=== gf2m_mul_serial ===
gf2m_mul_serial, floorplan with the power grid:
Pins as bars on the die edge. Tap cells in grey.
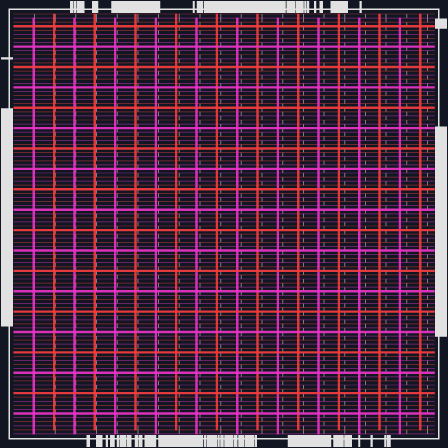

`config.mk`:
```
export PLATFORM = sky130hd
export DESIGN_NAME = gf2m_mul_serial
export DESIGN_NICKNAME = d
export VERILOG_FILES = /design/src/rtl/gf2m_mul_serial.sv
export SDC_FILE = /design/constraint.sdc
export NUM_CORES = 2
export LEC_CHECK = 0
export CORE_MARGIN = 2
export CORE_UTILIZATION = 35
export CTS_CLUSTER_DIAMETER = 50
export DETAILED_ROUTE_END_ITERATION = 8
export PLACE_DENSITY = 0.65
export SLEW_MARGIN = 20
export SYNTH_ARGS = -nofsm -noshare
export SYNTH_HDL_FRONTEND = slang
export SYNTH_SLANG_ARGS = --single-unit
```
`constraint.sdc`:
```
create_clock -name CLK -period 2.9 [get_ports CLK]
set_input_delay 0.58 -clock CLK [delete_from_list [all_inputs] [get_ports CLK]]
set_output_delay 0.58 -clock CLK [all_outputs]
set_load 0.05 [all_outputs]
```
`src/rtl/gf2m_mul_serial.sv`:
```
// Bit-serial GF(2^M) polynomial-basis multiplier/squarer, MSB-first, one bit per clock.
// One-shot request/response: IN_VALID starts a product, OUT_VALID pulses with the result on C.
module gf2m_mul_serial #(
  parameter int unsigned M    = 163,
  parameter logic [M-1:0] POLY = M'(8'hC9),
  parameter int unsigned CW   = 8
) (
  input  logic         CLK,
  input  logic         RST,
  input  logic         IN_VALID,
  input  logic         SQR,
  input  logic [M-1:0] A,
  input  logic [M-1:0] B,
  output logic [M-1:0] C,
  output logic         OUT_VALID,
  output logic         BUSY,
  output logic         ERROR
);

  localparam logic [CW-1:0] CNT_LAST = CW'(M - 1);

  typedef enum logic [1:0] {
    IDLE = 2'd0,
    RUN  = 2'd1,
    DONE = 2'd2
  } state_t;

  state_t         state_q, state_d;
  logic [M-1:0]   ra_q, ra_d;
  logic [M-1:0]   rb_q, rb_d;
  logic [M-1:0]   acc_q, acc_d;
  logic [CW-1:0]  cnt_q, cnt_d;
  logic [M-1:0]   c_d;
  logic           out_valid_d, busy_d, error_d;
  logic           accept;

  // Multiply by x modulo P(x): shift up and fold the overflow bit back in.
  function automatic logic [M-1:0] shl(input logic [M-1:0] x);
    return {x[M-2:0], 1'b0} ^ (x[M-1] ? POLY : '0);
  endfunction

  // rb is shifted left each step so its MSB is always the current multiplier bit.
  always_comb begin
    state_d     = state_q;
    ra_d        = ra_q;
    rb_d        = rb_q;
    acc_d       = acc_q;
    cnt_d       = cnt_q;
    c_d         = C;
    out_valid_d = 1'b0;
    error_d     = 1'b0;
    accept      = IN_VALID && (state_q == IDLE || state_q == DONE);

    case (state_q)
      IDLE: ;
      RUN: begin
        acc_d   = shl(acc_q) ^ (rb_q[M-1] ? ra_q : '0);
        rb_d    = rb_q << 1;
        error_d = IN_VALID;
        if (cnt_q == '0) begin
          state_d = DONE;
        end else begin
          cnt_d = cnt_q - CW'(1);
        end
      end
      DONE: begin
        c_d         = acc_q;
        out_valid_d = 1'b1;
        state_d     = IDLE;
      end
      default: state_d = IDLE;
    endcase

    if (accept) begin
      ra_d    = A;
      rb_d    = SQR ? A : B;
      acc_d   = '0;
      cnt_d   = CNT_LAST;
      state_d = RUN;
    end

    busy_d = (state_d == RUN);
  end

  always_ff @(posedge CLK) begin
    if (RST) begin
      state_q   <= IDLE;
      ra_q      <= '0;
      rb_q      <= '0;
      acc_q     <= '0;
      cnt_q     <= '0;
      C         <= '0;
      OUT_VALID <= 1'b0;
      BUSY      <= 1'b0;
      ERROR     <= 1'b0;
    end else begin
      state_q   <= state_d;
      ra_q      <= ra_d;
      rb_q      <= rb_d;
      acc_q     <= acc_d;
      cnt_q     <= cnt_d;
      C         <= c_d;
      OUT_VALID <= out_valid_d;
      BUSY      <= busy_d;
      ERROR     <= error_d;
    end
  end

endmodule
```
=== npu_bank_arbiter ===
===== src/rtl/npu_bank_arbiter.sv =====
// npu_bank_arbiter: host / tile-processor arbitration for NUM_BANKS
// single-port NPU SRAM banks, with per-bank read-return routing.
module npu_bank_arbiter #(
  parameter int NUM_BANKS  = 3,
  parameter int DATA_W     = 8,
  parameter int ADDR_W     = 10,
  parameter int RD_LAT     = 1,
  parameter int MAX_HBURST = 4,
  localparam int BANK_W = (NUM_BANKS > 1) ? $clog2(NUM_BANKS) : 1
) (
  input  logic                        clk,
  input  logic                        rst_n,
  input  logic                        lock,
  input  logic                        host_req,
  input  logic                        host_we,
  input  logic [BANK_W-1:0]           host_bank,
  input  logic [ADDR_W-1:0]           host_addr,
  input  logic [DATA_W-1:0]           host_wdata,
  output logic                        host_gnt,
  output logic                        host_err,
  output logic                        host_rvalid,
  output logic [DATA_W-1:0]           host_rdata,
  input  logic [NUM_BANKS-1:0]        tp_req,
  input  logic [NUM_BANKS-1:0]        tp_we,
  input  logic [NUM_BANKS*ADDR_W-1:0] tp_addr,
  input  logic [NUM_BANKS*DATA_W-1:0] tp_wdata,
  output logic [NUM_BANKS-1:0]        tp_gnt,
  output logic [NUM_BANKS-1:0]        tp_rvalid,
  output logic [NUM_BANKS*DATA_W-1:0] tp_rdata,
  output logic [NUM_BANKS-1:0]        bank_ce,
  output logic [NUM_BANKS-1:0]        bank_we,
  output logic [NUM_BANKS*ADDR_W-1:0] bank_addr,
  output logic [NUM_BANKS*DATA_W-1:0] bank_wdata,
  input  logic [NUM_BANKS*DATA_W-1:0] bank_rdata
);

  localparam int CNT_W = $clog2(MAX_HBURST + 1);
  localparam logic [BANK_W:0] NB = (BANK_W+1)'(NUM_BANKS);

  logic                 host_ok;
  logic                 bad_bank;
  logic [NUM_BANKS-1:0] host_win;
  logic [NUM_BANKS-1:0] tp_win;
  logic [NUM_BANKS-1:0] host_rv;

  assign host_ok  = host_req & ~lock;
  assign bad_bank = host_ok & ({1'b0, host_bank} >= NB);

  for (genvar k = 0; k < NUM_BANKS; k++) begin : g_bank
    localparam logic [BANK_W-1:0] KB = BANK_W'(k);

    logic [CNT_W-1:0]  hcnt;
    logic              hit;
    logic              sat;
    logic              rd_issue;
    logic              ce_q;
    logic              we_q;
    logic [ADDR_W-1:0] addr_q;
    logic [DATA_W-1:0] wdata_q;
    logic [RD_LAT:0]   rv;
    logic [RD_LAT:0]   rh;

    assign hit         = host_ok & (host_bank == KB);
    assign sat         = tp_req[k] & (hcnt == CNT_W'(MAX_HBURST));
    assign host_win[k] = hit & ~sat;
    assign tp_win[k]   = tp_req[k] & ~host_win[k];
    assign rd_issue    = (host_win[k] & ~host_we)
                       | (tp_win[k] & ~tp_we[k]);

    // A host win under contention implies hcnt < MAX_HBURST.
    always_ff @(posedge clk or negedge rst_n) begin
      if (!rst_n) begin
        hcnt <= '0;
      end else if (!tp_req[k] || tp_win[k]) begin
        hcnt <= '0;
      end else if (host_win[k]) begin
        hcnt <= hcnt + 1'b1;
      end
    end

    always_ff @(posedge clk or negedge rst_n) begin
      if (!rst_n) begin
        ce_q    <= 1'b0;
        we_q    <= 1'b0;
        addr_q  <= '0;
        wdata_q <= '0;
      end else begin
        ce_q <= host_win[k] | tp_win[k];
        we_q <= host_win[k] ? host_we : (tp_win[k] & tp_we[k]);
        if (host_win[k]) begin
          addr_q  <= host_addr;
          wdata_q <= host_wdata;
        end else if (tp_win[k]) begin
          addr_q  <= tp_addr[k*ADDR_W +: ADDR_W];
          wdata_q <= tp_wdata[k*DATA_W +: DATA_W];
        end
      end
    end

    // rv tags an issued read, rh marks it as owned by the host.
    always_ff @(posedge clk or negedge rst_n) begin
      if (!rst_n) begin
        rv <= '0;
        rh <= '0;
      end else begin
        rv <= {rv[RD_LAT-1:0], rd_issue};
        rh <= {rh[RD_LAT-1:0], host_win[k]};
      end
    end

    assign bank_ce[k] = ce_q;
    assign bank_we[k] = we_q;
    assign bank_addr[k*ADDR_W +: ADDR_W]  = addr_q;
    assign bank_wdata[k*DATA_W +: DATA_W] = wdata_q;

    assign host_rv[k]   = rv[RD_LAT] & rh[RD_LAT];
    assign tp_rvalid[k] = rv[RD_LAT] & ~rh[RD_LAT];
    assign tp_rdata[k*DATA_W +: DATA_W] =
      tp_rvalid[k] ? bank_rdata[k*DATA_W +: DATA_W] : '0;
  end

  // At most one host read returns per cycle, so OR-ing is a clean mux.
  always_comb begin
    host_rdata = '0;
    for (int k = 0; k < NUM_BANKS; k++) begin
      if (host_rv[k]) begin
        host_rdata = host_rdata | bank_rdata[k*DATA_W +: DATA_W];
      end
    end
  end

  assign host_rvalid = |host_rv;
  assign host_gnt    = rst_n & ((|host_win) | bad_bank);
  assign host_err    = rst_n & bad_bank;
  assign tp_gnt      = rst_n ? tp_win : '0;

endmodule


===== config.mk =====
export PLATFORM = sky130hd
export DESIGN_NAME = npu_bank_arbiter
export DESIGN_NICKNAME = d
export VERILOG_FILES = /design/src/rtl/npu_bank_arbiter.sv
export SDC_FILE = /design/constraint.sdc
export NUM_CORES = 1
export LEC_CHECK = 0
export CORE_AREA = 3 3 135 85
export DETAILED_ROUTE_END_ITERATION = 8
export DIE_AREA = 0 0 138 88
export HOLD_SLACK_MARGIN = 0.03
export PLACE_DENSITY = 0.8
export SETUP_SLACK_MARGIN = 0.3
export SYNTH_ARGS = -nofsm -noshare
export SYNTH_HDL_FRONTEND = slang
export SYNTH_SLANG_ARGS = --single-unit

===== constraint.sdc =====
create_clock -name clk -period 2.6 [get_ports clk]
set_input_delay 0.52 -clock clk [delete_from_list [all_inputs] [get_ports clk]]
set_output_delay 0.52 -clock clk [all_outputs]
set_load 0.1 [all_outputs]

gf2m_mul_serial, sequential cells grouped by signal name:
Other sequential cells in the stronger grey, the rest of the logic in the fainter grey.
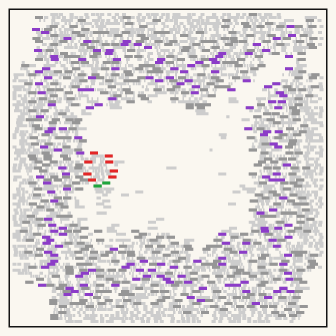
legend:
  state_q:
    colour: green
    sequential_cells: 2
  ra_q:
    colour: purple
    sequential_cells: 163
    where: all over the die
  cnt_q:
    colour: red
    sequential_cells: 8
not coloured: 492
sequential fraction of total cell area: 36.1%
core occupancy in the finished layout: 46.9%
flip-flop and latch power: 10.1 mW
Storage cell area: 13,300 um^2

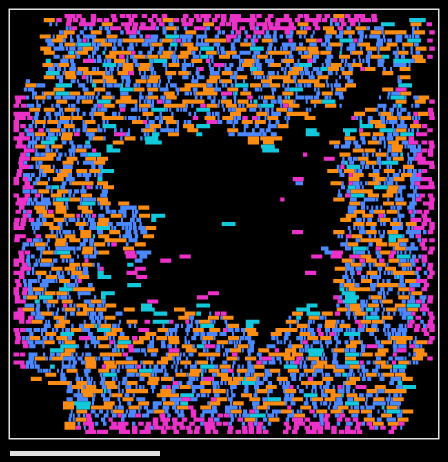
gf2m_mul_serial: cells coloured by class
Scale bar: 100 um.
legend:
  clock drivers and dummy loads:
    colour: cyan
    cells: 155
    share_of_their_area: 8.4%
  other buffers and delay cells:
    colour: magenta
    cells: 582
    share_of_their_area: 17%
  all other logic:
    colour: blue
    cells: 2,499
    share_of_their_area: 37%
  flip-flops:
    colour: orange
    cells: 665
    share_of_their_area: 37%
row count: 103
area of the core region: 78,700 um^2

About 'floorplan with the power grid' of gf2m_mul_serial:
legend:
  VDD:
    colour: red
  VSS:
    colour: magenta
rows: 103
tap cells: 1,050
met4 straps: 20
signal pins: 496

==> metrics.sh, gf2m_mul_serial <==
RUN_STATUS='completed'
CRITICAL_PATH_DEPTH=1
ROUTE.MET3.WL_MM=3.95
INVERTERS_EXCL_CLOCK=3
WORSTPATHBUFFERINVERTERCOUNT=1
DIE-HEIGHT_UM=286
CRITPATHARRIVALTIME_NS=1.86
REG2REG_DEPTH=5
YS_FF=665
POST_DRT_WL_PER_CELL_UM=16.5
N_CLOCK_BUFFER=107
POWER_SWITCHING_SHARE_PCT=26.8
FINCLKSKEW_NS=0.0246
TOTAL_POWER_mW=24.4
FLIP_FLOPS=665
HOLD_VIOLATIONS=0
CLKSLEWWORSTSETUPHOLDPATHS_NS=0.05
SYNTH-EDFF-COUNT=0
SYNTHTOPCELLSBYCOUNT='1,146 x sky130_fd_sc_hd__nand2_1, 665 x sky130_fd_sc_hd__dfxtp_1, 331 x sky130_fd_sc_hd__a21oi_1'
MET2_WIRELENGTH_MM=38.0
CP.REQUIRED_NS=2.32
POWER.SHARE.CLOCK_PCT=45.6
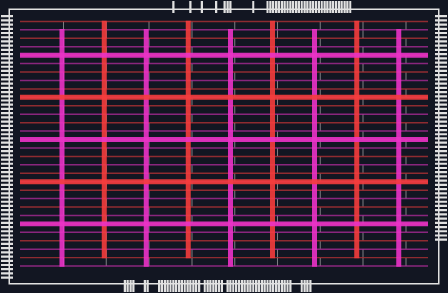
npu_bank_arbiter: floorplan with the power grid
Pins as bars on the die edge. Tap cells in grey.
legend:
  VSS:
    colour: magenta
  VDD:
    colour: red
met5 straps: 5
tap cells: 139

==> metrics.sh, npu_bank_arbiter <==
RUN_STATUS='completed'
TIMING.SETUP.CRITICAL_PATH_CLASS='input pin to output pin'
TRITONCTS='built'
PLACE_WS_NS=-0.186
POST_DETAIL_PLACE_HPWL_MM=10.2
HOLDBUFCOUNTCTS=0
TOTAL_POWER_mW=4.51
FLOORPLAN.IO_PINS=210
CRITPATHMAXSTAGEDELAY_NS=0.50
SYNTHESIZED_CHIP_AREA_REPORTED_BY_YOSYS_UM2=4100
CRIT-REG2REG-LAUNCH='g_bank[0].hcnt[1]'
P_LEAK_nW=3.26
CLOCK_INSERTION_DELAY_AT_THE_LATER_PIN_OF_THE_SKEW_REPORT_NS=0.34
YOSYS_MOST_USED_DFF='sky130_fd_sc_hd__dfrtp_1'
DIE_W_UM=138
NONCLKBUFAREAFRAC_PCT=35.7
CRITICAL_PATH.ENDPOINT='host_gnt'
POWER_FRAC_SEQ_PCT=31.8
CELLPOWERDENSITY_nW_PER_UM2=642
DIE_OUTLINE_AREA_UM2=12100
FP.COREAREA_UM2=10400
ROUTE.DETAILED.VIAS_PER_INST=5.03
FINAL_AREA_UM2=7020
COMBINATIONALPOWER_mW=1.80
GRT_ANTENNA_BEFORE_REPAIR=0
GRT_REMAINING_OVERFLOW=0
SYNTH_TOP_AREA_SHARE_PCT=49.4
SETUP_VIOL=0
END_KIND='output pin'
INTERNAL_POWER_mW=2.69
CTS_REPAIR_RESIZE_COUNT=21
SHARE_OF_ASYNC_SETTABLE_OR_ASYNC_RESETTABLE_FLOPS_AFTER_SYNTHESIS_PCT=100
CRITICAL_PATH_DEPTH=5
GRT.TOTAL_USAGE_PCT=21.4
LARGESTCLASSBYAREA='buffers'

==> notes/layouts.md <==
Pictures saved along the way, in no particular order.

Clock network drawn from the DEF.
shot_01.png
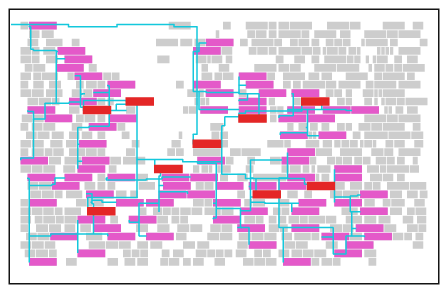
shot_02.png
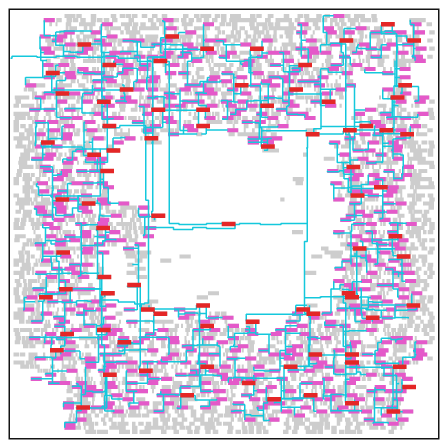
Of these, most sequential cells: shot_02.png
shot_02.png is gf2m_mul_serial.
shot_01.png is npu_bank_arbiter.

Key to shot_01.png:
legend:
  flip-flops:
    colour: magenta
    count: 81
  cells driving clock nets:
    colour: red
    count: 9
  clock wires:
    colour: cyan
    length: 1,010 um
routed clock nets: 10


=== n_queen_solver ===
n_queen_solver, congestion heat map:
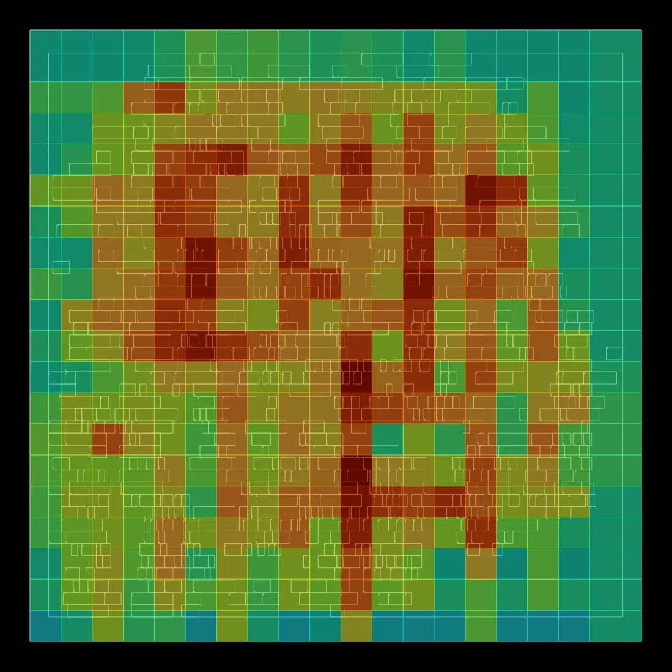

==> src/rtl/n_queen_solver.sv <==
// Parametrised N-queens backtracking engine with controller and datapath in one block.
// Each solution is streamed row by row over valid/ready, and emitted solutions are counted.
module n_queen_solver #(
  parameter int N  = 8,
  parameter int RW = (N > 1) ? $clog2(N) : 1,
  parameter int CW = 16
) (
  input  logic          i_clk,
  input  logic          i_reset,
  input  logic          i_start,
  input  logic          i_find_all,
  output logic          o_busy,
  output logic          o_done,
  output logic          o_sol_valid,
  input  logic          i_sol_ready,
  output logic [N-1:0]  o_sol_data,
  output logic [RW-1:0] o_sol_row,
  output logic          o_sol_last,
  output logic [CW-1:0] o_solution_count
);

  localparam logic [2:0] S_IDLE      = 3'd0;
  localparam logic [2:0] S_CHECK     = 3'd1;
  localparam logic [2:0] S_NEXT_COL  = 3'd2;
  localparam logic [2:0] S_BACKTRACK = 3'd3;
  localparam logic [2:0] S_EMIT      = 3'd4;
  localparam logic [2:0] S_DONE      = 3'd5;

  localparam logic [RW-1:0] LAST_ROW = RW'(N - 1);

  logic [2:0]    r_state;
  logic [N-1:0]  r_rows [N];
  logic [RW-1:0] r_r;
  logic [RW-1:0] r_k;
  logic          r_mode;
  logic [RW-1:0] r_sol_row;
  logic [CW-1:0] r_count;

  logic [N-1:0]  w_row_r;
  logic [N-1:0]  w_row_k;
  logic [RW-1:0] w_col_r;
  logic [RW-1:0] w_col_k;
  logic [RW:0]   w_rdist;
  logic [RW:0]   w_cdist;
  logic          w_conflict;
  logic [RW-1:0] w_r_inc;

  // Lowest set bit wins; only non-empty rows reach the comparator.
  function automatic logic [RW-1:0] f_col(input logic [N-1:0] onehot);
    logic [RW-1:0] idx;
    idx = '0;
    for (int i = N - 1; i >= 0; i--) begin
      if (onehot[i]) idx = RW'(i);
    end
    return idx;
  endfunction

  assign w_row_r    = r_rows[r_r];
  assign w_row_k    = r_rows[r_k];
  assign w_col_r    = f_col(w_row_r);
  assign w_col_k    = f_col(w_row_k);
  assign w_rdist    = {1'b0, r_r} - {1'b0, r_k};
  assign w_cdist    = (w_col_r >= w_col_k) ? ({1'b0, w_col_r} - {1'b0, w_col_k})
                                           : ({1'b0, w_col_k} - {1'b0, w_col_r});
  assign w_conflict = (w_col_r == w_col_k) || (w_rdist == w_cdist);
  assign w_r_inc    = r_r + 1'b1;

  always_ff @(posedge i_clk or posedge i_reset) begin
    if (i_reset) begin
      r_state   <= S_IDLE;
      for (int i = 0; i < N; i++) r_rows[i] <= '0;
      r_r       <= '0;
      r_k       <= '0;
      r_mode    <= 1'b0;
      r_sol_row <= '0;
      r_count   <= '0;
    end else begin
      case (r_state)
        S_IDLE, S_DONE: begin
          if (i_start) begin
            for (int i = 0; i < N; i++) r_rows[i] <= '0;
            r_rows[0] <= N'(1);
            r_r       <= '0;
            r_k       <= '0;
            r_sol_row <= '0;
            r_count   <= '0;
            r_mode    <= i_find_all;
            r_state   <= S_CHECK;
          end
        end
        S_CHECK: begin
          // Row 0 is always safe; otherwise safe once row 0 has been checked clean.
          if ((r_r == '0) || (!w_conflict && (r_k == '0))) begin
            if (r_r == LAST_ROW) begin
              r_sol_row <= '0;
              r_state   <= S_EMIT;
            end else begin
              r_r             <= w_r_inc;
              r_rows[w_r_inc] <= N'(1);
              r_k             <= r_r;
            end
          end else if (w_conflict) begin
            r_state <= S_NEXT_COL;
          end else begin
            r_k <= r_k - 1'b1;
          end
        end
        S_NEXT_COL: begin
          if (w_row_r[N-1]) begin
            r_state <= S_BACKTRACK;
          end else begin
            r_rows[r_r] <= w_row_r << 1;
            r_k         <= (r_r == '0) ? '0 : (r_r - 1'b1);
            r_state     <= S_CHECK;
          end
        end
        S_BACKTRACK: begin
          r_rows[r_r] <= '0;
          if (r_r == '0) begin
            r_state <= S_DONE;
          end else begin
            r_r     <= r_r - 1'b1;
            r_state <= S_NEXT_COL;
          end
        end
        S_EMIT: begin
          if (i_sol_ready) begin
            if (r_sol_row == LAST_ROW) begin
              r_sol_row <= '0;
              if (r_count != '1) r_count <= r_count + 1'b1;
              // All-solutions mode resumes the search by advancing the last row.
              r_state   <= r_mode ? S_NEXT_COL : S_DONE;
            end else begin
              r_sol_row <= r_sol_row + 1'b1;
            end
          end
        end
        default: r_state <= S_IDLE;
      endcase
    end
  end

  assign o_busy           = (r_state == S_CHECK) || (r_state == S_NEXT_COL) ||
                            (r_state == S_BACKTRACK) || (r_state == S_EMIT);
  assign o_done           = (r_state == S_DONE);
  assign o_sol_valid      = (r_state == S_EMIT);
  assign o_sol_data       = o_sol_valid ? r_rows[r_sol_row] : '0;
  assign o_sol_row        = r_sol_row;
  assign o_sol_last       = o_sol_valid && (r_sol_row == LAST_ROW);
  assign o_solution_count = r_count;

endmodule

==> config.mk <==
export PLATFORM = sky130hd
export DESIGN_NAME = n_queen_solver
export DESIGN_NICKNAME = d
export VERILOG_FILES = /design/src/rtl/n_queen_solver.sv
export SDC_FILE = /design/constraint.sdc
export NUM_CORES = 1
export LEC_CHECK = 0
export CAP_MARGIN = 20
export CORE_MARGIN = 4
export CORE_UTILIZATION = 40
export DETAILED_ROUTE_END_ITERATION = 7
export GPL_TIMING_DRIVEN = 0
export PLACE_DENSITY = 0.54
export SLEW_MARGIN = 5
export SYNTH_ARGS = -nofsm -noshare
export SYNTH_HDL_FRONTEND = slang
export SYNTH_SLANG_ARGS = --single-unit
==> constraint.sdc <==
create_clock -name i_clk -period 6.7 [get_ports i_clk]
set_input_delay 1.675 -clock i_clk [delete_from_list [all_inputs] [get_ports i_clk]]
set_output_delay 1.675 -clock i_clk [all_outputs]
set_load 0.01 [all_outputs]
=== noc_endpoint ===
==> config.mk <==
export PLATFORM = sky130hd
export DESIGN_NAME = noc_endpoint
export DESIGN_NICKNAME = d
export VERILOG_FILES = /design/src/rtl/noc_pkg.sv /design/src/rtl/endpoint_rx_fifo.sv /design/src/rtl/noc_endpoint.sv
export SDC_FILE = /design/constraint.sdc
export NUM_CORES = 1
export LEC_CHECK = 0
export ABC_AREA = 1
export CAP_MARGIN = 0
export CORE_MARGIN = 2
export CORE_UTILIZATION = 47
export CTS_BUF_LIST = sky130_fd_sc_hd__clkbuf_2
export DETAILED_ROUTE_END_ITERATION = 10
export PLACE_DENSITY = 0.85
export SYNTH_ARGS = -nofsm -noshare
export SYNTH_HDL_FRONTEND = slang
export SYNTH_HIERARCHICAL = 1
export SYNTH_SLANG_ARGS = --single-unit
export TNS_END_PERCENT = 50
==> constraint.sdc <==
create_clock -name clk -period 2.3 [get_ports clk]
set_clock_uncertainty 0.1 [all_clocks]
set_input_delay 0.69 -clock clk [delete_from_list [all_inputs] [get_ports clk]]
set_output_delay 0.69 -clock clk [all_outputs]
set_load 0.02 [all_outputs]
==> src/rtl/noc_pkg.sv <==
// Shared flit format and defaults for the mesh endpoint.
// A flit is {payload, dest_x, dest_y}; every flit is routed on its own.
package noc_pkg;

  localparam int FLIT_W           = 16;
  localparam int PAYLOAD_W        = 8;
  localparam int COORD_W          = 4;
  localparam int PAYLOAD_LSB      = 8;
  localparam int DEST_X_LSB       = 4;
  localparam int DEST_Y_LSB       = 0;
  localparam int DEFAULT_CREDITS  = 4;
  localparam int DEFAULT_RX_DEPTH = 4;

  typedef struct packed {
    logic [PAYLOAD_W-1:0] payload;
    logic [COORD_W-1:0]   dest_x;
    logic [COORD_W-1:0]   dest_y;
  } flit_t;

  function automatic flit_t make_flit(input logic [PAYLOAD_W-1:0] payload,
                                      input logic [COORD_W-1:0]   dest_x,
                                      input logic [COORD_W-1:0]   dest_y);
    logic [FLIT_W-1:0] f;
    f = '0;
    f[PAYLOAD_LSB +: PAYLOAD_W] = payload;
    f[DEST_X_LSB  +: COORD_W]   = dest_x;
    f[DEST_Y_LSB  +: COORD_W]   = dest_y;
    return flit_t'(f);
  endfunction

endpackage

==> src/rtl/endpoint_rx_fifo.sv <==
// Receive buffer for the endpoint. The caller only pushes when accepted and only pops
// when non-empty; a push while full is legal only together with a pop.
module endpoint_rx_fifo #(
  parameter int DEPTH = 4,
  parameter int WIDTH = 16
) (
  input  logic             clk,
  input  logic             rst,
  input  logic             push,
  input  logic             pop,
  input  logic [WIDTH-1:0] din,
  output logic [WIDTH-1:0] dout,
  output logic             full,
  output logic             empty
);

  localparam int AW = $clog2(DEPTH);

  // One extra pointer bit tells a full buffer apart from an empty one.
  logic [AW:0]      wr_ptr;
  logic [AW:0]      rd_ptr;
  logic [WIDTH-1:0] mem [DEPTH];

  assign empty = (wr_ptr == rd_ptr);
  assign full  = (wr_ptr[AW] != rd_ptr[AW]) && (wr_ptr[AW-1:0] == rd_ptr[AW-1:0]);
  assign dout  = empty ? '0 : mem[rd_ptr[AW-1:0]];

  // NOTE: the storage array has no reset; the pointers alone define which entries are valid.
  always_ff @(posedge clk) begin
    if (push) mem[wr_ptr[AW-1:0]] <= din;
  end

  always_ff @(posedge clk or negedge rst) begin
    if (!rst) begin
      wr_ptr <= '0;
      rd_ptr <= '0;
    end else begin
      if (push) wr_ptr <= wr_ptr + 1'b1;
      if (pop)  rd_ptr <= rd_ptr + 1'b1;
    end
  end

endmodule

==> src/rtl/noc_endpoint.sv <==
// Mesh network endpoint: credit-based flit transmit toward the router local input and
// a buffered, credit-returning receive path toward the core, with sticky error flags.
module noc_endpoint
  import noc_pkg::*;
#(
  parameter int XCOORD   = 0,
  parameter int YCOORD   = 0,
  parameter int CREDITS  = DEFAULT_CREDITS,
  parameter int RX_DEPTH = DEFAULT_RX_DEPTH
) (
  input  logic                 clk,
  input  logic                 rst,
  input  logic                 tx_valid,
  output logic                 tx_ready,
  input  logic [COORD_W-1:0]   tx_dest_x,
  input  logic [COORD_W-1:0]   tx_dest_y,
  input  logic [PAYLOAD_W-1:0] tx_payload,
  output logic [FLIT_W-1:0]    net_tx_data,
  output logic                 net_tx_enable,
  input  logic                 net_tx_credit,
  input  logic [FLIT_W-1:0]    net_rx_data,
  input  logic                 net_rx_enable,
  output logic                 net_rx_credit,
  output logic                 rx_valid,
  input  logic                 rx_ready,
  output logic [FLIT_W-1:0]    rx_data,
  output logic                 err_rx_overflow,
  output logic                 err_credit_overflow,
  output logic                 err_misroute
);

  localparam logic [3:0]         CREDIT_MAX = 4'(CREDITS);
  localparam logic [COORD_W-1:0] MY_X       = COORD_W'(XCOORD);
  localparam logic [COORD_W-1:0] MY_Y       = COORD_W'(YCOORD);

  logic [3:0] credit_cnt;
  logic       send;
  logic       rx_full;
  logic       rx_empty;
  logic       rx_pop;
  logic       rx_push;
  logic       rx_misrouted;

  // tx_ready comes straight from the credit register so the core sees no combinational loop.
  assign tx_ready = (credit_cnt != 4'd0);
  assign send     = tx_valid && tx_ready;

  assign rx_valid     = !rx_empty;
  assign rx_pop       = rx_valid && rx_ready;
  assign rx_push      = net_rx_enable && (!rx_full || rx_pop);
  assign rx_misrouted = (net_rx_data[DEST_X_LSB +: COORD_W] != MY_X) ||
                        (net_rx_data[DEST_Y_LSB +: COORD_W] != MY_Y);

  // NOTE: all registered state uses non-blocking assignments so every update sees pre-edge values.
  always_ff @(posedge clk or negedge rst) begin
    if (!rst) begin
      credit_cnt          <= CREDIT_MAX;
      net_tx_enable       <= 1'b0;
      net_tx_data         <= '0;
      net_rx_credit       <= 1'b0;
      err_rx_overflow     <= 1'b0;
      err_credit_overflow <= 1'b0;
      err_misroute        <= 1'b0;
    end else begin
      net_tx_enable <= send;
      if (send) net_tx_data <= make_flit(tx_payload, tx_dest_x, tx_dest_y);

      if (send && !net_tx_credit) begin
        credit_cnt <= credit_cnt - 4'd1;
      end else if (!send && net_tx_credit) begin
        if (credit_cnt == CREDIT_MAX) err_credit_overflow <= 1'b1;
        else                          credit_cnt <= credit_cnt + 4'd1;
      end

      net_rx_credit <= rx_pop;
      if (net_rx_enable && !rx_push) err_rx_overflow <= 1'b1;
      if (rx_push && rx_misrouted)   err_misroute    <= 1'b1;
    end
  end

  endpoint_rx_fifo #(
    .DEPTH (RX_DEPTH),
    .WIDTH (FLIT_W)
  ) u_rx_fifo (
    .clk   (clk),
    .rst   (rst),
    .push  (rx_push),
    .pop   (rx_pop),
    .din   (net_rx_data),
    .dout  (rx_data),
    .full  (rx_full),
    .empty (rx_empty)
  );

endmodule
=== xor_unit_sched_flat ===
--- src/rtl/xor_unit_sched_if.sv ---
// Request/response bundle for the shared XOR scheduler.
// The master side is the requesters plus the response consumer; the slave side is the scheduler.
interface xor_unit_sched_if #(
  parameter int unsigned NREQ = 4,
  parameter int unsigned DW   = 8,
  parameter int unsigned IDW  = 2
) ();
  logic [NREQ-1:0]    req_valid;
  logic [NREQ*DW-1:0] req_a;
  logic [NREQ*DW-1:0] req_b;
  logic [NREQ-1:0]    req_ready;
  logic               rsp_valid;
  logic [DW-1:0]      rsp_data;
  logic [IDW-1:0]     rsp_id;
  logic               rsp_ready;

  modport master (
    output req_valid, req_a, req_b, rsp_ready,
    input  req_ready, rsp_valid, rsp_data, rsp_id
  );

  modport slave (
    input  req_valid, req_a, req_b, rsp_ready,
    output req_ready, rsp_valid, rsp_data, rsp_id
  );
endinterface

--- src/rtl/xor_unit_sched.sv ---
// Round-robin scheduler sharing one registered XOR datapath among NREQ requesters.
// Each operation takes three cycles: grant/capture, compute, then hold the response until it is taken.
module xor_unit_sched #(
  parameter int unsigned NREQ = 4,
  parameter int unsigned DW   = 8,
  parameter int unsigned IDW  = 2,
  parameter int unsigned CNTW = 16
) (
  input  logic            clk,
  input  logic            rst_n,
  xor_unit_sched_if.slave bus,
  output logic            busy,
  output logic [CNTW-1:0] op_count
);

  typedef enum logic [1:0] {IDLE, EXEC, RESP} state_t;

  state_t         state, state_nx;
  logic [IDW-1:0] rr_ptr;
  logic [DW-1:0]  a_q, b_q;
  logic [IDW-1:0] id_q;
  logic [DW-1:0]  rsp_data_q;
  logic [IDW-1:0] rsp_id_q;
  logic           rsp_valid_q;

  logic [NREQ-1:0] grant;
  logic [IDW-1:0]  win;
  logic [IDW-1:0]  idx;
  logic            found;

  // Search starts at rr_ptr and wraps modulo NREQ, which need not be a power of two.
  always_comb begin
    found = 1'b0;
    win   = '0;
    idx   = '0;
    for (int unsigned k = 0; k < NREQ; k++) begin
      idx = IDW'((32'(rr_ptr) + k) % NREQ);
      if (!found && bus.req_valid[idx]) begin
        found = 1'b1;
        win   = idx;
      end
    end
  end

  always_comb begin
    state_nx = state;
    grant    = '0;
    case (state)
      IDLE: begin
        if (rst_n && found) begin
          grant[win] = 1'b1;
          state_nx   = EXEC;
        end
      end
      EXEC:    state_nx = RESP;
      RESP:    if (bus.rsp_ready) state_nx = IDLE;
      default: state_nx = IDLE;
    endcase
  end

  always_ff @(posedge clk) begin
    if (!rst_n) begin
      state       <= IDLE;
      rr_ptr      <= '0;
      a_q         <= '0;
      b_q         <= '0;
      id_q        <= '0;
      rsp_data_q  <= '0;
      rsp_id_q    <= '0;
      rsp_valid_q <= 1'b0;
      op_count    <= '0;
    end else begin
      state       <= state_nx;
      rsp_valid_q <= (state_nx == RESP);
      case (state)
        IDLE: begin
          if (state_nx == EXEC) begin
            a_q    <= bus.req_a[32'(win)*DW +: DW];
            b_q    <= bus.req_b[32'(win)*DW +: DW];
            id_q   <= win;
            rr_ptr <= IDW'((32'(win) + 1) % NREQ);
          end
        end
        EXEC: begin
          rsp_data_q <= a_q ^ b_q;
          rsp_id_q   <= id_q;
        end
        RESP: begin
          if (bus.rsp_ready) op_count <= op_count + CNTW'(1);
        end
        default: ;
      endcase
    end
  end

  assign bus.req_ready = grant;
  assign bus.rsp_valid = rsp_valid_q;
  assign bus.rsp_data  = rsp_data_q;
  assign bus.rsp_id    = rsp_id_q;
  assign busy          = (state != IDLE);

endmodule
--- src/flat_wrapper.sv ---
// flat-port wrapper written by rule: the top's interface ports become plain ports
module xor_unit_sched_flat 
#(
  parameter int unsigned NREQ = 4,
  parameter int unsigned DW   = 8,
  parameter int unsigned IDW  = 2,
  parameter int unsigned CNTW = 16
)
  (clk, rst_n, busy, op_count, bus_req_valid, bus_req_a, bus_req_b, bus_rsp_ready, bus_req_ready, bus_rsp_valid, bus_rsp_data, bus_rsp_id);
  xor_unit_sched_if #(.NREQ(NREQ), .DW(DW), .IDW(IDW)) bus_i ();
  input  logic clk;
  input  logic rst_n;
  output logic busy;
  output logic [CNTW-1:0] op_count;
  input wire logic [$bits(bus_i.req_valid)-1:0] bus_req_valid;
  input wire logic [$bits(bus_i.req_a)-1:0] bus_req_a;
  input wire logic [$bits(bus_i.req_b)-1:0] bus_req_b;
  input wire logic [$bits(bus_i.rsp_ready)-1:0] bus_rsp_ready;
  output wire logic [$bits(bus_i.req_ready)-1:0] bus_req_ready;
  output wire logic [$bits(bus_i.rsp_valid)-1:0] bus_rsp_valid;
  output wire logic [$bits(bus_i.rsp_data)-1:0] bus_rsp_data;
  output wire logic [$bits(bus_i.rsp_id)-1:0] bus_rsp_id;
  assign bus_i.req_valid = bus_req_valid;
  assign bus_i.req_a = bus_req_a;
  assign bus_i.req_b = bus_req_b;
  assign bus_i.rsp_ready = bus_rsp_ready;
  assign bus_req_ready = bus_i.req_ready;
  assign bus_rsp_valid = bus_i.rsp_valid;
  assign bus_rsp_data = bus_i.rsp_data;
  assign bus_rsp_id = bus_i.rsp_id;
  xor_unit_sched #(.NREQ(NREQ), .DW(DW), .IDW(IDW), .CNTW(CNTW)) u_core (.clk(clk), .rst_n(rst_n), .bus(bus_i), .busy(busy), .op_count(op_count));
endmodule
--- config.mk ---
export PLATFORM = sky130hd
export DESIGN_NAME = xor_unit_sched_flat
export DESIGN_NICKNAME = d
export VERILOG_FILES = /design/src/rtl/xor_unit_sched_if.sv /design/src/rtl/xor_unit_sched.sv /design/src/flat_wrapper.sv
export SDC_FILE = /design/constraint.sdc
export NUM_CORES = 1
export LEC_CHECK = 0
export CAP_MARGIN = 20
export CORE_ASPECT_RATIO = 0.5
export CORE_MARGIN = 5
export CORE_UTILIZATION = 47
export CTS_CLUSTER_SIZE = 16
export DETAILED_ROUTE_END_ITERATION = 16
export PLACE_DENSITY = 0.86
export SLEW_MARGIN = 15
export SYNTH_ARGS = -nofsm -noshare
export SYNTH_HDL_FRONTEND = slang
export SYNTH_SLANG_ARGS = --single-unit
--- constraint.sdc ---
create_clock -name clk -period 4.1 [get_ports clk]
set_clock_uncertainty 0.1 [all_clocks]
set_input_delay 0.41 -clock clk [delete_from_list [all_inputs] [get_ports clk]]
set_output_delay 0.41 -clock clk [all_outputs]
set_load 0.02 [all_outputs]
=== varredor_canais_flat ===
## src/rtl/varredor_pkg.sv

```systemverilog
// Shared types and constants for the four-channel mux scanner.
package varredor_pkg;
    localparam int NUM_CANAIS  = 4;
    localparam int DWELL_W_DEF = 4;

    typedef enum logic {
        IDLE = 1'b0,
        SCAN = 1'b1
    } estado_e;
endpackage

```

## src/rtl/varredor_canais_if.sv

```systemverilog
// Control/select bundle between a scan controller host and the varredor_canais scanner.
interface varredor_canais_if
    import varredor_pkg::*;
#(
    parameter int DWELL_W = DWELL_W_DEF
);
    logic                  en;
    logic [NUM_CANAIS-1:0] mask;
    logic [DWELL_W-1:0]    dwell;
    logic                  A;
    logic                  B;
    logic                  valid;
    logic                  frame;

    modport master (output en, mask, dwell, input A, B, valid, frame);
    modport slave  (input en, mask, dwell, output A, B, valid, frame);
endinterface

```

## src/rtl/proximo_canal.sv

```systemverilog
// Combinational search for the next enabled channel after cur_i, in circular order.
module proximo_canal
    import varredor_pkg::*;
(
    input  logic [1:0]            cur_i,
    input  logic [NUM_CANAIS-1:0] mask_i,
    output logic [1:0]            nxt_o,
    output logic                  wrap_o,
    output logic                  none_o
);
    logic       found;
    logic [1:0] idx;

    always_comb begin
        nxt_o = cur_i;
        found = 1'b0;
        idx   = cur_i;
        // Offset 4 lands back on cur_i, so a lone enabled channel re-selects itself.
        for (int i = 1; i <= NUM_CANAIS; i++) begin
            idx = cur_i + 2'(i);
            if (!found && mask_i[idx]) begin
                nxt_o = idx;
                found = 1'b1;
            end
        end
        none_o = (mask_i == '0);
        wrap_o = found && (nxt_o <= cur_i);
    end
endmodule

```

## src/rtl/varredor_canais.sv

```systemverilog
// Analog-mux channel scanner: holds each enabled channel dwell+1 cycles, pulses frame per round.
// Define VARREDOR_MASK_EN to honour the per-channel mask; otherwise all four channels scan.
module varredor_canais
    import varredor_pkg::*;
#(
    parameter int DWELL_W = DWELL_W_DEF
)(
    input  logic              clk,
    input  logic              rst,
    varredor_canais_if.slave  bus
);
    estado_e               state_q;
    logic [1:0]            ch_q;
    logic                  valid_q;
    logic                  frame_q;
    logic [DWELL_W-1:0]    cnt_q;
    logic [DWELL_W-1:0]    dwell_q;

    logic [NUM_CANAIS-1:0] mask_eff;
    logic [1:0]            cur_sel;
    logic [1:0]            nxt;
    logic                  wrap;
    logic                  none;
    logic [DWELL_W-1:0]    lim;

`ifdef VARREDOR_MASK_EN
    assign mask_eff = bus.mask;
`else
    logic unused_mask;
    assign unused_mask = ^bus.mask;
    assign mask_eff    = '1;
`endif

    // Searching from channel 3 while idle yields the lowest enabled channel.
    assign cur_sel = (state_q == IDLE) ? 2'd3 : ch_q;

    proximo_canal u_prox (
        .cur_i  (cur_sel),
        .mask_i (mask_eff),
        .nxt_o  (nxt),
        .wrap_o (wrap),
        .none_o (none)
    );

    // On a channel's first cycle the live dwell applies; afterwards the sampled copy.
    assign lim = (cnt_q == '0) ? bus.dwell : dwell_q;

    always_ff @(posedge clk) begin
        if (rst) begin
            state_q <= IDLE;
            ch_q    <= '0;
            valid_q <= 1'b0;
            frame_q <= 1'b0;
            cnt_q   <= '0;
            dwell_q <= '0;
        end else begin
            case (state_q)
                IDLE: begin
                    valid_q <= 1'b0;
                    frame_q <= 1'b0;
                    cnt_q   <= '0;
                    if (bus.en && !none) begin
                        state_q <= SCAN;
                        ch_q    <= nxt;
                        valid_q <= 1'b1;
                        frame_q <= 1'b1;
                    end
                end
                SCAN: begin
                    if (!bus.en) begin
                        state_q <= IDLE;
                        valid_q <= 1'b0;
                        frame_q <= 1'b0;
                        cnt_q   <= '0;
                    end else begin
                        if (cnt_q == '0)
                            dwell_q <= bus.dwell;
                        if (cnt_q == lim) begin
                            cnt_q <= '0;
                            if (none) begin
                                state_q <= IDLE;
                                valid_q <= 1'b0;
                                frame_q <= 1'b0;
                            end else begin
                                ch_q    <= nxt;
                                frame_q <= wrap;
                            end
                        end else begin
                            cnt_q   <= cnt_q + {{(DWELL_W-1){1'b0}}, 1'b1};
                            frame_q <= 1'b0;
                        end
                    end
                end
                default: state_q <= IDLE;
            endcase
        end
    end

    assign bus.A     = ch_q[1];
    assign bus.B     = ch_q[0];
    assign bus.valid = valid_q;
    assign bus.frame = frame_q;
endmodule
```

## src/flat_wrapper.sv

```systemverilog
// flat-port wrapper written by rule: the top's interface ports become plain ports
module varredor_canais_flat import varredor_pkg::*;
#(
    parameter int DWELL_W = DWELL_W_DEF
)
  (clk, rst, bus_en, bus_mask, bus_dwell, bus_A, bus_B, bus_valid, bus_frame);
  varredor_canais_if #(.DWELL_W(DWELL_W)) bus_i ();
  input  logic clk;
  input  logic rst;
  input wire logic [$bits(bus_i.en)-1:0] bus_en;
  input wire logic [$bits(bus_i.mask)-1:0] bus_mask;
  input wire logic [$bits(bus_i.dwell)-1:0] bus_dwell;
  output wire logic [$bits(bus_i.A)-1:0] bus_A;
  output wire logic [$bits(bus_i.B)-1:0] bus_B;
  output wire logic [$bits(bus_i.valid)-1:0] bus_valid;
  output wire logic [$bits(bus_i.frame)-1:0] bus_frame;
  assign bus_i.en = bus_en;
  assign bus_i.mask = bus_mask;
  assign bus_i.dwell = bus_dwell;
  assign bus_A = bus_i.A;
  assign bus_B = bus_i.B;
  assign bus_valid = bus_i.valid;
  assign bus_frame = bus_i.frame;
  varredor_canais #(.DWELL_W(DWELL_W)) u_core (.clk(clk), .rst(rst), .bus(bus_i));
endmodule
```

## config.mk

```make
export PLATFORM = sky130hd
export DESIGN_NAME = varredor_canais_flat
export DESIGN_NICKNAME = d
export VERILOG_FILES = /design/src/rtl/varredor_pkg.sv /design/src/rtl/varredor_canais_if.sv /design/src/rtl/proximo_canal.sv /design/src/rtl/varredor_canais.sv /design/src/flat_wrapper.sv
export SDC_FILE = /design/constraint.sdc
export NUM_CORES = 1
export LEC_CHECK = 0
export CORE_MARGIN = 5
export CORE_UTILIZATION = 40
export DETAILED_ROUTE_END_ITERATION = 16
export GPL_TIMING_DRIVEN = 0
export HOLD_SLACK_MARGIN = 0.06
export PLACE_DENSITY = 0.65
export SKIP_CTS_REPAIR_TIMING = 1
export SLEW_MARGIN = 25
export SYNTH_ARGS = -nofsm -noshare
export SYNTH_HDL_FRONTEND = slang
export SYNTH_SLANG_ARGS = --single-unit
```

## constraint.sdc

```tcl
create_clock -name clk -period 2.8 [get_ports clk]
set_clock_uncertainty 0.05 [all_clocks]
set_input_delay 0.56 -clock clk [delete_from_list [all_inputs] [get_ports clk]]
set_output_delay 0.56 -clock clk [all_outputs]
set_load 0.05 [all_outputs]
```

xor_unit_sched_flat, congestion heat map:
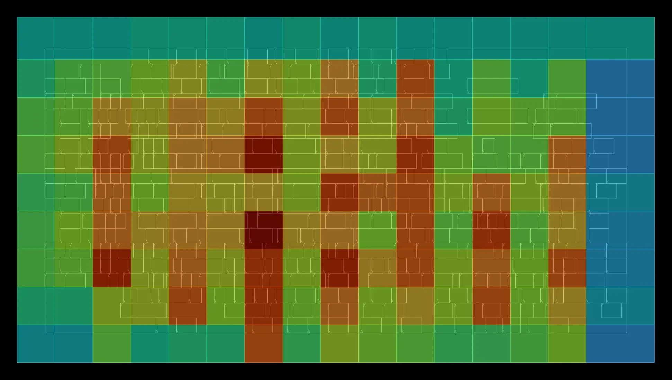
core occupancy in the finished layout: 70.5%
met2 global-route usage: 33.8%
Most Crowded Layer GR: met2

==> metrics.sh, xor_unit_sched_flat <==
CLKSLEWWORSTSETUPHOLDPATHS_NS=0.06
DETAIL_ROUTE.WIRELENGTH_MM=7.24
GRT_REMAINING_OVERFLOW=0
FLOORPLAN.IO_PINS=103
SYNTH.CELLMIX.COMPOUNDSHARE_PCT=18.3
DR_TOTAL_VIAS=2460
ROUTE.TOP_LAYER_USED='met4'
STD_CELL_ROWS=19
FILLERINSTANCES=415
REG2REG_DEPTH=7
USE_MET1_PCT=25.8
COMBAREAFRACTION_PCT=39.9
DIE_W_UM=116
SYNTH-EDFF-COUNT=0
SYNTHTOPCELLSBYCOUNT='49 x sky130_fd_sc_hd__dfxtp_1, 22 x sky130_fd_sc_hd__and2_1, 22 x sky130_fd_sc_hd__nand2_1, 22 x sky130_fd_sc_hd__xnor2_1, 21 x sky130_fd_sc_hd__nand3_1'
YOSYSWARNINGCOUNT=0
LAYOUT.NETS=452
RUN_STATUS='completed'
POWER.SHARE.CLOCK_PCT=32.9
NUMBER_OF_GLOBAL_ROUTE_VIAS_BEFORE_REPAIR=2434
SYNTH.LARGEST_AREA_CELL='sky130_fd_sc_hd__dfxtp_1'
SETUP_TOTAL_NEGATIVE_SLACK_NS=0
LARGESTCLASSBYAREA='logic gates'
MAXCLOCKFREQUENCY_GHz=0.303
FINAL_LAYOUT_TOP_LOGIC_CELL='sky130_fd_sc_hd__clkdlybuf4s50_1'
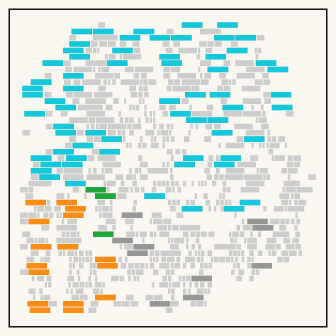
n_queen_solver: sequential cells grouped by signal name
Other sequential cells in the stronger grey, the rest of the logic in the fainter grey.
legend:
  o_solution_count:
    colour: orange
    sequential_cells: 16
    where: bottom left
  r_rows:
    colour: cyan
    sequential_cells: 64
  o_sol_row:
    colour: green
    sequential_cells: 3

Notes on 'congestion heat map' of n_queen_solver above:
met3 track demand over resource in global routing: 6.20%
core occupancy in the finished layout: 47.3%
Most Crowded Layer GR: met1
met2 global-route usage: 34.3%

==> metrics.sh, n_queen_solver <==
GLOBALPLACE.CONGESTION=0.902
SYNTH_INSTANCES=658
LAYOUT_TOP_CELLS='93 x sky130_fd_sc_hd__dfrtp_1, 63 x sky130_fd_sc_hd__nand2_1, 60 x sky130_fd_sc_hd__nor2_1'
STD_CELL_ROWS=46
HOLD_VIOLATIONS=0
CRIT-REG2REG-LAUNCH='r_r[2]'
ROUTE.TOP_LAYER_USED='met4'
COMBAREAFRACTION_PCT=53.0
YOSYS_MOST_USED_DFF='sky130_fd_sc_hd__dfrtp_1'
YS_FF=93
YOSYS-MUX-AREA-FRACTION_PCT=17.8
SEQ_SHARE_PCT=30.9
PLACEDINSTANCEAREA_UM2=7180
AREAGROWTHSYNTHTOFINISH_PCT=15.5
CLKSLEWWORSTSETUPHOLDPATHS_NS=0.07
WORSTPATHBUFFERINVERTERCOUNT=3
FIRST_PASS_ITERS=5
GRT_MAX_DEGREE=51
POST-PLACE-CELLS=910
DIE_W_UM=136
FLOORPLAN.IO_PINS=36
NUMBER_OF_GLOBAL_ROUTE_VIAS_BEFORE_REPAIR=5665
RUN_STATUS='completed'
WORSTHOLDPATHTYPE='register to register'
P_SEQ_mW=0.675
TIMING.FINAL.MAX_SLEW_VIOLATIONS=0
SYN_AREA_UM2=6520
CRITICAL_PATH.ENDPOINT='r_rows[59]'
INTERNAL_POWER_mW=1.61
LAYOUT.NETS=733
CTS_REPAIR_RESIZE_COUNT=0
SYNTH_DOMINANT_CELL_COUNT='sky130_fd_sc_hd__dfrtp_1'
POST_SYNTH_FA_HA_MAJ_AREA_FRACTION_PCT=4.87
CLOCK_PATH_BUFFERS=2
POST_DRT_WL_PER_CELL_UM=24.0
M1WIRELENGTH_MM=9.94
WORSTSETUPSTARTPOINTTYPE='register'
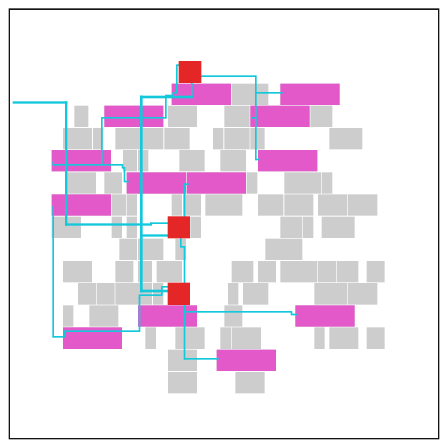
varredor_canais_flat: clock network drawn from the DEF
legend:
  cells driving clock nets:
    colour: red
    count: 3
  flip-flops:
    colour: magenta
    count: 13
  clock wires:
    colour: cyan
    length: 215 um
routed clock nets: 4
clock insertion delay at the later pin of the skew report: 0.29 ns
clock network fraction of total power: 32.4%
power dissipated in the clock network: 0.121 mW

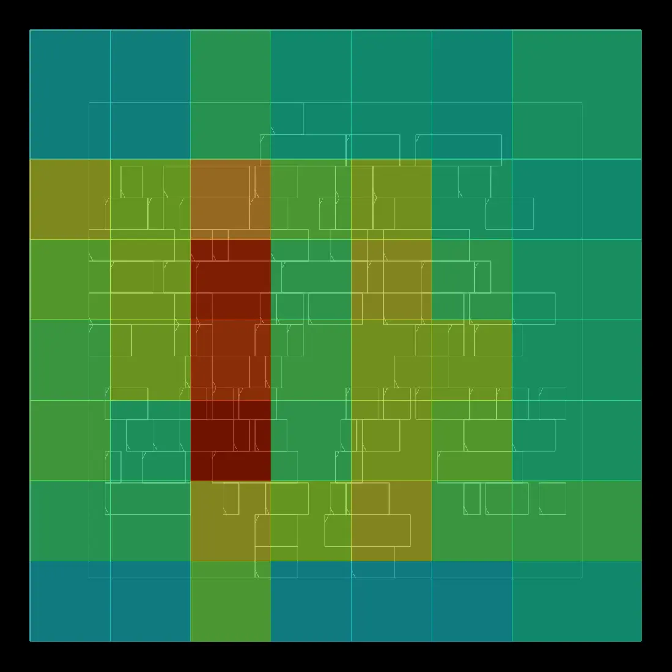
varredor_canais_flat: congestion heat map
gr usage total: 12.0%
core occupancy in the finished layout: 50.4%
average wire per cell in the routed design: 12.1 um
met3 track demand over resource in global routing: 2.56%

==> metrics.sh, varredor_canais_flat <==
LAYOUT_TOP_CELLS='13 x sky130_fd_sc_hd__dfxtp_1, 9 x sky130_fd_sc_hd__clkdlybuf4s50_1, 7 x sky130_fd_sc_hd__nand2b_1'
CRITICAL_PATH.SLOWEST_CELL='sky130_fd_sc_hd__nor3b_2'
FINAL_AREA_UM2=870
POST-PLACE-CELLS=110
COMBINATIONAL_GROUP_SHARE_OF_TOTAL_POWER_PCT=15.9
CRITICAL_PATH.MAX_FANOUT=7
CLOCK_PATH_BUFFERS=2
SETUP_TOTAL_NEGATIVE_SLACK_NS=0
CRIT-REG2REG-CAPTURE='u_core.cnt_q[3]'
CTS-HTREE-LEVELS=1
HOLD_DEPTH=2
POST_DETAIL_PLACE_HPWL_MM=1.01
INVERTERS_EXCL_CLOCK=6
RUN_STATUS='completed'
GRT_MAX_DEGREE=11
FIRST_PASS_ITERS=4
SYN_AREA_UM2=722
INSERTEDDIODECOUNT=0
PLACE.PORT_BUFFERS=9
CTS_MADE_BUFFERS=3
CLKSLEWWORSTSETUPHOLDPATHS_NS=0.08
YOSYS-MUX-AREA-FRACTION_PCT=8.32
SETUP_VIOL=0
WORSTSETUPSTARTPOINTTYPE='register'
FINAL-INSTANCE-COUNT-EXCL-FILL=114
TIMING.SETUP.CRITICAL_PATH_CLASS='register to register'
SYNTHTOPCELLSBYCOUNT='13 x sky130_fd_sc_hd__dfxtp_1, 7 x sky130_fd_sc_hd__nand2b_1, 6 x sky130_fd_sc_hd__inv_1, 6 x sky130_fd_sc_hd__mux2i_1, 6 x sky130_fd_sc_hd__nor2_1'
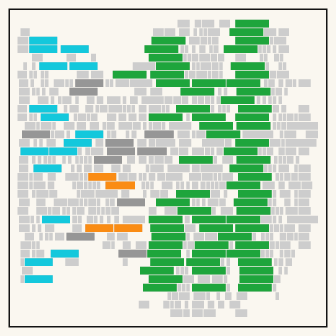
noc_endpoint: sequential cells grouped by signal name
Other sequential cells in the stronger grey, the rest of the logic in the fainter grey.
legend:
  net_tx_data:
    colour: cyan
    sequential_cells: 16
  u_rx_fifo/mem:
    colour: green
    sequential_cells: 64
  credit_cnt:
    colour: orange
    sequential_cells: 4
core occupancy in the finished layout: 67.7%
flip-flop and latch power: 2.52 mW
sequential fraction of total cell area: 43.6%

==> metrics.sh, noc_endpoint <==
NUM-MULTI-INPUT-GATES=251
GR-USAGE-MET2_PCT=36.8
CLKSLEWWORSTSETUPHOLDPATHS_NS=0.27
MAX-VDD-IR-DROP_uV=601
COMBINATIONAL_GROUP_SHARE_OF_TOTAL_POWER_PCT=60.3
P_LEAK_nW=3.04
HOLD_VIOLATIONS=0
ANTENNA_VIOLATING_NETS_POST_ROUTE=0
SETUP_VIOL=17
PLACEDINSTANCEAREA_UM2=5600
TIMING.FINAL.MAX_SLEW_VIOLATIONS=0
YOSYS_MOST_USED_DFF='sky130_fd_sc_hd__edfxtp_1'
POWER_FRAC_SEQ_PCT=30.5
USE_MET1_PCT=21.6
FAILING_CHECKS='negative setup slack'
LAYOUT.NETS=637
INTERNAL_POWER_mW=4.72
CELLPOWERDENSITY_nW_PER_UM2=1330
FLIP_FLOPS=95
FLOORPLANUTILIZATION_PCT=48.2
POST_SYNTH_AND_OR_NAND_NOR_AREA_FRACTION_PCT=22.3
CRITICAL_PATH_DEPTH=9
NON_CLOCK_BUFFERS=125
FINAL_LAYOUT_SIZE_SUFFIX_GT1_SHARE_PCT=34.0
TIMING.SETUP.CRITICAL_PATH_CLASS='register to output pin'
SETUP_WS_NS=-0.323
FILLERINSTANCES=658
RUN_STATUS='finished, violations left'
LOGIC_CELL_AREA_UM2=1500
DETAIL_ROUTE.WIRELENGTH_MM=10.1
N_CLOCK_BUFFER=9
FINAL-INSTANCE-COUNT-EXCL-FILL=705
DIE_OUTLINE_AREA_UM2=10200
DIE-HEIGHT_UM=101

=== regfile_param ===
regfile_param, sequential cells grouped by signal name:
Other sequential cells in the stronger grey, the rest of the logic in the fainter grey.
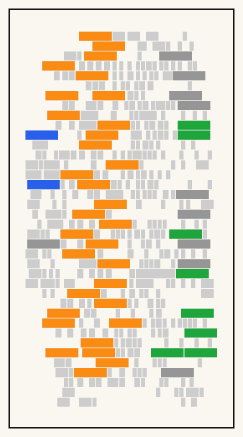

--- src/rtl/regfile_pkg.sv ---
// Shared types and default sizing for the parametrised register file.
package regfile_pkg;

    localparam int unsigned RF_DATA_W_DEF   = 8;
    localparam int unsigned RF_NUM_REGS_DEF = 4;

    typedef enum logic {
        RF_IDLE  = 1'b0,
        RF_CLEAR = 1'b1
    } rf_state_e;

endpackage

--- src/rtl/regfile_rdport.sv ---
// Single registered read port: range check, storage mux, optional write-first bypass.
// Optional feature: REGFILE_BYPASS_EN (adds the waddr compare and wdata forwarding).
module regfile_rdport
    import regfile_pkg::*;
#(
    parameter int unsigned DATA_W   = RF_DATA_W_DEF,
    parameter int unsigned NUM_REGS = RF_NUM_REGS_DEF,
    parameter int unsigned ADDR_W   = $clog2(NUM_REGS)
) (
    input  logic              sysclk,
    input  logic              rst,
    input  logic              en_i,
    input  logic [ADDR_W-1:0] addr_i,
    input  logic [DATA_W-1:0] regs_i [NUM_REGS],
`ifdef REGFILE_BYPASS_EN
    input  logic              byp_we_i,
    input  logic [ADDR_W-1:0] waddr_i,
    input  logic [DATA_W-1:0] wdata_i,
`endif
    output logic [DATA_W-1:0] rdata_o
);

    localparam bit POW2 = (NUM_REGS == (2 ** ADDR_W));

    logic              in_range_c;
    logic [DATA_W-1:0] rdata_d;
    logic [DATA_W-1:0] rdata_q;

    // Every address decodes to a register when the depth is a power of two.
    if (POW2) begin : g_full
        assign in_range_c = 1'b1;
    end else begin : g_part
        assign in_range_c = (addr_i < ADDR_W'(NUM_REGS));
    end

    // Select captured data; hold when not enabled, zero for unmapped addresses.
    always_comb begin
        rdata_d = rdata_q;
        if (en_i) begin
            if (!in_range_c) begin
                rdata_d = '0;
            end else begin
                rdata_d = regs_i[addr_i];
`ifdef REGFILE_BYPASS_EN
                if (byp_we_i && (addr_i == waddr_i)) begin
                    rdata_d = wdata_i;
                end
`endif
            end
        end
    end

    // Output data register.
    always_ff @(posedge sysclk or posedge rst) begin
        if (rst) begin
            rdata_q <= '0;
        end else begin
            rdata_q <= rdata_d;
        end
    end

    assign rdata_o = rdata_q;

endmodule

--- src/rtl/regfile_param.sv ---
// NUM_REGS x DATA_W register file: one write port, two registered read ports,
// sequential bulk-clear. Optional feature: REGFILE_BYPASS_EN (write-first reads).
module regfile_param
    import regfile_pkg::*;
#(
    parameter int unsigned DATA_W   = RF_DATA_W_DEF,
    parameter int unsigned NUM_REGS = RF_NUM_REGS_DEF,
    parameter int unsigned ADDR_W   = $clog2(NUM_REGS)
) (
    input  logic              sysclk,
    input  logic              rst,
    input  logic              we,
    input  logic [ADDR_W-1:0] waddr,
    input  logic [DATA_W-1:0] wdata,
    input  logic              re,
    input  logic [ADDR_W-1:0] raddr0,
    input  logic [ADDR_W-1:0] raddr1,
    output logic [DATA_W-1:0] rdata0,
    output logic [DATA_W-1:0] rdata1,
    output logic              rvalid,
    input  logic              clr_req,
    output logic              busy
);

    localparam bit POW2 = (NUM_REGS == (2 ** ADDR_W));

    rf_state_e         state_q, state_d;
    logic [ADDR_W-1:0] idx_q, idx_d;
    logic              busy_q, busy_d;
    logic              rvalid_q, rvalid_d;
    logic              wr_en_c, clr_en_c, rd_en_c, waddr_ok_c;
    logic [DATA_W-1:0] regs_q [NUM_REGS];

    // Write address range check, pruned away for power-of-two depths.
    if (POW2) begin : g_wfull
        assign waddr_ok_c = 1'b1;
    end else begin : g_wpart
        assign waddr_ok_c = (waddr < ADDR_W'(NUM_REGS));
    end

    // FSM and status registers.
    always_ff @(posedge sysclk or posedge rst) begin
        if (rst) begin
            state_q  <= RF_IDLE;
            idx_q    <= '0;
            busy_q   <= 1'b0;
            rvalid_q <= 1'b0;
        end else begin
            state_q  <= state_d;
            idx_q    <= idx_d;
            busy_q   <= busy_d;
            rvalid_q <= rvalid_d;
        end
    end

    // Next state: IDLE waits for clr_req, CLEAR walks idx to the last register.
    always_comb begin
        state_d = state_q;
        idx_d   = idx_q;
        unique case (state_q)
            RF_IDLE: begin
                if (clr_req) begin
                    state_d = RF_CLEAR;
                    idx_d   = '0;
                end
            end
            RF_CLEAR: begin
                idx_d = idx_q + ADDR_W'(1);
                if (idx_q == ADDR_W'(NUM_REGS - 1)) begin
                    state_d = RF_IDLE;
                    idx_d   = '0;
                end
            end
            default: begin
                state_d = RF_IDLE;
                idx_d   = '0;
            end
        endcase
    end

    // Datapath controls; ports are serviced only in IDLE.
    always_comb begin
        wr_en_c  = 1'b0;
        rd_en_c  = 1'b0;
        clr_en_c = 1'b0;
        busy_d   = (state_d == RF_CLEAR);
        rvalid_d = 1'b0;
        if (state_q == RF_IDLE) begin
            wr_en_c  = we && waddr_ok_c;
            rd_en_c  = re;
            rvalid_d = re;
        end else begin
            clr_en_c = 1'b1;
        end
    end

    // Storage array: IDLE writes or one clear per cycle.
    always_ff @(posedge sysclk or posedge rst) begin
        if (rst) begin
            for (int i = 0; i < int'(NUM_REGS); i++) begin
                regs_q[i] <= '0;
            end
        end else if (clr_en_c) begin
            regs_q[idx_q] <= '0;
        end else if (wr_en_c) begin
            regs_q[waddr] <= wdata;
        end
    end

    regfile_rdport #(
        .DATA_W  (DATA_W),
        .NUM_REGS(NUM_REGS),
        .ADDR_W  (ADDR_W)
    ) u_rd0 (
        .sysclk  (sysclk),
        .rst     (rst),
        .en_i    (rd_en_c),
        .addr_i  (raddr0),
        .regs_i  (regs_q),
`ifdef REGFILE_BYPASS_EN
        .byp_we_i(wr_en_c),
        .waddr_i (waddr),
        .wdata_i (wdata),
`endif
        .rdata_o (rdata0)
    );

    regfile_rdport #(
        .DATA_W  (DATA_W),
        .NUM_REGS(NUM_REGS),
        .ADDR_W  (ADDR_W)
    ) u_rd1 (
        .sysclk  (sysclk),
        .rst     (rst),
        .en_i    (rd_en_c),
        .addr_i  (raddr1),
        .regs_i  (regs_q),
`ifdef REGFILE_BYPASS_EN
        .byp_we_i(wr_en_c),
        .waddr_i (waddr),
        .wdata_i (wdata),
`endif
        .rdata_o (rdata1)
    );

    assign busy   = busy_q;
    assign rvalid = rvalid_q;

endmodule

--- config.mk ---
export PLATFORM = sky130hd
export DESIGN_NAME = regfile_param
export DESIGN_NICKNAME = d
export VERILOG_FILES = /design/src/rtl/regfile_pkg.sv /design/src/rtl/regfile_rdport.sv /design/src/rtl/regfile_param.sv
export SDC_FILE = /design/constraint.sdc
export NUM_CORES = 1
export LEC_CHECK = 0
export ABC_AREA = 1
export CORE_ASPECT_RATIO = 2
export CORE_MARGIN = 4
export CORE_UTILIZATION = 50
export CTS_CLUSTER_DIAMETER = 200
export DETAILED_ROUTE_END_ITERATION = 12
export PLACE_DENSITY = 0.73
export RECOVER_POWER = 100
export SLEW_MARGIN = 20
export SYNTH_ARGS = -nofsm -noshare
export SYNTH_HDL_FRONTEND = slang
export SYNTH_SLANG_ARGS = --single-unit
--- constraint.sdc ---
create_clock -name sysclk -period 2.16 [get_ports sysclk]
set_input_delay 0.648 -clock sysclk [delete_from_list [all_inputs] [get_ports sysclk]]
set_output_delay 0.648 -clock sysclk [all_outputs]
set_load 0.05 [all_outputs]
=== id_ex_pipe_reg ===
## config.mk

```make
export PLATFORM = sky130hd
export DESIGN_NAME = id_ex_pipe_reg
export DESIGN_NICKNAME = d
export VERILOG_FILES = /design/src/rtl/pipe_pkg.sv /design/src/rtl/pipe_reg.sv /design/src/rtl/id_ex_pipe_reg.sv
export SDC_FILE = /design/constraint.sdc
export NUM_CORES = 1
export LEC_CHECK = 0
export ABC_AREA = 0
export CAP_MARGIN = 20
export CORE_AREA = 2 2 163 165
export DETAILED_ROUTE_END_ITERATION = 8
export DIE_AREA = 0 0 165 167
export MAX_ROUTING_LAYER = met4
export PLACE_DENSITY_LB_ADDON = 0.05
export SLEW_MARGIN = 10
export SYNTH_ARGS = -nofsm -noshare
export SYNTH_HDL_FRONTEND = slang
export SYNTH_SLANG_ARGS = --single-unit
```

## constraint.sdc

```tcl
create_clock -name clk -period 2.25 [get_ports clk]
set_input_delay 0.45 -clock clk [delete_from_list [all_inputs] [get_ports clk]]
set_output_delay 0.45 -clock clk [all_outputs]
set_load 0.02 [all_outputs]
```

## src/rtl/pipe_pkg.sv

```systemverilog
// Shared pipeline-register types: the decode/execute control bundle and its bubble value.
package pipe_pkg;

    typedef struct packed {
        logic       RegWrite;
        logic [1:0] ResultSrc;
        logic       MemWrite;
        logic       Jump;
        logic       Branch;
        logic [2:0] ALUControl;
        logic       ALUSrc;
        logic       MUXJUMP;
        logic       JUMPRT;
        logic       BranchMUX;
    } ctrl_t;

    localparam ctrl_t CTRL_BUBBLE = '0;

    localparam int NUM_DATA = 5;  // RD1, RD2, PC, ImmExt, PCPlus4
    localparam int NUM_ADDR = 3;  // Rs1, Rs2, Rd

endpackage

```

## src/rtl/pipe_reg.sv

```systemverilog
// Generic pipeline field register: async reset, synchronous bubble clear, hold when en=0.
module pipe_reg #(
    parameter int WIDTH = 32
) (
    input  logic             clk,
    input  logic             rst_n,
    input  logic             en,
    input  logic             clr,
    input  logic [WIDTH-1:0] d,
    output logic [WIDTH-1:0] q
);

    // Clear outranks enable so a flush wins over a stall on the same edge.
    always_ff @(posedge clk or negedge rst_n) begin
        if (!rst_n)
            q <= '0;
        else if (clr)
            q <= '0;
        else if (en)
            q <= d;
    end

endmodule

```

## src/rtl/id_ex_pipe_reg.sv

```systemverilog
// ID/EX pipeline register with flush/stall handling, invalid-slot control gating
// and saturating stall/flush event counters.
module id_ex_pipe_reg
    import pipe_pkg::*;
#(
    parameter int DATA_WIDTH     = 32,
    parameter int REG_ADDR_WIDTH = 5,
    parameter int CNT_WIDTH      = 16
) (
    input  logic                      clk,
    input  logic                      rst_n,
    input  ctrl_t                     CtrlD,
    input  logic                      ValidD,
    input  logic [DATA_WIDTH-1:0]     RD1,
    input  logic [DATA_WIDTH-1:0]     RD2,
    input  logic [DATA_WIDTH-1:0]     PCD,
    input  logic [DATA_WIDTH-1:0]     ImmExtD,
    input  logic [DATA_WIDTH-1:0]     PCPlus4D,
    input  logic [REG_ADDR_WIDTH-1:0] Rs1D,
    input  logic [REG_ADDR_WIDTH-1:0] Rs2D,
    input  logic [REG_ADDR_WIDTH-1:0] RdD,
    input  logic                      StallE,
    input  logic                      FlushE,
    input  logic                      CntClr,
    output ctrl_t                     CtrlE,
    output logic                      ValidE,
    output logic [DATA_WIDTH-1:0]     RD1E,
    output logic [DATA_WIDTH-1:0]     RD2E,
    output logic [DATA_WIDTH-1:0]     PCE,
    output logic [DATA_WIDTH-1:0]     ImmExtE,
    output logic [DATA_WIDTH-1:0]     PCPlus4E,
    output logic [REG_ADDR_WIDTH-1:0] Rs1E,
    output logic [REG_ADDR_WIDTH-1:0] Rs2E,
    output logic [REG_ADDR_WIDTH-1:0] RdE,
    output logic [CNT_WIDTH-1:0]      StallCount,
    output logic [CNT_WIDTH-1:0]      FlushCount
);

    localparam int                 CW      = $bits(ctrl_t);
    localparam logic [CNT_WIDTH-1:0] CNT_MAX = '1;

    logic                                   ld_en;
    logic [CW-1:0]                          ctrl_d, ctrl_q;
    logic [NUM_DATA-1:0][DATA_WIDTH-1:0]    data_d, data_q;
    logic [NUM_ADDR-1:0][REG_ADDR_WIDTH-1:0] addr_d, addr_q;

    assign ld_en = !StallE;

    // An invalid slot must never carry side-effecting control into execute.
    assign ctrl_d = ValidD ? CtrlD : CTRL_BUBBLE;

    assign data_d = {RD1, RD2, PCD, ImmExtD, PCPlus4D};
    assign addr_d = {Rs1D, Rs2D, RdD};

    pipe_reg #(.WIDTH(CW)) u_ctrl (
        .clk(clk), .rst_n(rst_n), .en(ld_en), .clr(FlushE), .d(ctrl_d), .q(ctrl_q)
    );

    pipe_reg #(.WIDTH(1)) u_valid (
        .clk(clk), .rst_n(rst_n), .en(ld_en), .clr(FlushE), .d(ValidD), .q(ValidE)
    );

    for (genvar g = 0; g < NUM_DATA; g++) begin : g_data
        pipe_reg #(.WIDTH(DATA_WIDTH)) u_reg (
            .clk(clk), .rst_n(rst_n), .en(ld_en), .clr(FlushE), .d(data_d[g]), .q(data_q[g])
        );
    end

    for (genvar g = 0; g < NUM_ADDR; g++) begin : g_addr
        pipe_reg #(.WIDTH(REG_ADDR_WIDTH)) u_reg (
            .clk(clk), .rst_n(rst_n), .en(ld_en), .clr(FlushE), .d(addr_d[g]), .q(addr_q[g])
        );
    end

    assign CtrlE = ctrl_q;
    assign {RD1E, RD2E, PCE, ImmExtE, PCPlus4E} = data_q;
    assign {Rs1E, Rs2E, RdE} = addr_q;

    // A stall that coincides with a flush is counted only as a flush.
    always_ff @(posedge clk or negedge rst_n) begin
        if (!rst_n) begin
            StallCount <= '0;
            FlushCount <= '0;
        end else if (CntClr) begin
            StallCount <= '0;
            FlushCount <= '0;
        end else begin
            if (StallE && !FlushE && StallCount != CNT_MAX)
                StallCount <= StallCount + 1'b1;
            if (FlushE && FlushCount != CNT_MAX)
                FlushCount <= FlushCount + 1'b1;
        end
    end

endmodule

```

=== uart_receiver_controller_flat ===
<file path="src/rtl/uart_receiver_controller_pkg.sv">
// rtl/uart_receiver_controller_pkg.sv - system controller shared constants, states and operand addresses
package uart_receiver_controller_pkg;

    localparam logic [7:0] CMD_WRITE   = 8'hAA;
    localparam logic [7:0] CMD_READ    = 8'hBB;
    localparam logic [7:0] CMD_ALU_OP  = 8'hCC;
    localparam logic [7:0] CMD_ALU_NOP = 8'hDD;

    // Operand registers are shared with the register file and the ALU.
    localparam int OPERAND_A_ADDRESS = 0;
    localparam int OPERAND_B_ADDRESS = 1;

    typedef enum logic [2:0] {
        IDLE     = 3'd0,
        WR_ADDR  = 3'd1,
        WR_DATA  = 3'd2,
        RD_ADDR  = 3'd3,
        OP_A     = 3'd4,
        OP_B     = 3'd5,
        ALU_FUNC = 3'd6
    } rx_state_t;

endpackage

</file>
<file path="src/rtl/uart_receiver_controller_if.sv">
// rtl/uart_receiver_controller_if.sv - received-byte stream in, register file / ALU control out
interface uart_receiver_controller_if #(
    parameter int DATA_WIDTH         = 8,
    parameter int ADDRESS_WIDTH      = 4,
    parameter int ALU_FUNCTION_WIDTH = 4
);
    logic [DATA_WIDTH-1:0]         received_data;
    logic                          received_data_valid;
    logic                          frame_error;
    logic                          parity_error;
    logic                          enable;
    logic [ADDRESS_WIDTH-1:0]      address;
    logic                          write_enable;
    logic [DATA_WIDTH-1:0]         write_data;
    logic                          read_enable;
    logic                          ALU_enable;
    logic [ALU_FUNCTION_WIDTH-1:0] ALU_function;
    logic                          clock_gate_enable;

    modport master (
        input  received_data, received_data_valid, frame_error, parity_error, enable,
        output address, write_enable, write_data, read_enable, ALU_enable, ALU_function,
               clock_gate_enable
    );

    modport slave (
        output received_data, received_data_valid, frame_error, parity_error, enable,
        input  address, write_enable, write_data, read_enable, ALU_enable, ALU_function,
               clock_gate_enable
    );
endinterface

</file>
<file path="src/rtl/uart_receiver_controller.sv">
// rtl/uart_receiver_controller.sv - frame parser driving register file strobes and ALU start
module uart_receiver_controller
    import uart_receiver_controller_pkg::*;
#(
    parameter int DATA_WIDTH         = 8,
    parameter int ADDRESS_WIDTH      = 4,
    parameter int ALU_FUNCTION_WIDTH = 4
) (
    input  logic                       clk,
    input  logic                       reset,
    uart_receiver_controller_if.master bus
);

    rx_state_t                     state, state_next;
    logic [ADDRESS_WIDTH-1:0]      address_next;
    logic [DATA_WIDTH-1:0]         write_data_next;
    logic [ALU_FUNCTION_WIDTH-1:0] alu_function_next;
    logic                          write_enable_next;
    logic                          read_enable_next;
    logic                          alu_enable_next;
    logic                          clock_gate_next;
    logic                          good_byte;
    logic [DATA_WIDTH-1:0]         rx_byte;

    assign rx_byte   = bus.received_data;
    assign good_byte = bus.received_data_valid && !bus.frame_error && !bus.parity_error;

    always_comb begin
        state_next        = state;
        address_next      = bus.address;
        write_data_next   = bus.write_data;
        alu_function_next = bus.ALU_function;
        write_enable_next = 1'b0;
        read_enable_next  = 1'b0;
        alu_enable_next   = 1'b0;

        if (bus.received_data_valid && !good_byte) begin
            state_next = IDLE;
        end else if (good_byte) begin
            case (state)
                IDLE: begin
                    // enable only gates the start of a command, never its operands
                    if (bus.enable) begin
                        if (rx_byte == DATA_WIDTH'(CMD_WRITE))        state_next = WR_ADDR;
                        else if (rx_byte == DATA_WIDTH'(CMD_READ))    state_next = RD_ADDR;
                        else if (rx_byte == DATA_WIDTH'(CMD_ALU_OP))  state_next = OP_A;
                        else if (rx_byte == DATA_WIDTH'(CMD_ALU_NOP)) state_next = ALU_FUNC;
                    end
                end
                WR_ADDR: begin
                    address_next = rx_byte[ADDRESS_WIDTH-1:0];
                    state_next   = WR_DATA;
                end
                WR_DATA: begin
                    write_enable_next = 1'b1;
                    write_data_next   = rx_byte;
                    state_next        = IDLE;
                end
                RD_ADDR: begin
                    read_enable_next = 1'b1;
                    address_next     = rx_byte[ADDRESS_WIDTH-1:0];
                    state_next       = IDLE;
                end
                OP_A: begin
                    write_enable_next = 1'b1;
                    address_next      = ADDRESS_WIDTH'(OPERAND_A_ADDRESS);
                    write_data_next   = rx_byte;
                    state_next        = OP_B;
                end
                OP_B: begin
                    write_enable_next = 1'b1;
                    address_next      = ADDRESS_WIDTH'(OPERAND_B_ADDRESS);
                    write_data_next   = rx_byte;
                    state_next        = ALU_FUNC;
                end
                ALU_FUNC: begin
                    alu_enable_next   = 1'b1;
                    alu_function_next = rx_byte[ALU_FUNCTION_WIDTH-1:0];
                    state_next        = IDLE;
                end
                default: state_next = IDLE;
            endcase
        end

        // Gated clock runs while an ALU command is in flight, through its start cycle.
        clock_gate_next = (state_next == OP_A) || (state_next == OP_B) ||
                          (state_next == ALU_FUNC) || alu_enable_next;
    end

    always_ff @(posedge clk) begin
        if (reset) begin
            state                 <= IDLE;
            bus.address           <= '0;
            bus.write_enable      <= 1'b0;
            bus.write_data        <= '0;
            bus.read_enable       <= 1'b0;
            bus.ALU_enable        <= 1'b0;
            bus.ALU_function      <= '0;
            bus.clock_gate_enable <= 1'b0;
        end else begin
            state                 <= state_next;
            bus.address           <= address_next;
            bus.write_enable      <= write_enable_next;
            bus.write_data        <= write_data_next;
            bus.read_enable       <= read_enable_next;
            bus.ALU_enable        <= alu_enable_next;
            bus.ALU_function      <= alu_function_next;
            bus.clock_gate_enable <= clock_gate_next;
        end
    end

endmodule

</file>
<file path="src/flat_wrapper.sv">
// flat-port wrapper written by rule: the top's interface ports become plain ports
module uart_receiver_controller_flat import uart_receiver_controller_pkg::*;
#(
    parameter int DATA_WIDTH         = 8,
    parameter int ADDRESS_WIDTH      = 4,
    parameter int ALU_FUNCTION_WIDTH = 4
)
  (clk, reset, bus_received_data, bus_received_data_valid, bus_frame_error, bus_parity_error, bus_enable, bus_address, bus_write_enable, bus_write_data, bus_read_enable, bus_ALU_enable, bus_ALU_function, bus_clock_gate_enable);
  uart_receiver_controller_if #(.DATA_WIDTH(DATA_WIDTH), .ADDRESS_WIDTH(ADDRESS_WIDTH), .ALU_FUNCTION_WIDTH(ALU_FUNCTION_WIDTH)) bus_i ();
  input  logic clk;
  input  logic reset;
  input wire logic [$bits(bus_i.received_data)-1:0] bus_received_data;
  input wire logic [$bits(bus_i.received_data_valid)-1:0] bus_received_data_valid;
  input wire logic [$bits(bus_i.frame_error)-1:0] bus_frame_error;
  input wire logic [$bits(bus_i.parity_error)-1:0] bus_parity_error;
  input wire logic [$bits(bus_i.enable)-1:0] bus_enable;
  output wire logic [$bits(bus_i.address)-1:0] bus_address;
  output wire logic [$bits(bus_i.write_enable)-1:0] bus_write_enable;
  output wire logic [$bits(bus_i.write_data)-1:0] bus_write_data;
  output wire logic [$bits(bus_i.read_enable)-1:0] bus_read_enable;
  output wire logic [$bits(bus_i.ALU_enable)-1:0] bus_ALU_enable;
  output wire logic [$bits(bus_i.ALU_function)-1:0] bus_ALU_function;
  output wire logic [$bits(bus_i.clock_gate_enable)-1:0] bus_clock_gate_enable;
  assign bus_i.received_data = bus_received_data;
  assign bus_i.received_data_valid = bus_received_data_valid;
  assign bus_i.frame_error = bus_frame_error;
  assign bus_i.parity_error = bus_parity_error;
  assign bus_i.enable = bus_enable;
  assign bus_address = bus_i.address;
  assign bus_write_enable = bus_i.write_enable;
  assign bus_write_data = bus_i.write_data;
  assign bus_read_enable = bus_i.read_enable;
  assign bus_ALU_enable = bus_i.ALU_enable;
  assign bus_ALU_function = bus_i.ALU_function;
  assign bus_clock_gate_enable = bus_i.clock_gate_enable;
  uart_receiver_controller #(.DATA_WIDTH(DATA_WIDTH), .ADDRESS_WIDTH(ADDRESS_WIDTH), .ALU_FUNCTION_WIDTH(ALU_FUNCTION_WIDTH)) u_core (.clk(clk), .reset(reset), .bus(bus_i));
endmodule
</file>
<file path="config.mk">
export PLATFORM = sky130hd
export DESIGN_NAME = uart_receiver_controller_flat
export DESIGN_NICKNAME = d
export VERILOG_FILES = /design/src/rtl/uart_receiver_controller_pkg.sv /design/src/rtl/uart_receiver_controller_if.sv /design/src/rtl/uart_receiver_controller.sv /design/src/flat_wrapper.sv
export SDC_FILE = /design/constraint.sdc
export NUM_CORES = 1
export LEC_CHECK = 0
export CAP_MARGIN = 20
export CORE_ASPECT_RATIO = 0.75
export CORE_UTILIZATION = 47
export DETAILED_ROUTE_END_ITERATION = 10
export PLACE_DENSITY = 0.83
export RECOVER_POWER = 100
export REMOVE_ABC_BUFFERS = 1
export SLEW_MARGIN = 15
export SYNTH_ARGS = -nofsm -noshare
export SYNTH_HDL_FRONTEND = slang
export SYNTH_SLANG_ARGS = --single-unit
</file>
<file path="constraint.sdc">
create_clock -name clk -period 3.95 [get_ports clk]
set_input_delay 0.9875 -clock clk [delete_from_list [all_inputs] [get_ports clk]]
set_output_delay 0.9875 -clock clk [all_outputs]
set_load 0.005 [all_outputs]
</file>
=== ram_bank_scheduler ===
**config.mk**
```make
export PLATFORM = sky130hd
export DESIGN_NAME = ram_bank_scheduler
export DESIGN_NICKNAME = d
export VERILOG_FILES = /design/src/rtl/ram_bank_scheduler.sv
export SDC_FILE = /design/constraint.sdc
export NUM_CORES = 1
export LEC_CHECK = 0
export ABC_AREA = 1
export CORE_ASPECT_RATIO = 2
export CORE_UTILIZATION = 37
export DETAILED_ROUTE_END_ITERATION = 10
export HOLD_SLACK_MARGIN = 0.02
export PLACE_DENSITY = 0.57
export SLEW_MARGIN = 20
export SYNTH_ARGS = -nofsm -noshare
export SYNTH_HDL_FRONTEND = slang
export SYNTH_SLANG_ARGS = --single-unit
```
**constraint.sdc**
```tcl
create_clock -name iclk -period 3.3 [get_ports iclk]
set_input_delay 0.33 -clock iclk [delete_from_list [all_inputs] [get_ports iclk]]
set_output_delay 0.33 -clock iclk [all_outputs]
set_load 0.01 [all_outputs]
```
**src/rtl/ram_bank_scheduler.sv**
```systemverilog
// Bank ring scheduler for the raw/OTP RAM pairs shared by the SD
// raw-fill, OTP-fill and writeback clients.
//
// Ports:
//   iclk, irst              clock, async active-high reset
//   iflush                  sync abort of all flags, pointers, owners
//   i*_req / o*_gnt         level request, one-cycle grant pulse
//   o*_bank                 bank owned by the client (held after release)
//   i*_done                 one-cycle release pulse from the owner
//   oready                  per-bank raw_valid & otp_valid
//   oempty                  no flag set and no owner active
module ram_bank_scheduler #(
    parameter int NBANKS = 8,
    parameter int BANK_W = 3
) (
    input  logic              iclk,
    input  logic              irst,
    input  logic              iflush,
    input  logic              iraw_req,
    output logic              oraw_gnt,
    output logic [BANK_W-1:0] oraw_bank,
    input  logic              iraw_done,
    input  logic              iotp_req,
    output logic              ootp_gnt,
    output logic [BANK_W-1:0] ootp_bank,
    input  logic              iotp_done,
    input  logic              iwb_req,
    output logic              owb_gnt,
    output logic [BANK_W-1:0] owb_bank,
    input  logic              iwb_done,
    output logic [NBANKS-1:0] oready,
    output logic              oempty
);

    typedef enum logic {S_IDLE, S_OWN} own_e;

    own_e              raw_st_q, raw_st_d;
    own_e              otp_st_q, otp_st_d;
    own_e              wb_st_q, wb_st_d;
    logic [NBANKS-1:0] raw_vld_q, raw_vld_d;
    logic [NBANKS-1:0] otp_vld_q, otp_vld_d;
    logic [BANK_W-1:0] raw_ptr_q, raw_ptr_d;
    logic [BANK_W-1:0] otp_ptr_q, otp_ptr_d;
    logic [BANK_W-1:0] wb_ptr_q, wb_ptr_d;
    logic [BANK_W-1:0] raw_bank_q, raw_bank_d;
    logic [BANK_W-1:0] otp_bank_q, otp_bank_d;
    logic [BANK_W-1:0] wb_bank_q, wb_bank_d;
    logic              raw_gnt_q, raw_gnt_d;
    logic              otp_gnt_q, otp_gnt_d;
    logic              wb_gnt_q, wb_gnt_d;
    logic [NBANKS-1:0] ready_q, ready_d;
    logic              empty_q, empty_d;

    logic raw_ok, otp_ok, wb_ok;
    logic raw_take, otp_take, wb_take;
    logic raw_rel, otp_rel, wb_rel;
    logic wb_own;

    // Grant checks always look at the pre-edge flags, so a flag set or
    // cleared in this cycle affects the other clients one cycle later.
    assign wb_own = (wb_st_q == S_OWN);
    assign raw_ok = !raw_vld_q[raw_ptr_q]
                  && !(wb_own && wb_bank_q == raw_ptr_q);
    assign otp_ok = !otp_vld_q[otp_ptr_q]
                  && !(wb_own && wb_bank_q == otp_ptr_q);
    assign wb_ok  = raw_vld_q[wb_ptr_q] && otp_vld_q[wb_ptr_q];

    assign raw_take = !iflush && raw_st_q == S_IDLE && iraw_req && raw_ok;
    assign otp_take = !iflush && otp_st_q == S_IDLE && iotp_req && otp_ok;
    assign wb_take  = !iflush && wb_st_q == S_IDLE && iwb_req && wb_ok;
    assign raw_rel  = !iflush && raw_st_q == S_OWN && iraw_done;
    assign otp_rel  = !iflush && otp_st_q == S_OWN && iotp_done;
    assign wb_rel   = !iflush && wb_st_q == S_OWN && iwb_done;

    // State register
    always_ff @(posedge iclk or posedge irst) begin
        if (irst) begin
            raw_st_q   <= S_IDLE;
            otp_st_q   <= S_IDLE;
            wb_st_q    <= S_IDLE;
            raw_vld_q  <= '0;
            otp_vld_q  <= '0;
            raw_ptr_q  <= '0;
            otp_ptr_q  <= '0;
            wb_ptr_q   <= '0;
            raw_bank_q <= '0;
            otp_bank_q <= '0;
            wb_bank_q  <= '0;
            raw_gnt_q  <= 1'b0;
            otp_gnt_q  <= 1'b0;
            wb_gnt_q   <= 1'b0;
            ready_q    <= '0;
            empty_q    <= 1'b1;
        end else begin
            raw_st_q   <= raw_st_d;
            otp_st_q   <= otp_st_d;
            wb_st_q    <= wb_st_d;
            raw_vld_q  <= raw_vld_d;
            otp_vld_q  <= otp_vld_d;
            raw_ptr_q  <= raw_ptr_d;
            otp_ptr_q  <= otp_ptr_d;
            wb_ptr_q   <= wb_ptr_d;
            raw_bank_q <= raw_bank_d;
            otp_bank_q <= otp_bank_d;
            wb_bank_q  <= wb_bank_d;
            raw_gnt_q  <= raw_gnt_d;
            otp_gnt_q  <= otp_gnt_d;
            wb_gnt_q   <= wb_gnt_d;
            ready_q    <= ready_d;
            empty_q    <= empty_d;
        end
    end

    // Next-state logic for the three owner FSMs
    always_comb begin
        raw_st_d = raw_st_q;
        otp_st_d = otp_st_q;
        wb_st_d  = wb_st_q;
        if (iflush) begin
            raw_st_d = S_IDLE;
            otp_st_d = S_IDLE;
            wb_st_d  = S_IDLE;
        end else begin
            if (raw_take) raw_st_d = S_OWN;
            if (raw_rel)  raw_st_d = S_IDLE;
            if (otp_take) otp_st_d = S_OWN;
            if (otp_rel)  otp_st_d = S_IDLE;
            if (wb_take)  wb_st_d  = S_OWN;
            if (wb_rel)   wb_st_d  = S_IDLE;
        end
    end

    // Outputs, flags and pointers
    always_comb begin
        raw_vld_d  = raw_vld_q;
        otp_vld_d  = otp_vld_q;
        raw_ptr_d  = raw_ptr_q;
        otp_ptr_d  = otp_ptr_q;
        wb_ptr_d   = wb_ptr_q;
        raw_bank_d = raw_bank_q;
        otp_bank_d = otp_bank_q;
        wb_bank_d  = wb_bank_q;
        raw_gnt_d  = raw_take;
        otp_gnt_d  = otp_take;
        wb_gnt_d   = wb_take;
        if (iflush) begin
            raw_vld_d  = '0;
            otp_vld_d  = '0;
            raw_ptr_d  = '0;
            otp_ptr_d  = '0;
            wb_ptr_d   = '0;
            raw_bank_d = '0;
            otp_bank_d = '0;
            wb_bank_d  = '0;
        end else begin
            if (raw_take) raw_bank_d = raw_ptr_q;
            if (otp_take) otp_bank_d = otp_ptr_q;
            if (wb_take)  wb_bank_d  = wb_ptr_q;
            if (raw_rel) begin
                raw_vld_d[raw_bank_q] = 1'b1;
                raw_ptr_d = raw_ptr_q + BANK_W'(1);
            end
            if (otp_rel) begin
                otp_vld_d[otp_bank_q] = 1'b1;
                otp_ptr_d = otp_ptr_q + BANK_W'(1);
            end
            // The wb-owned bank is never owned by a fill client, so the
            // clear cannot collide with a set above.
            if (wb_rel) begin
                raw_vld_d[wb_bank_q] = 1'b0;
                otp_vld_d[wb_bank_q] = 1'b0;
                wb_ptr_d = wb_ptr_q + BANK_W'(1);
            end
        end
        ready_d = raw_vld_d & otp_vld_d;
        empty_d = (raw_vld_d == '0) && (otp_vld_d == '0)
                && raw_st_d == S_IDLE && otp_st_d == S_IDLE
                && wb_st_d == S_IDLE;
    end

    assign oraw_gnt  = raw_gnt_q;
    assign ootp_gnt  = otp_gnt_q;
    assign owb_gnt   = wb_gnt_q;
    assign oraw_bank = raw_bank_q;
    assign ootp_bank = otp_bank_q;
    assign owb_bank  = wb_bank_q;
    assign oready    = ready_q;
    assign oempty    = empty_q;

endmodule

```
uart_receiver_controller_flat, sequential cells grouped by signal name:
Other sequential cells in the stronger grey, the rest of the logic in the fainter grey.
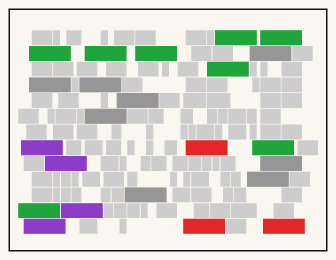
legend:
  u_core.bus.address:
    colour: purple
    sequential_cells: 4
  u_core.bus.write_data:
    colour: green
    sequential_cells: 8
  u_core.state:
    colour: red
    sequential_cells: 3

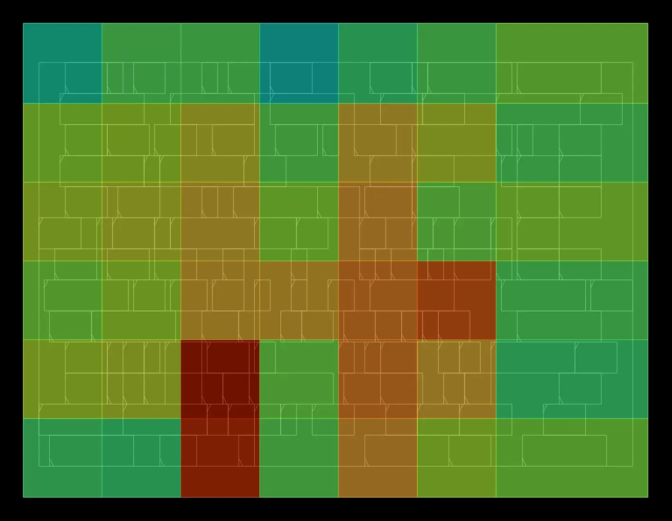
uart_receiver_controller_flat: congestion heat map
gr usage total: 23.8%
core occupancy in the finished layout: 72.5%
met1 Resource Use GR: 28.9%
met3 track demand over resource in global routing: 7.69%

==> metrics.sh, uart_receiver_controller_flat <==
RUN_STATUS='completed'
END_KIND='register'
YS_SEQ_SHARE_PCT=47.1
CRITICAL_PATH.ENDPOINT='u_core.bus.ALU_function[0]'
SYNTH.LARGEST_AREA_CELL='sky130_fd_sc_hd__dfxtp_1'
CTS.REPAIR_TIMING.SETUP_BUFFER_COUNT=0
CP.REQUIRED_NS=4.16
CTS_MADE_BUFFERS=3
AREA_SHARE_CLOCK_BUF_INV_PCT=2.07
YS_FF=23
WORSTHOLDPATHTYPE='register to register'
FLOORPLAN.IO_PINS=34
MAX-SLEW-MARGIN-REL_PCT=52.2
NUMBER_OF_GLOBAL_ROUTE_VIAS_BEFORE_REPAIR=887
GR-USAGE-MET2_PCT=39.0
WIRE_LENGTH_OF_THE_FIRST_GLOBAL_ROUTING_PASS_MM=3.88
TIMING.SETUP.CRITICAL_PATH_CLASS='input pin to register'
CRITICAL_PATH.STARTPOINT='bus_received_data_valid'
CLKSLEWWORSTSETUPHOLDPATHS_NS=0.13
LARGESTCLASSBYAREA='logic gates'
WORSTSETUPSTARTPOINTTYPE='input pin'
NONCLKBUFAREAFRAC_PCT=25.6
P_LEAK_nW=0.578
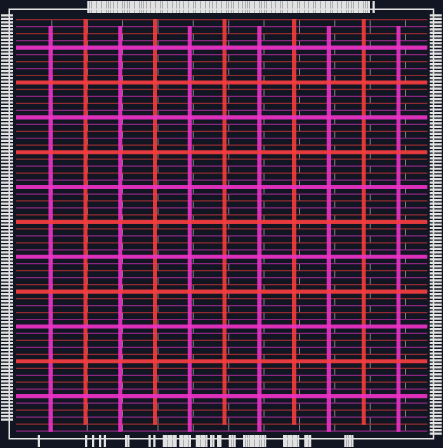
id_ex_pipe_reg: floorplan with the power grid
Pins as bars on the die edge. Tap cells in grey.
legend:
  VDD:
    colour: red
  VSS:
    colour: magenta
signal pins: 415
tap cells: 335
met4 straps: 11
met1 rails: 60
rows: 59
area of the core region: 25,800 um^2
Die Width: 165 um
worst supply voltage drop on vdd: 404 uV
die height: 167 um

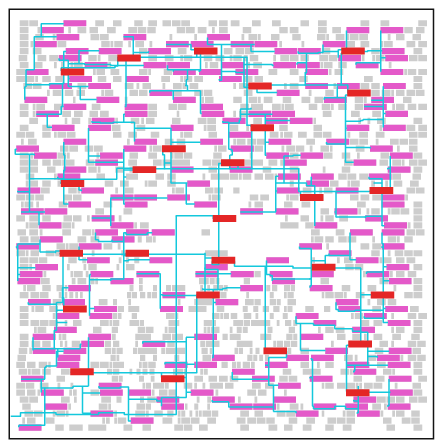
id_ex_pipe_reg: clock network drawn from the DEF
legend:
  cells driving clock nets:
    colour: red
    count: 26
  clock wires:
    colour: cyan
    length: 3,050 um
  flip-flops:
    colour: magenta
    count: 221
routed clock nets: 27
flops lie: all over the die
Setup Skew: 0.00667 ns
power dissipated in the clock network: 3.96 mW

==> metrics.sh, id_ex_pipe_reg <==
CTS_MADE_BUFFERS=26
RUN_STATUS='completed'
POWER_SWITCHING_SHARE_PCT=25.1
GRT_MAX_DEGREE=87
POST_DRT_WL_PER_CELL_UM=18.5
CLOCK_PATH_BUFFERS=3
CELLPOWERDENSITY_nW_PER_UM2=665
YOSYS_MOST_USED_DFF='sky130_fd_sc_hd__dfrtp_1'
FINAL-INSTANCE-COUNT-EXCL-FILL=1593
WORSTPATHBUFFERINVERTERCOUNT=1
CP_DELAY_BY_FAMILY_TOP='buffers and inverters'
YS_TOP_LOGIC_FAMILY='multiplexers'
SYNTHTOPCELLSBYCOUNT='221 x sky130_fd_sc_hd__dfrtp_1, 212 x sky130_fd_sc_hd__nor2_1, 178 x sky130_fd_sc_hd__mux2i_1'
CRITICAL_PATH.ENDPOINT='StallCount[7]'
WORST_R2R_SETUP_SLACK_NS=0.41
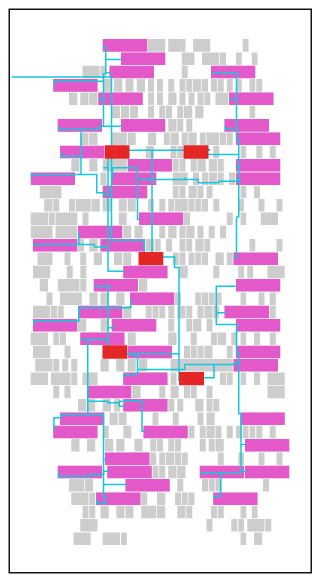
regfile_param: clock network drawn from the DEF
legend:
  cells driving clock nets:
    colour: red
    count: 5
  clock wires:
    colour: cyan
    length: 631 um
  flip-flops:
    colour: magenta
    count: 52
routed clock nets: 6

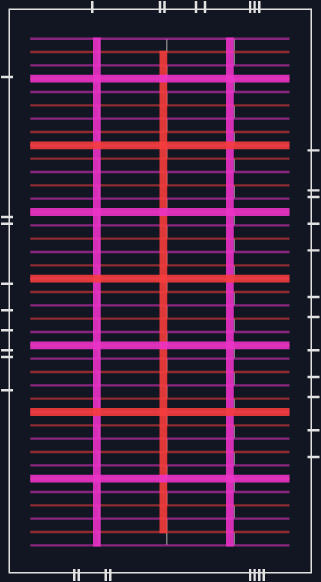
regfile_param: floorplan with the power grid
Pins as bars on the die edge. Tap cells in grey.
legend:
  VDD:
    colour: red
  VSS:
    colour: magenta
met5 straps: 7
met1 rails: 39

Notes on 'sequential cells grouped by signal name' of regfile_param above:
legend:
  u_rd1.rdata_o:
    colour: green
    sequential_cells: 8
  idx_q:
    colour: blue
    sequential_cells: 2
  regs_q:
    colour: orange
    sequential_cells: 32
    where: a vertical strip down the middle
Storage cell area: 1300 um^2
core occupancy in the finished layout: 57.2%
flip-flop and latch power: 1.47 mW
sequential fraction of total cell area: 41.6%

==> metrics.sh, regfile_param <==
RUN_STATUS='completed'
MAX-SLEW-MARGIN-REL_PCT=15.0
REG2REG_DEPTH=5
HOLD_DEPTH=2
FINAL-INSTANCE-COUNT-EXCL-FILL=460
YOSYS_MOST_USED_DFF='sky130_fd_sc_hd__dfrtp_1'
ANTENNA_VIOLATING_NETS_POST_ROUTE=0
TRITONCTS='built'
WORST_HOLD_STARTPOINT='u_rd0.rdata_o[2]'
STD_CELL_ROWS=38
WORSTSETUPSTARTPOINTTYPE='register'
CRITICAL_PATH.MAX_FANOUT=2
CRITPATHMAXSTAGEDELAY_NS=0.81
POST-PLACE-CELLS=452
POST_SYNTH_AND_OR_NAND_NOR_AREA_FRACTION_PCT=31.5
FILLERINSTANCES=559
LAYOUT.NETS=423
NON_CLOCK_BUFFERS=41
XOR_SHARE_PCT=0
GR-USAGE-MET2_PCT=38.9
YOSYSWARNINGCOUNT=0
WORSTHOLDPATHTYPE='register to register'
YS_SEQ_SHARE_PCT=45.8
FINCLKSKEW_NS=0.0114
SYNTHTOPCELLSBYCOUNT='134 x sky130_fd_sc_hd__nand2_1, 64 x sky130_fd_sc_hd__nand3_1, 52 x sky130_fd_sc_hd__dfrtp_1'
USE_MET1_PCT=22.9
POWER.CLOCK.TOTAL_mW=0.712
WORST_HOLD_PATH.ENDPOINT='u_rd0.rdata_o[2]'
END_KIND='output pin'
DR_TOTAL_VIAS=2401
DIE_OUTLINE_AREA_UM2=7030
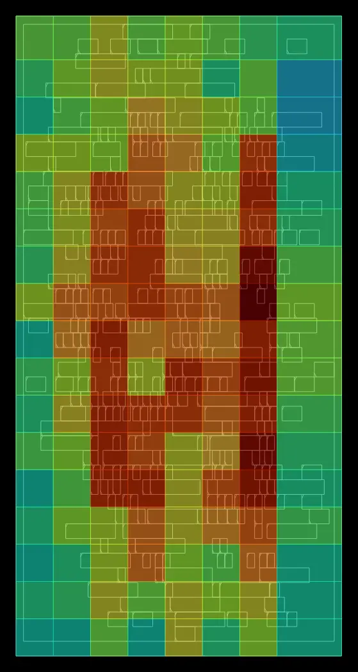
ram_bank_scheduler: congestion heat map
average wire per cell in the routed design: 15.5 um
Most Crowded Layer GR: met2

==> metrics.sh, ram_bank_scheduler <==
CTS-HTREE-LEVELS=2
USE_MET3_PCT=2.74
SETUP_WS_NS=1.08
YOSYS_MOST_USED_DFF='sky130_fd_sc_hd__dfrtp_1'
CRIT-REG2REG-LAUNCH='otp_ptr_q[0]'
CRITICAL_PATH_DEPTH=11
MAX-VDD-IR-DROP_uV=338
GRT.TOTAL_USAGE_PCT=22.8
LAYOUT_TOP_CELLS='98 x sky130_fd_sc_hd__nand2_1, 59 x sky130_fd_sc_hd__inv_1, 48 x sky130_fd_sc_hd__dfrtp_1'
CLKSLEWWORSTSETUPHOLDPATHS_NS=0.06
CELLPOWERDENSITY_nW_PER_UM2=413
YS_SEQ_SHARE_PCT=48.9
POWER.SHARE.CLOCK_PCT=42.9
CLOCK_INSERTION_DELAY_AT_THE_LATER_PIN_OF_THE_SKEW_REPORT_NS=0.29
LAYOUT.NETS=385
NUMBER_OF_GLOBAL_ROUTE_VIAS_BEFORE_REPAIR=2417
LOGIC_CELL_AREA_UM2=1010
TOTAL_POWER_mW=1.25
AREAGROWTHSYNTHTOFINISH_PCT=20.8
FLOORPLAN.IO_PINS=30
SYNTH.NET_COUNT=354
CRITICAL_PATH.SLOWEST_CELL='sky130_fd_sc_hd__clkdlybuf4s50_1'
SYN_AREA_UM2=2510
FP.COREAREA_UM2=6570
GRT_ANTENNA_BEFORE_REPAIR=0
GRT_MAX_DEGREE=50
CP.REQUIRED_NS=3.53
GRT_SETUP_UNREPAIRED='false'
CRITICAL_PATH.MAX_FANOUT=13
SYNTH.LARGEST_AREA_CELL='sky130_fd_sc_hd__dfrtp_1'
MAXCLOCKFREQUENCY_GHz=0.451
TIMING.SETUP.CRITICAL_PATH_CLASS='input pin to register'
RUN_STATUS='completed'
MAX-SLEW-MARGIN-REL_PCT=44.2
GRT_REMAINING_OVERFLOW=0
DIE-HEIGHT_UM=119
HOLDBUFCOUNTCTS=0
SYNTHTOPCELLSBYCOUNT='98 x sky130_fd_sc_hd__nand2_1, 60 x sky130_fd_sc_hd__inv_1, 48 x sky130_fd_sc_hd__dfrtp_1'
DETAIL_ROUTE.WIRELENGTH_MM=7.18
SYNTH-EDFF-COUNT=0
FLOORPLANUTILIZATION_PCT=38.2
TAPCELL_COUNT=88
COMBAREAFRACTION_PCT=33.3


==> screenshots <==
Floorplan with the power grid.
Pins as bars on the die edge. Tap cells in grey.
picture 1
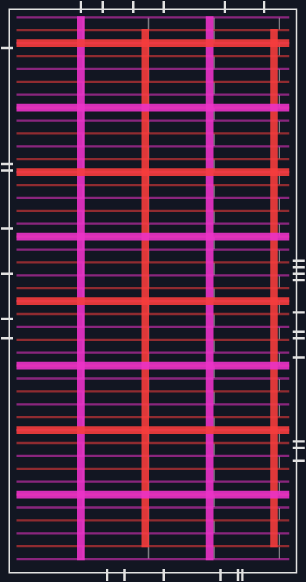
picture 2
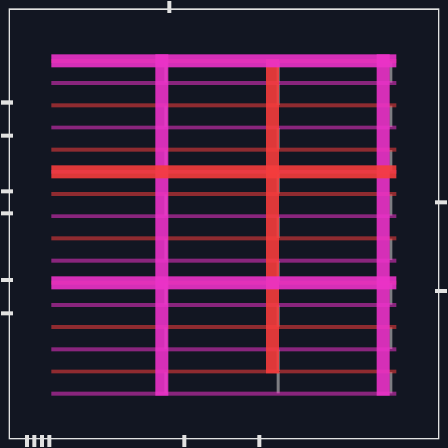
picture 3
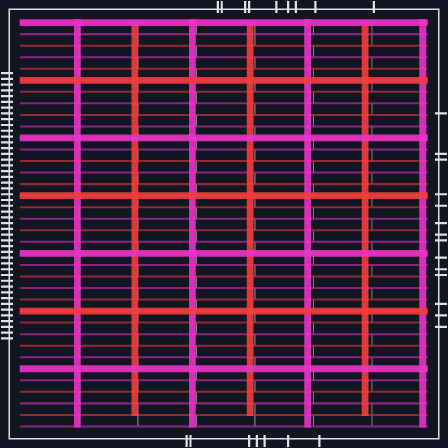
picture 4
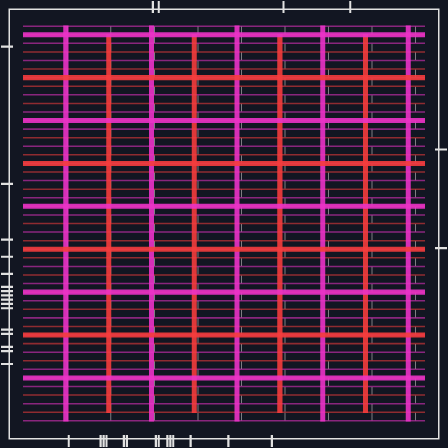
picture 5
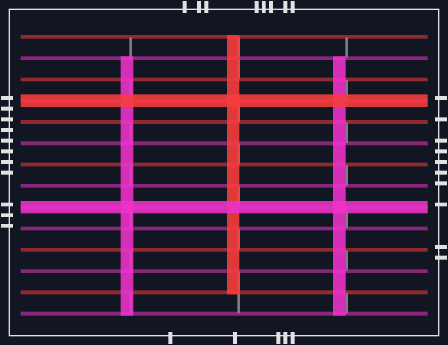
picture 6
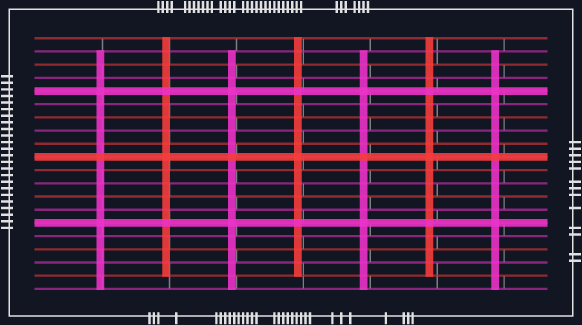
Picture 3 comes from noc_endpoint.
Picture 2 comes from varredor_canais_flat.
Picture 4 comes from n_queen_solver.
Picture 6 comes from xor_unit_sched_flat.
Picture 1 comes from ram_bank_scheduler.
Picture 5 comes from uart_receiver_controller_flat.
The one with the most pins is picture 6.
The one with the largest die is picture 4.

Key to picture 3:
legend:
  VSS:
    colour: magenta
  VDD:
    colour: red
met1 rails: 36
rows: 35


==> screenshots <==
Clock network drawn from the DEF.
panel A
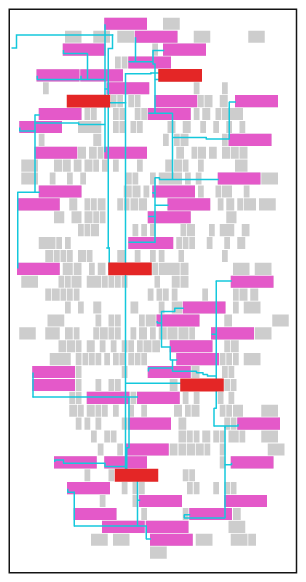
panel B
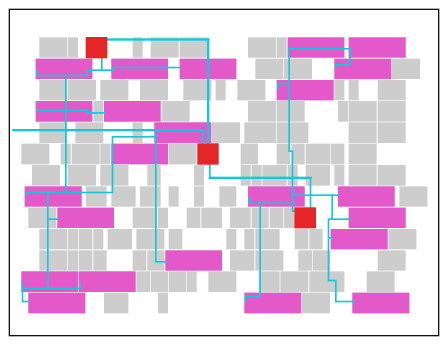
panel C
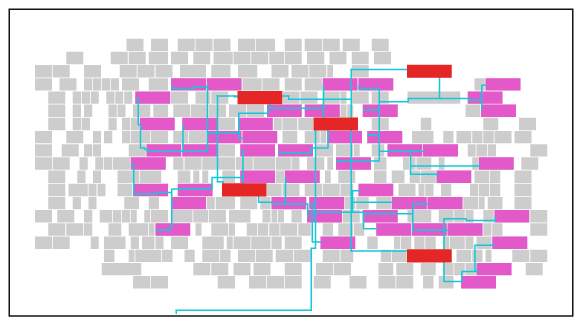
panel D
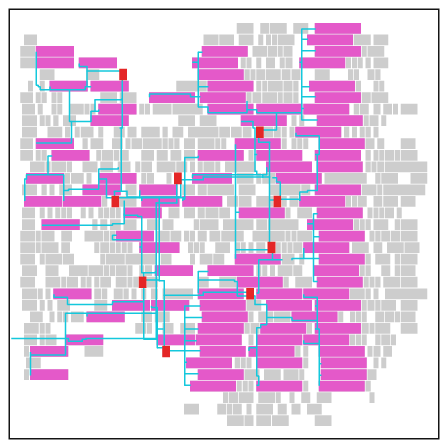
panel E
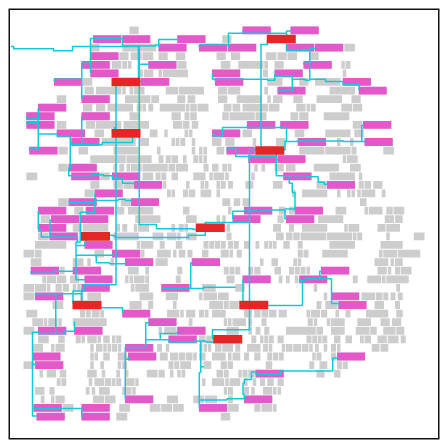
- noc_endpoint = panel D
- uart_receiver_controller_flat = panel B
- xor_unit_sched_flat = panel C
- ram_bank_scheduler = panel A
- n_queen_solver = panel E
Of these, fewest sequential cells: panel B

Power and IR drop assume default switching activity.
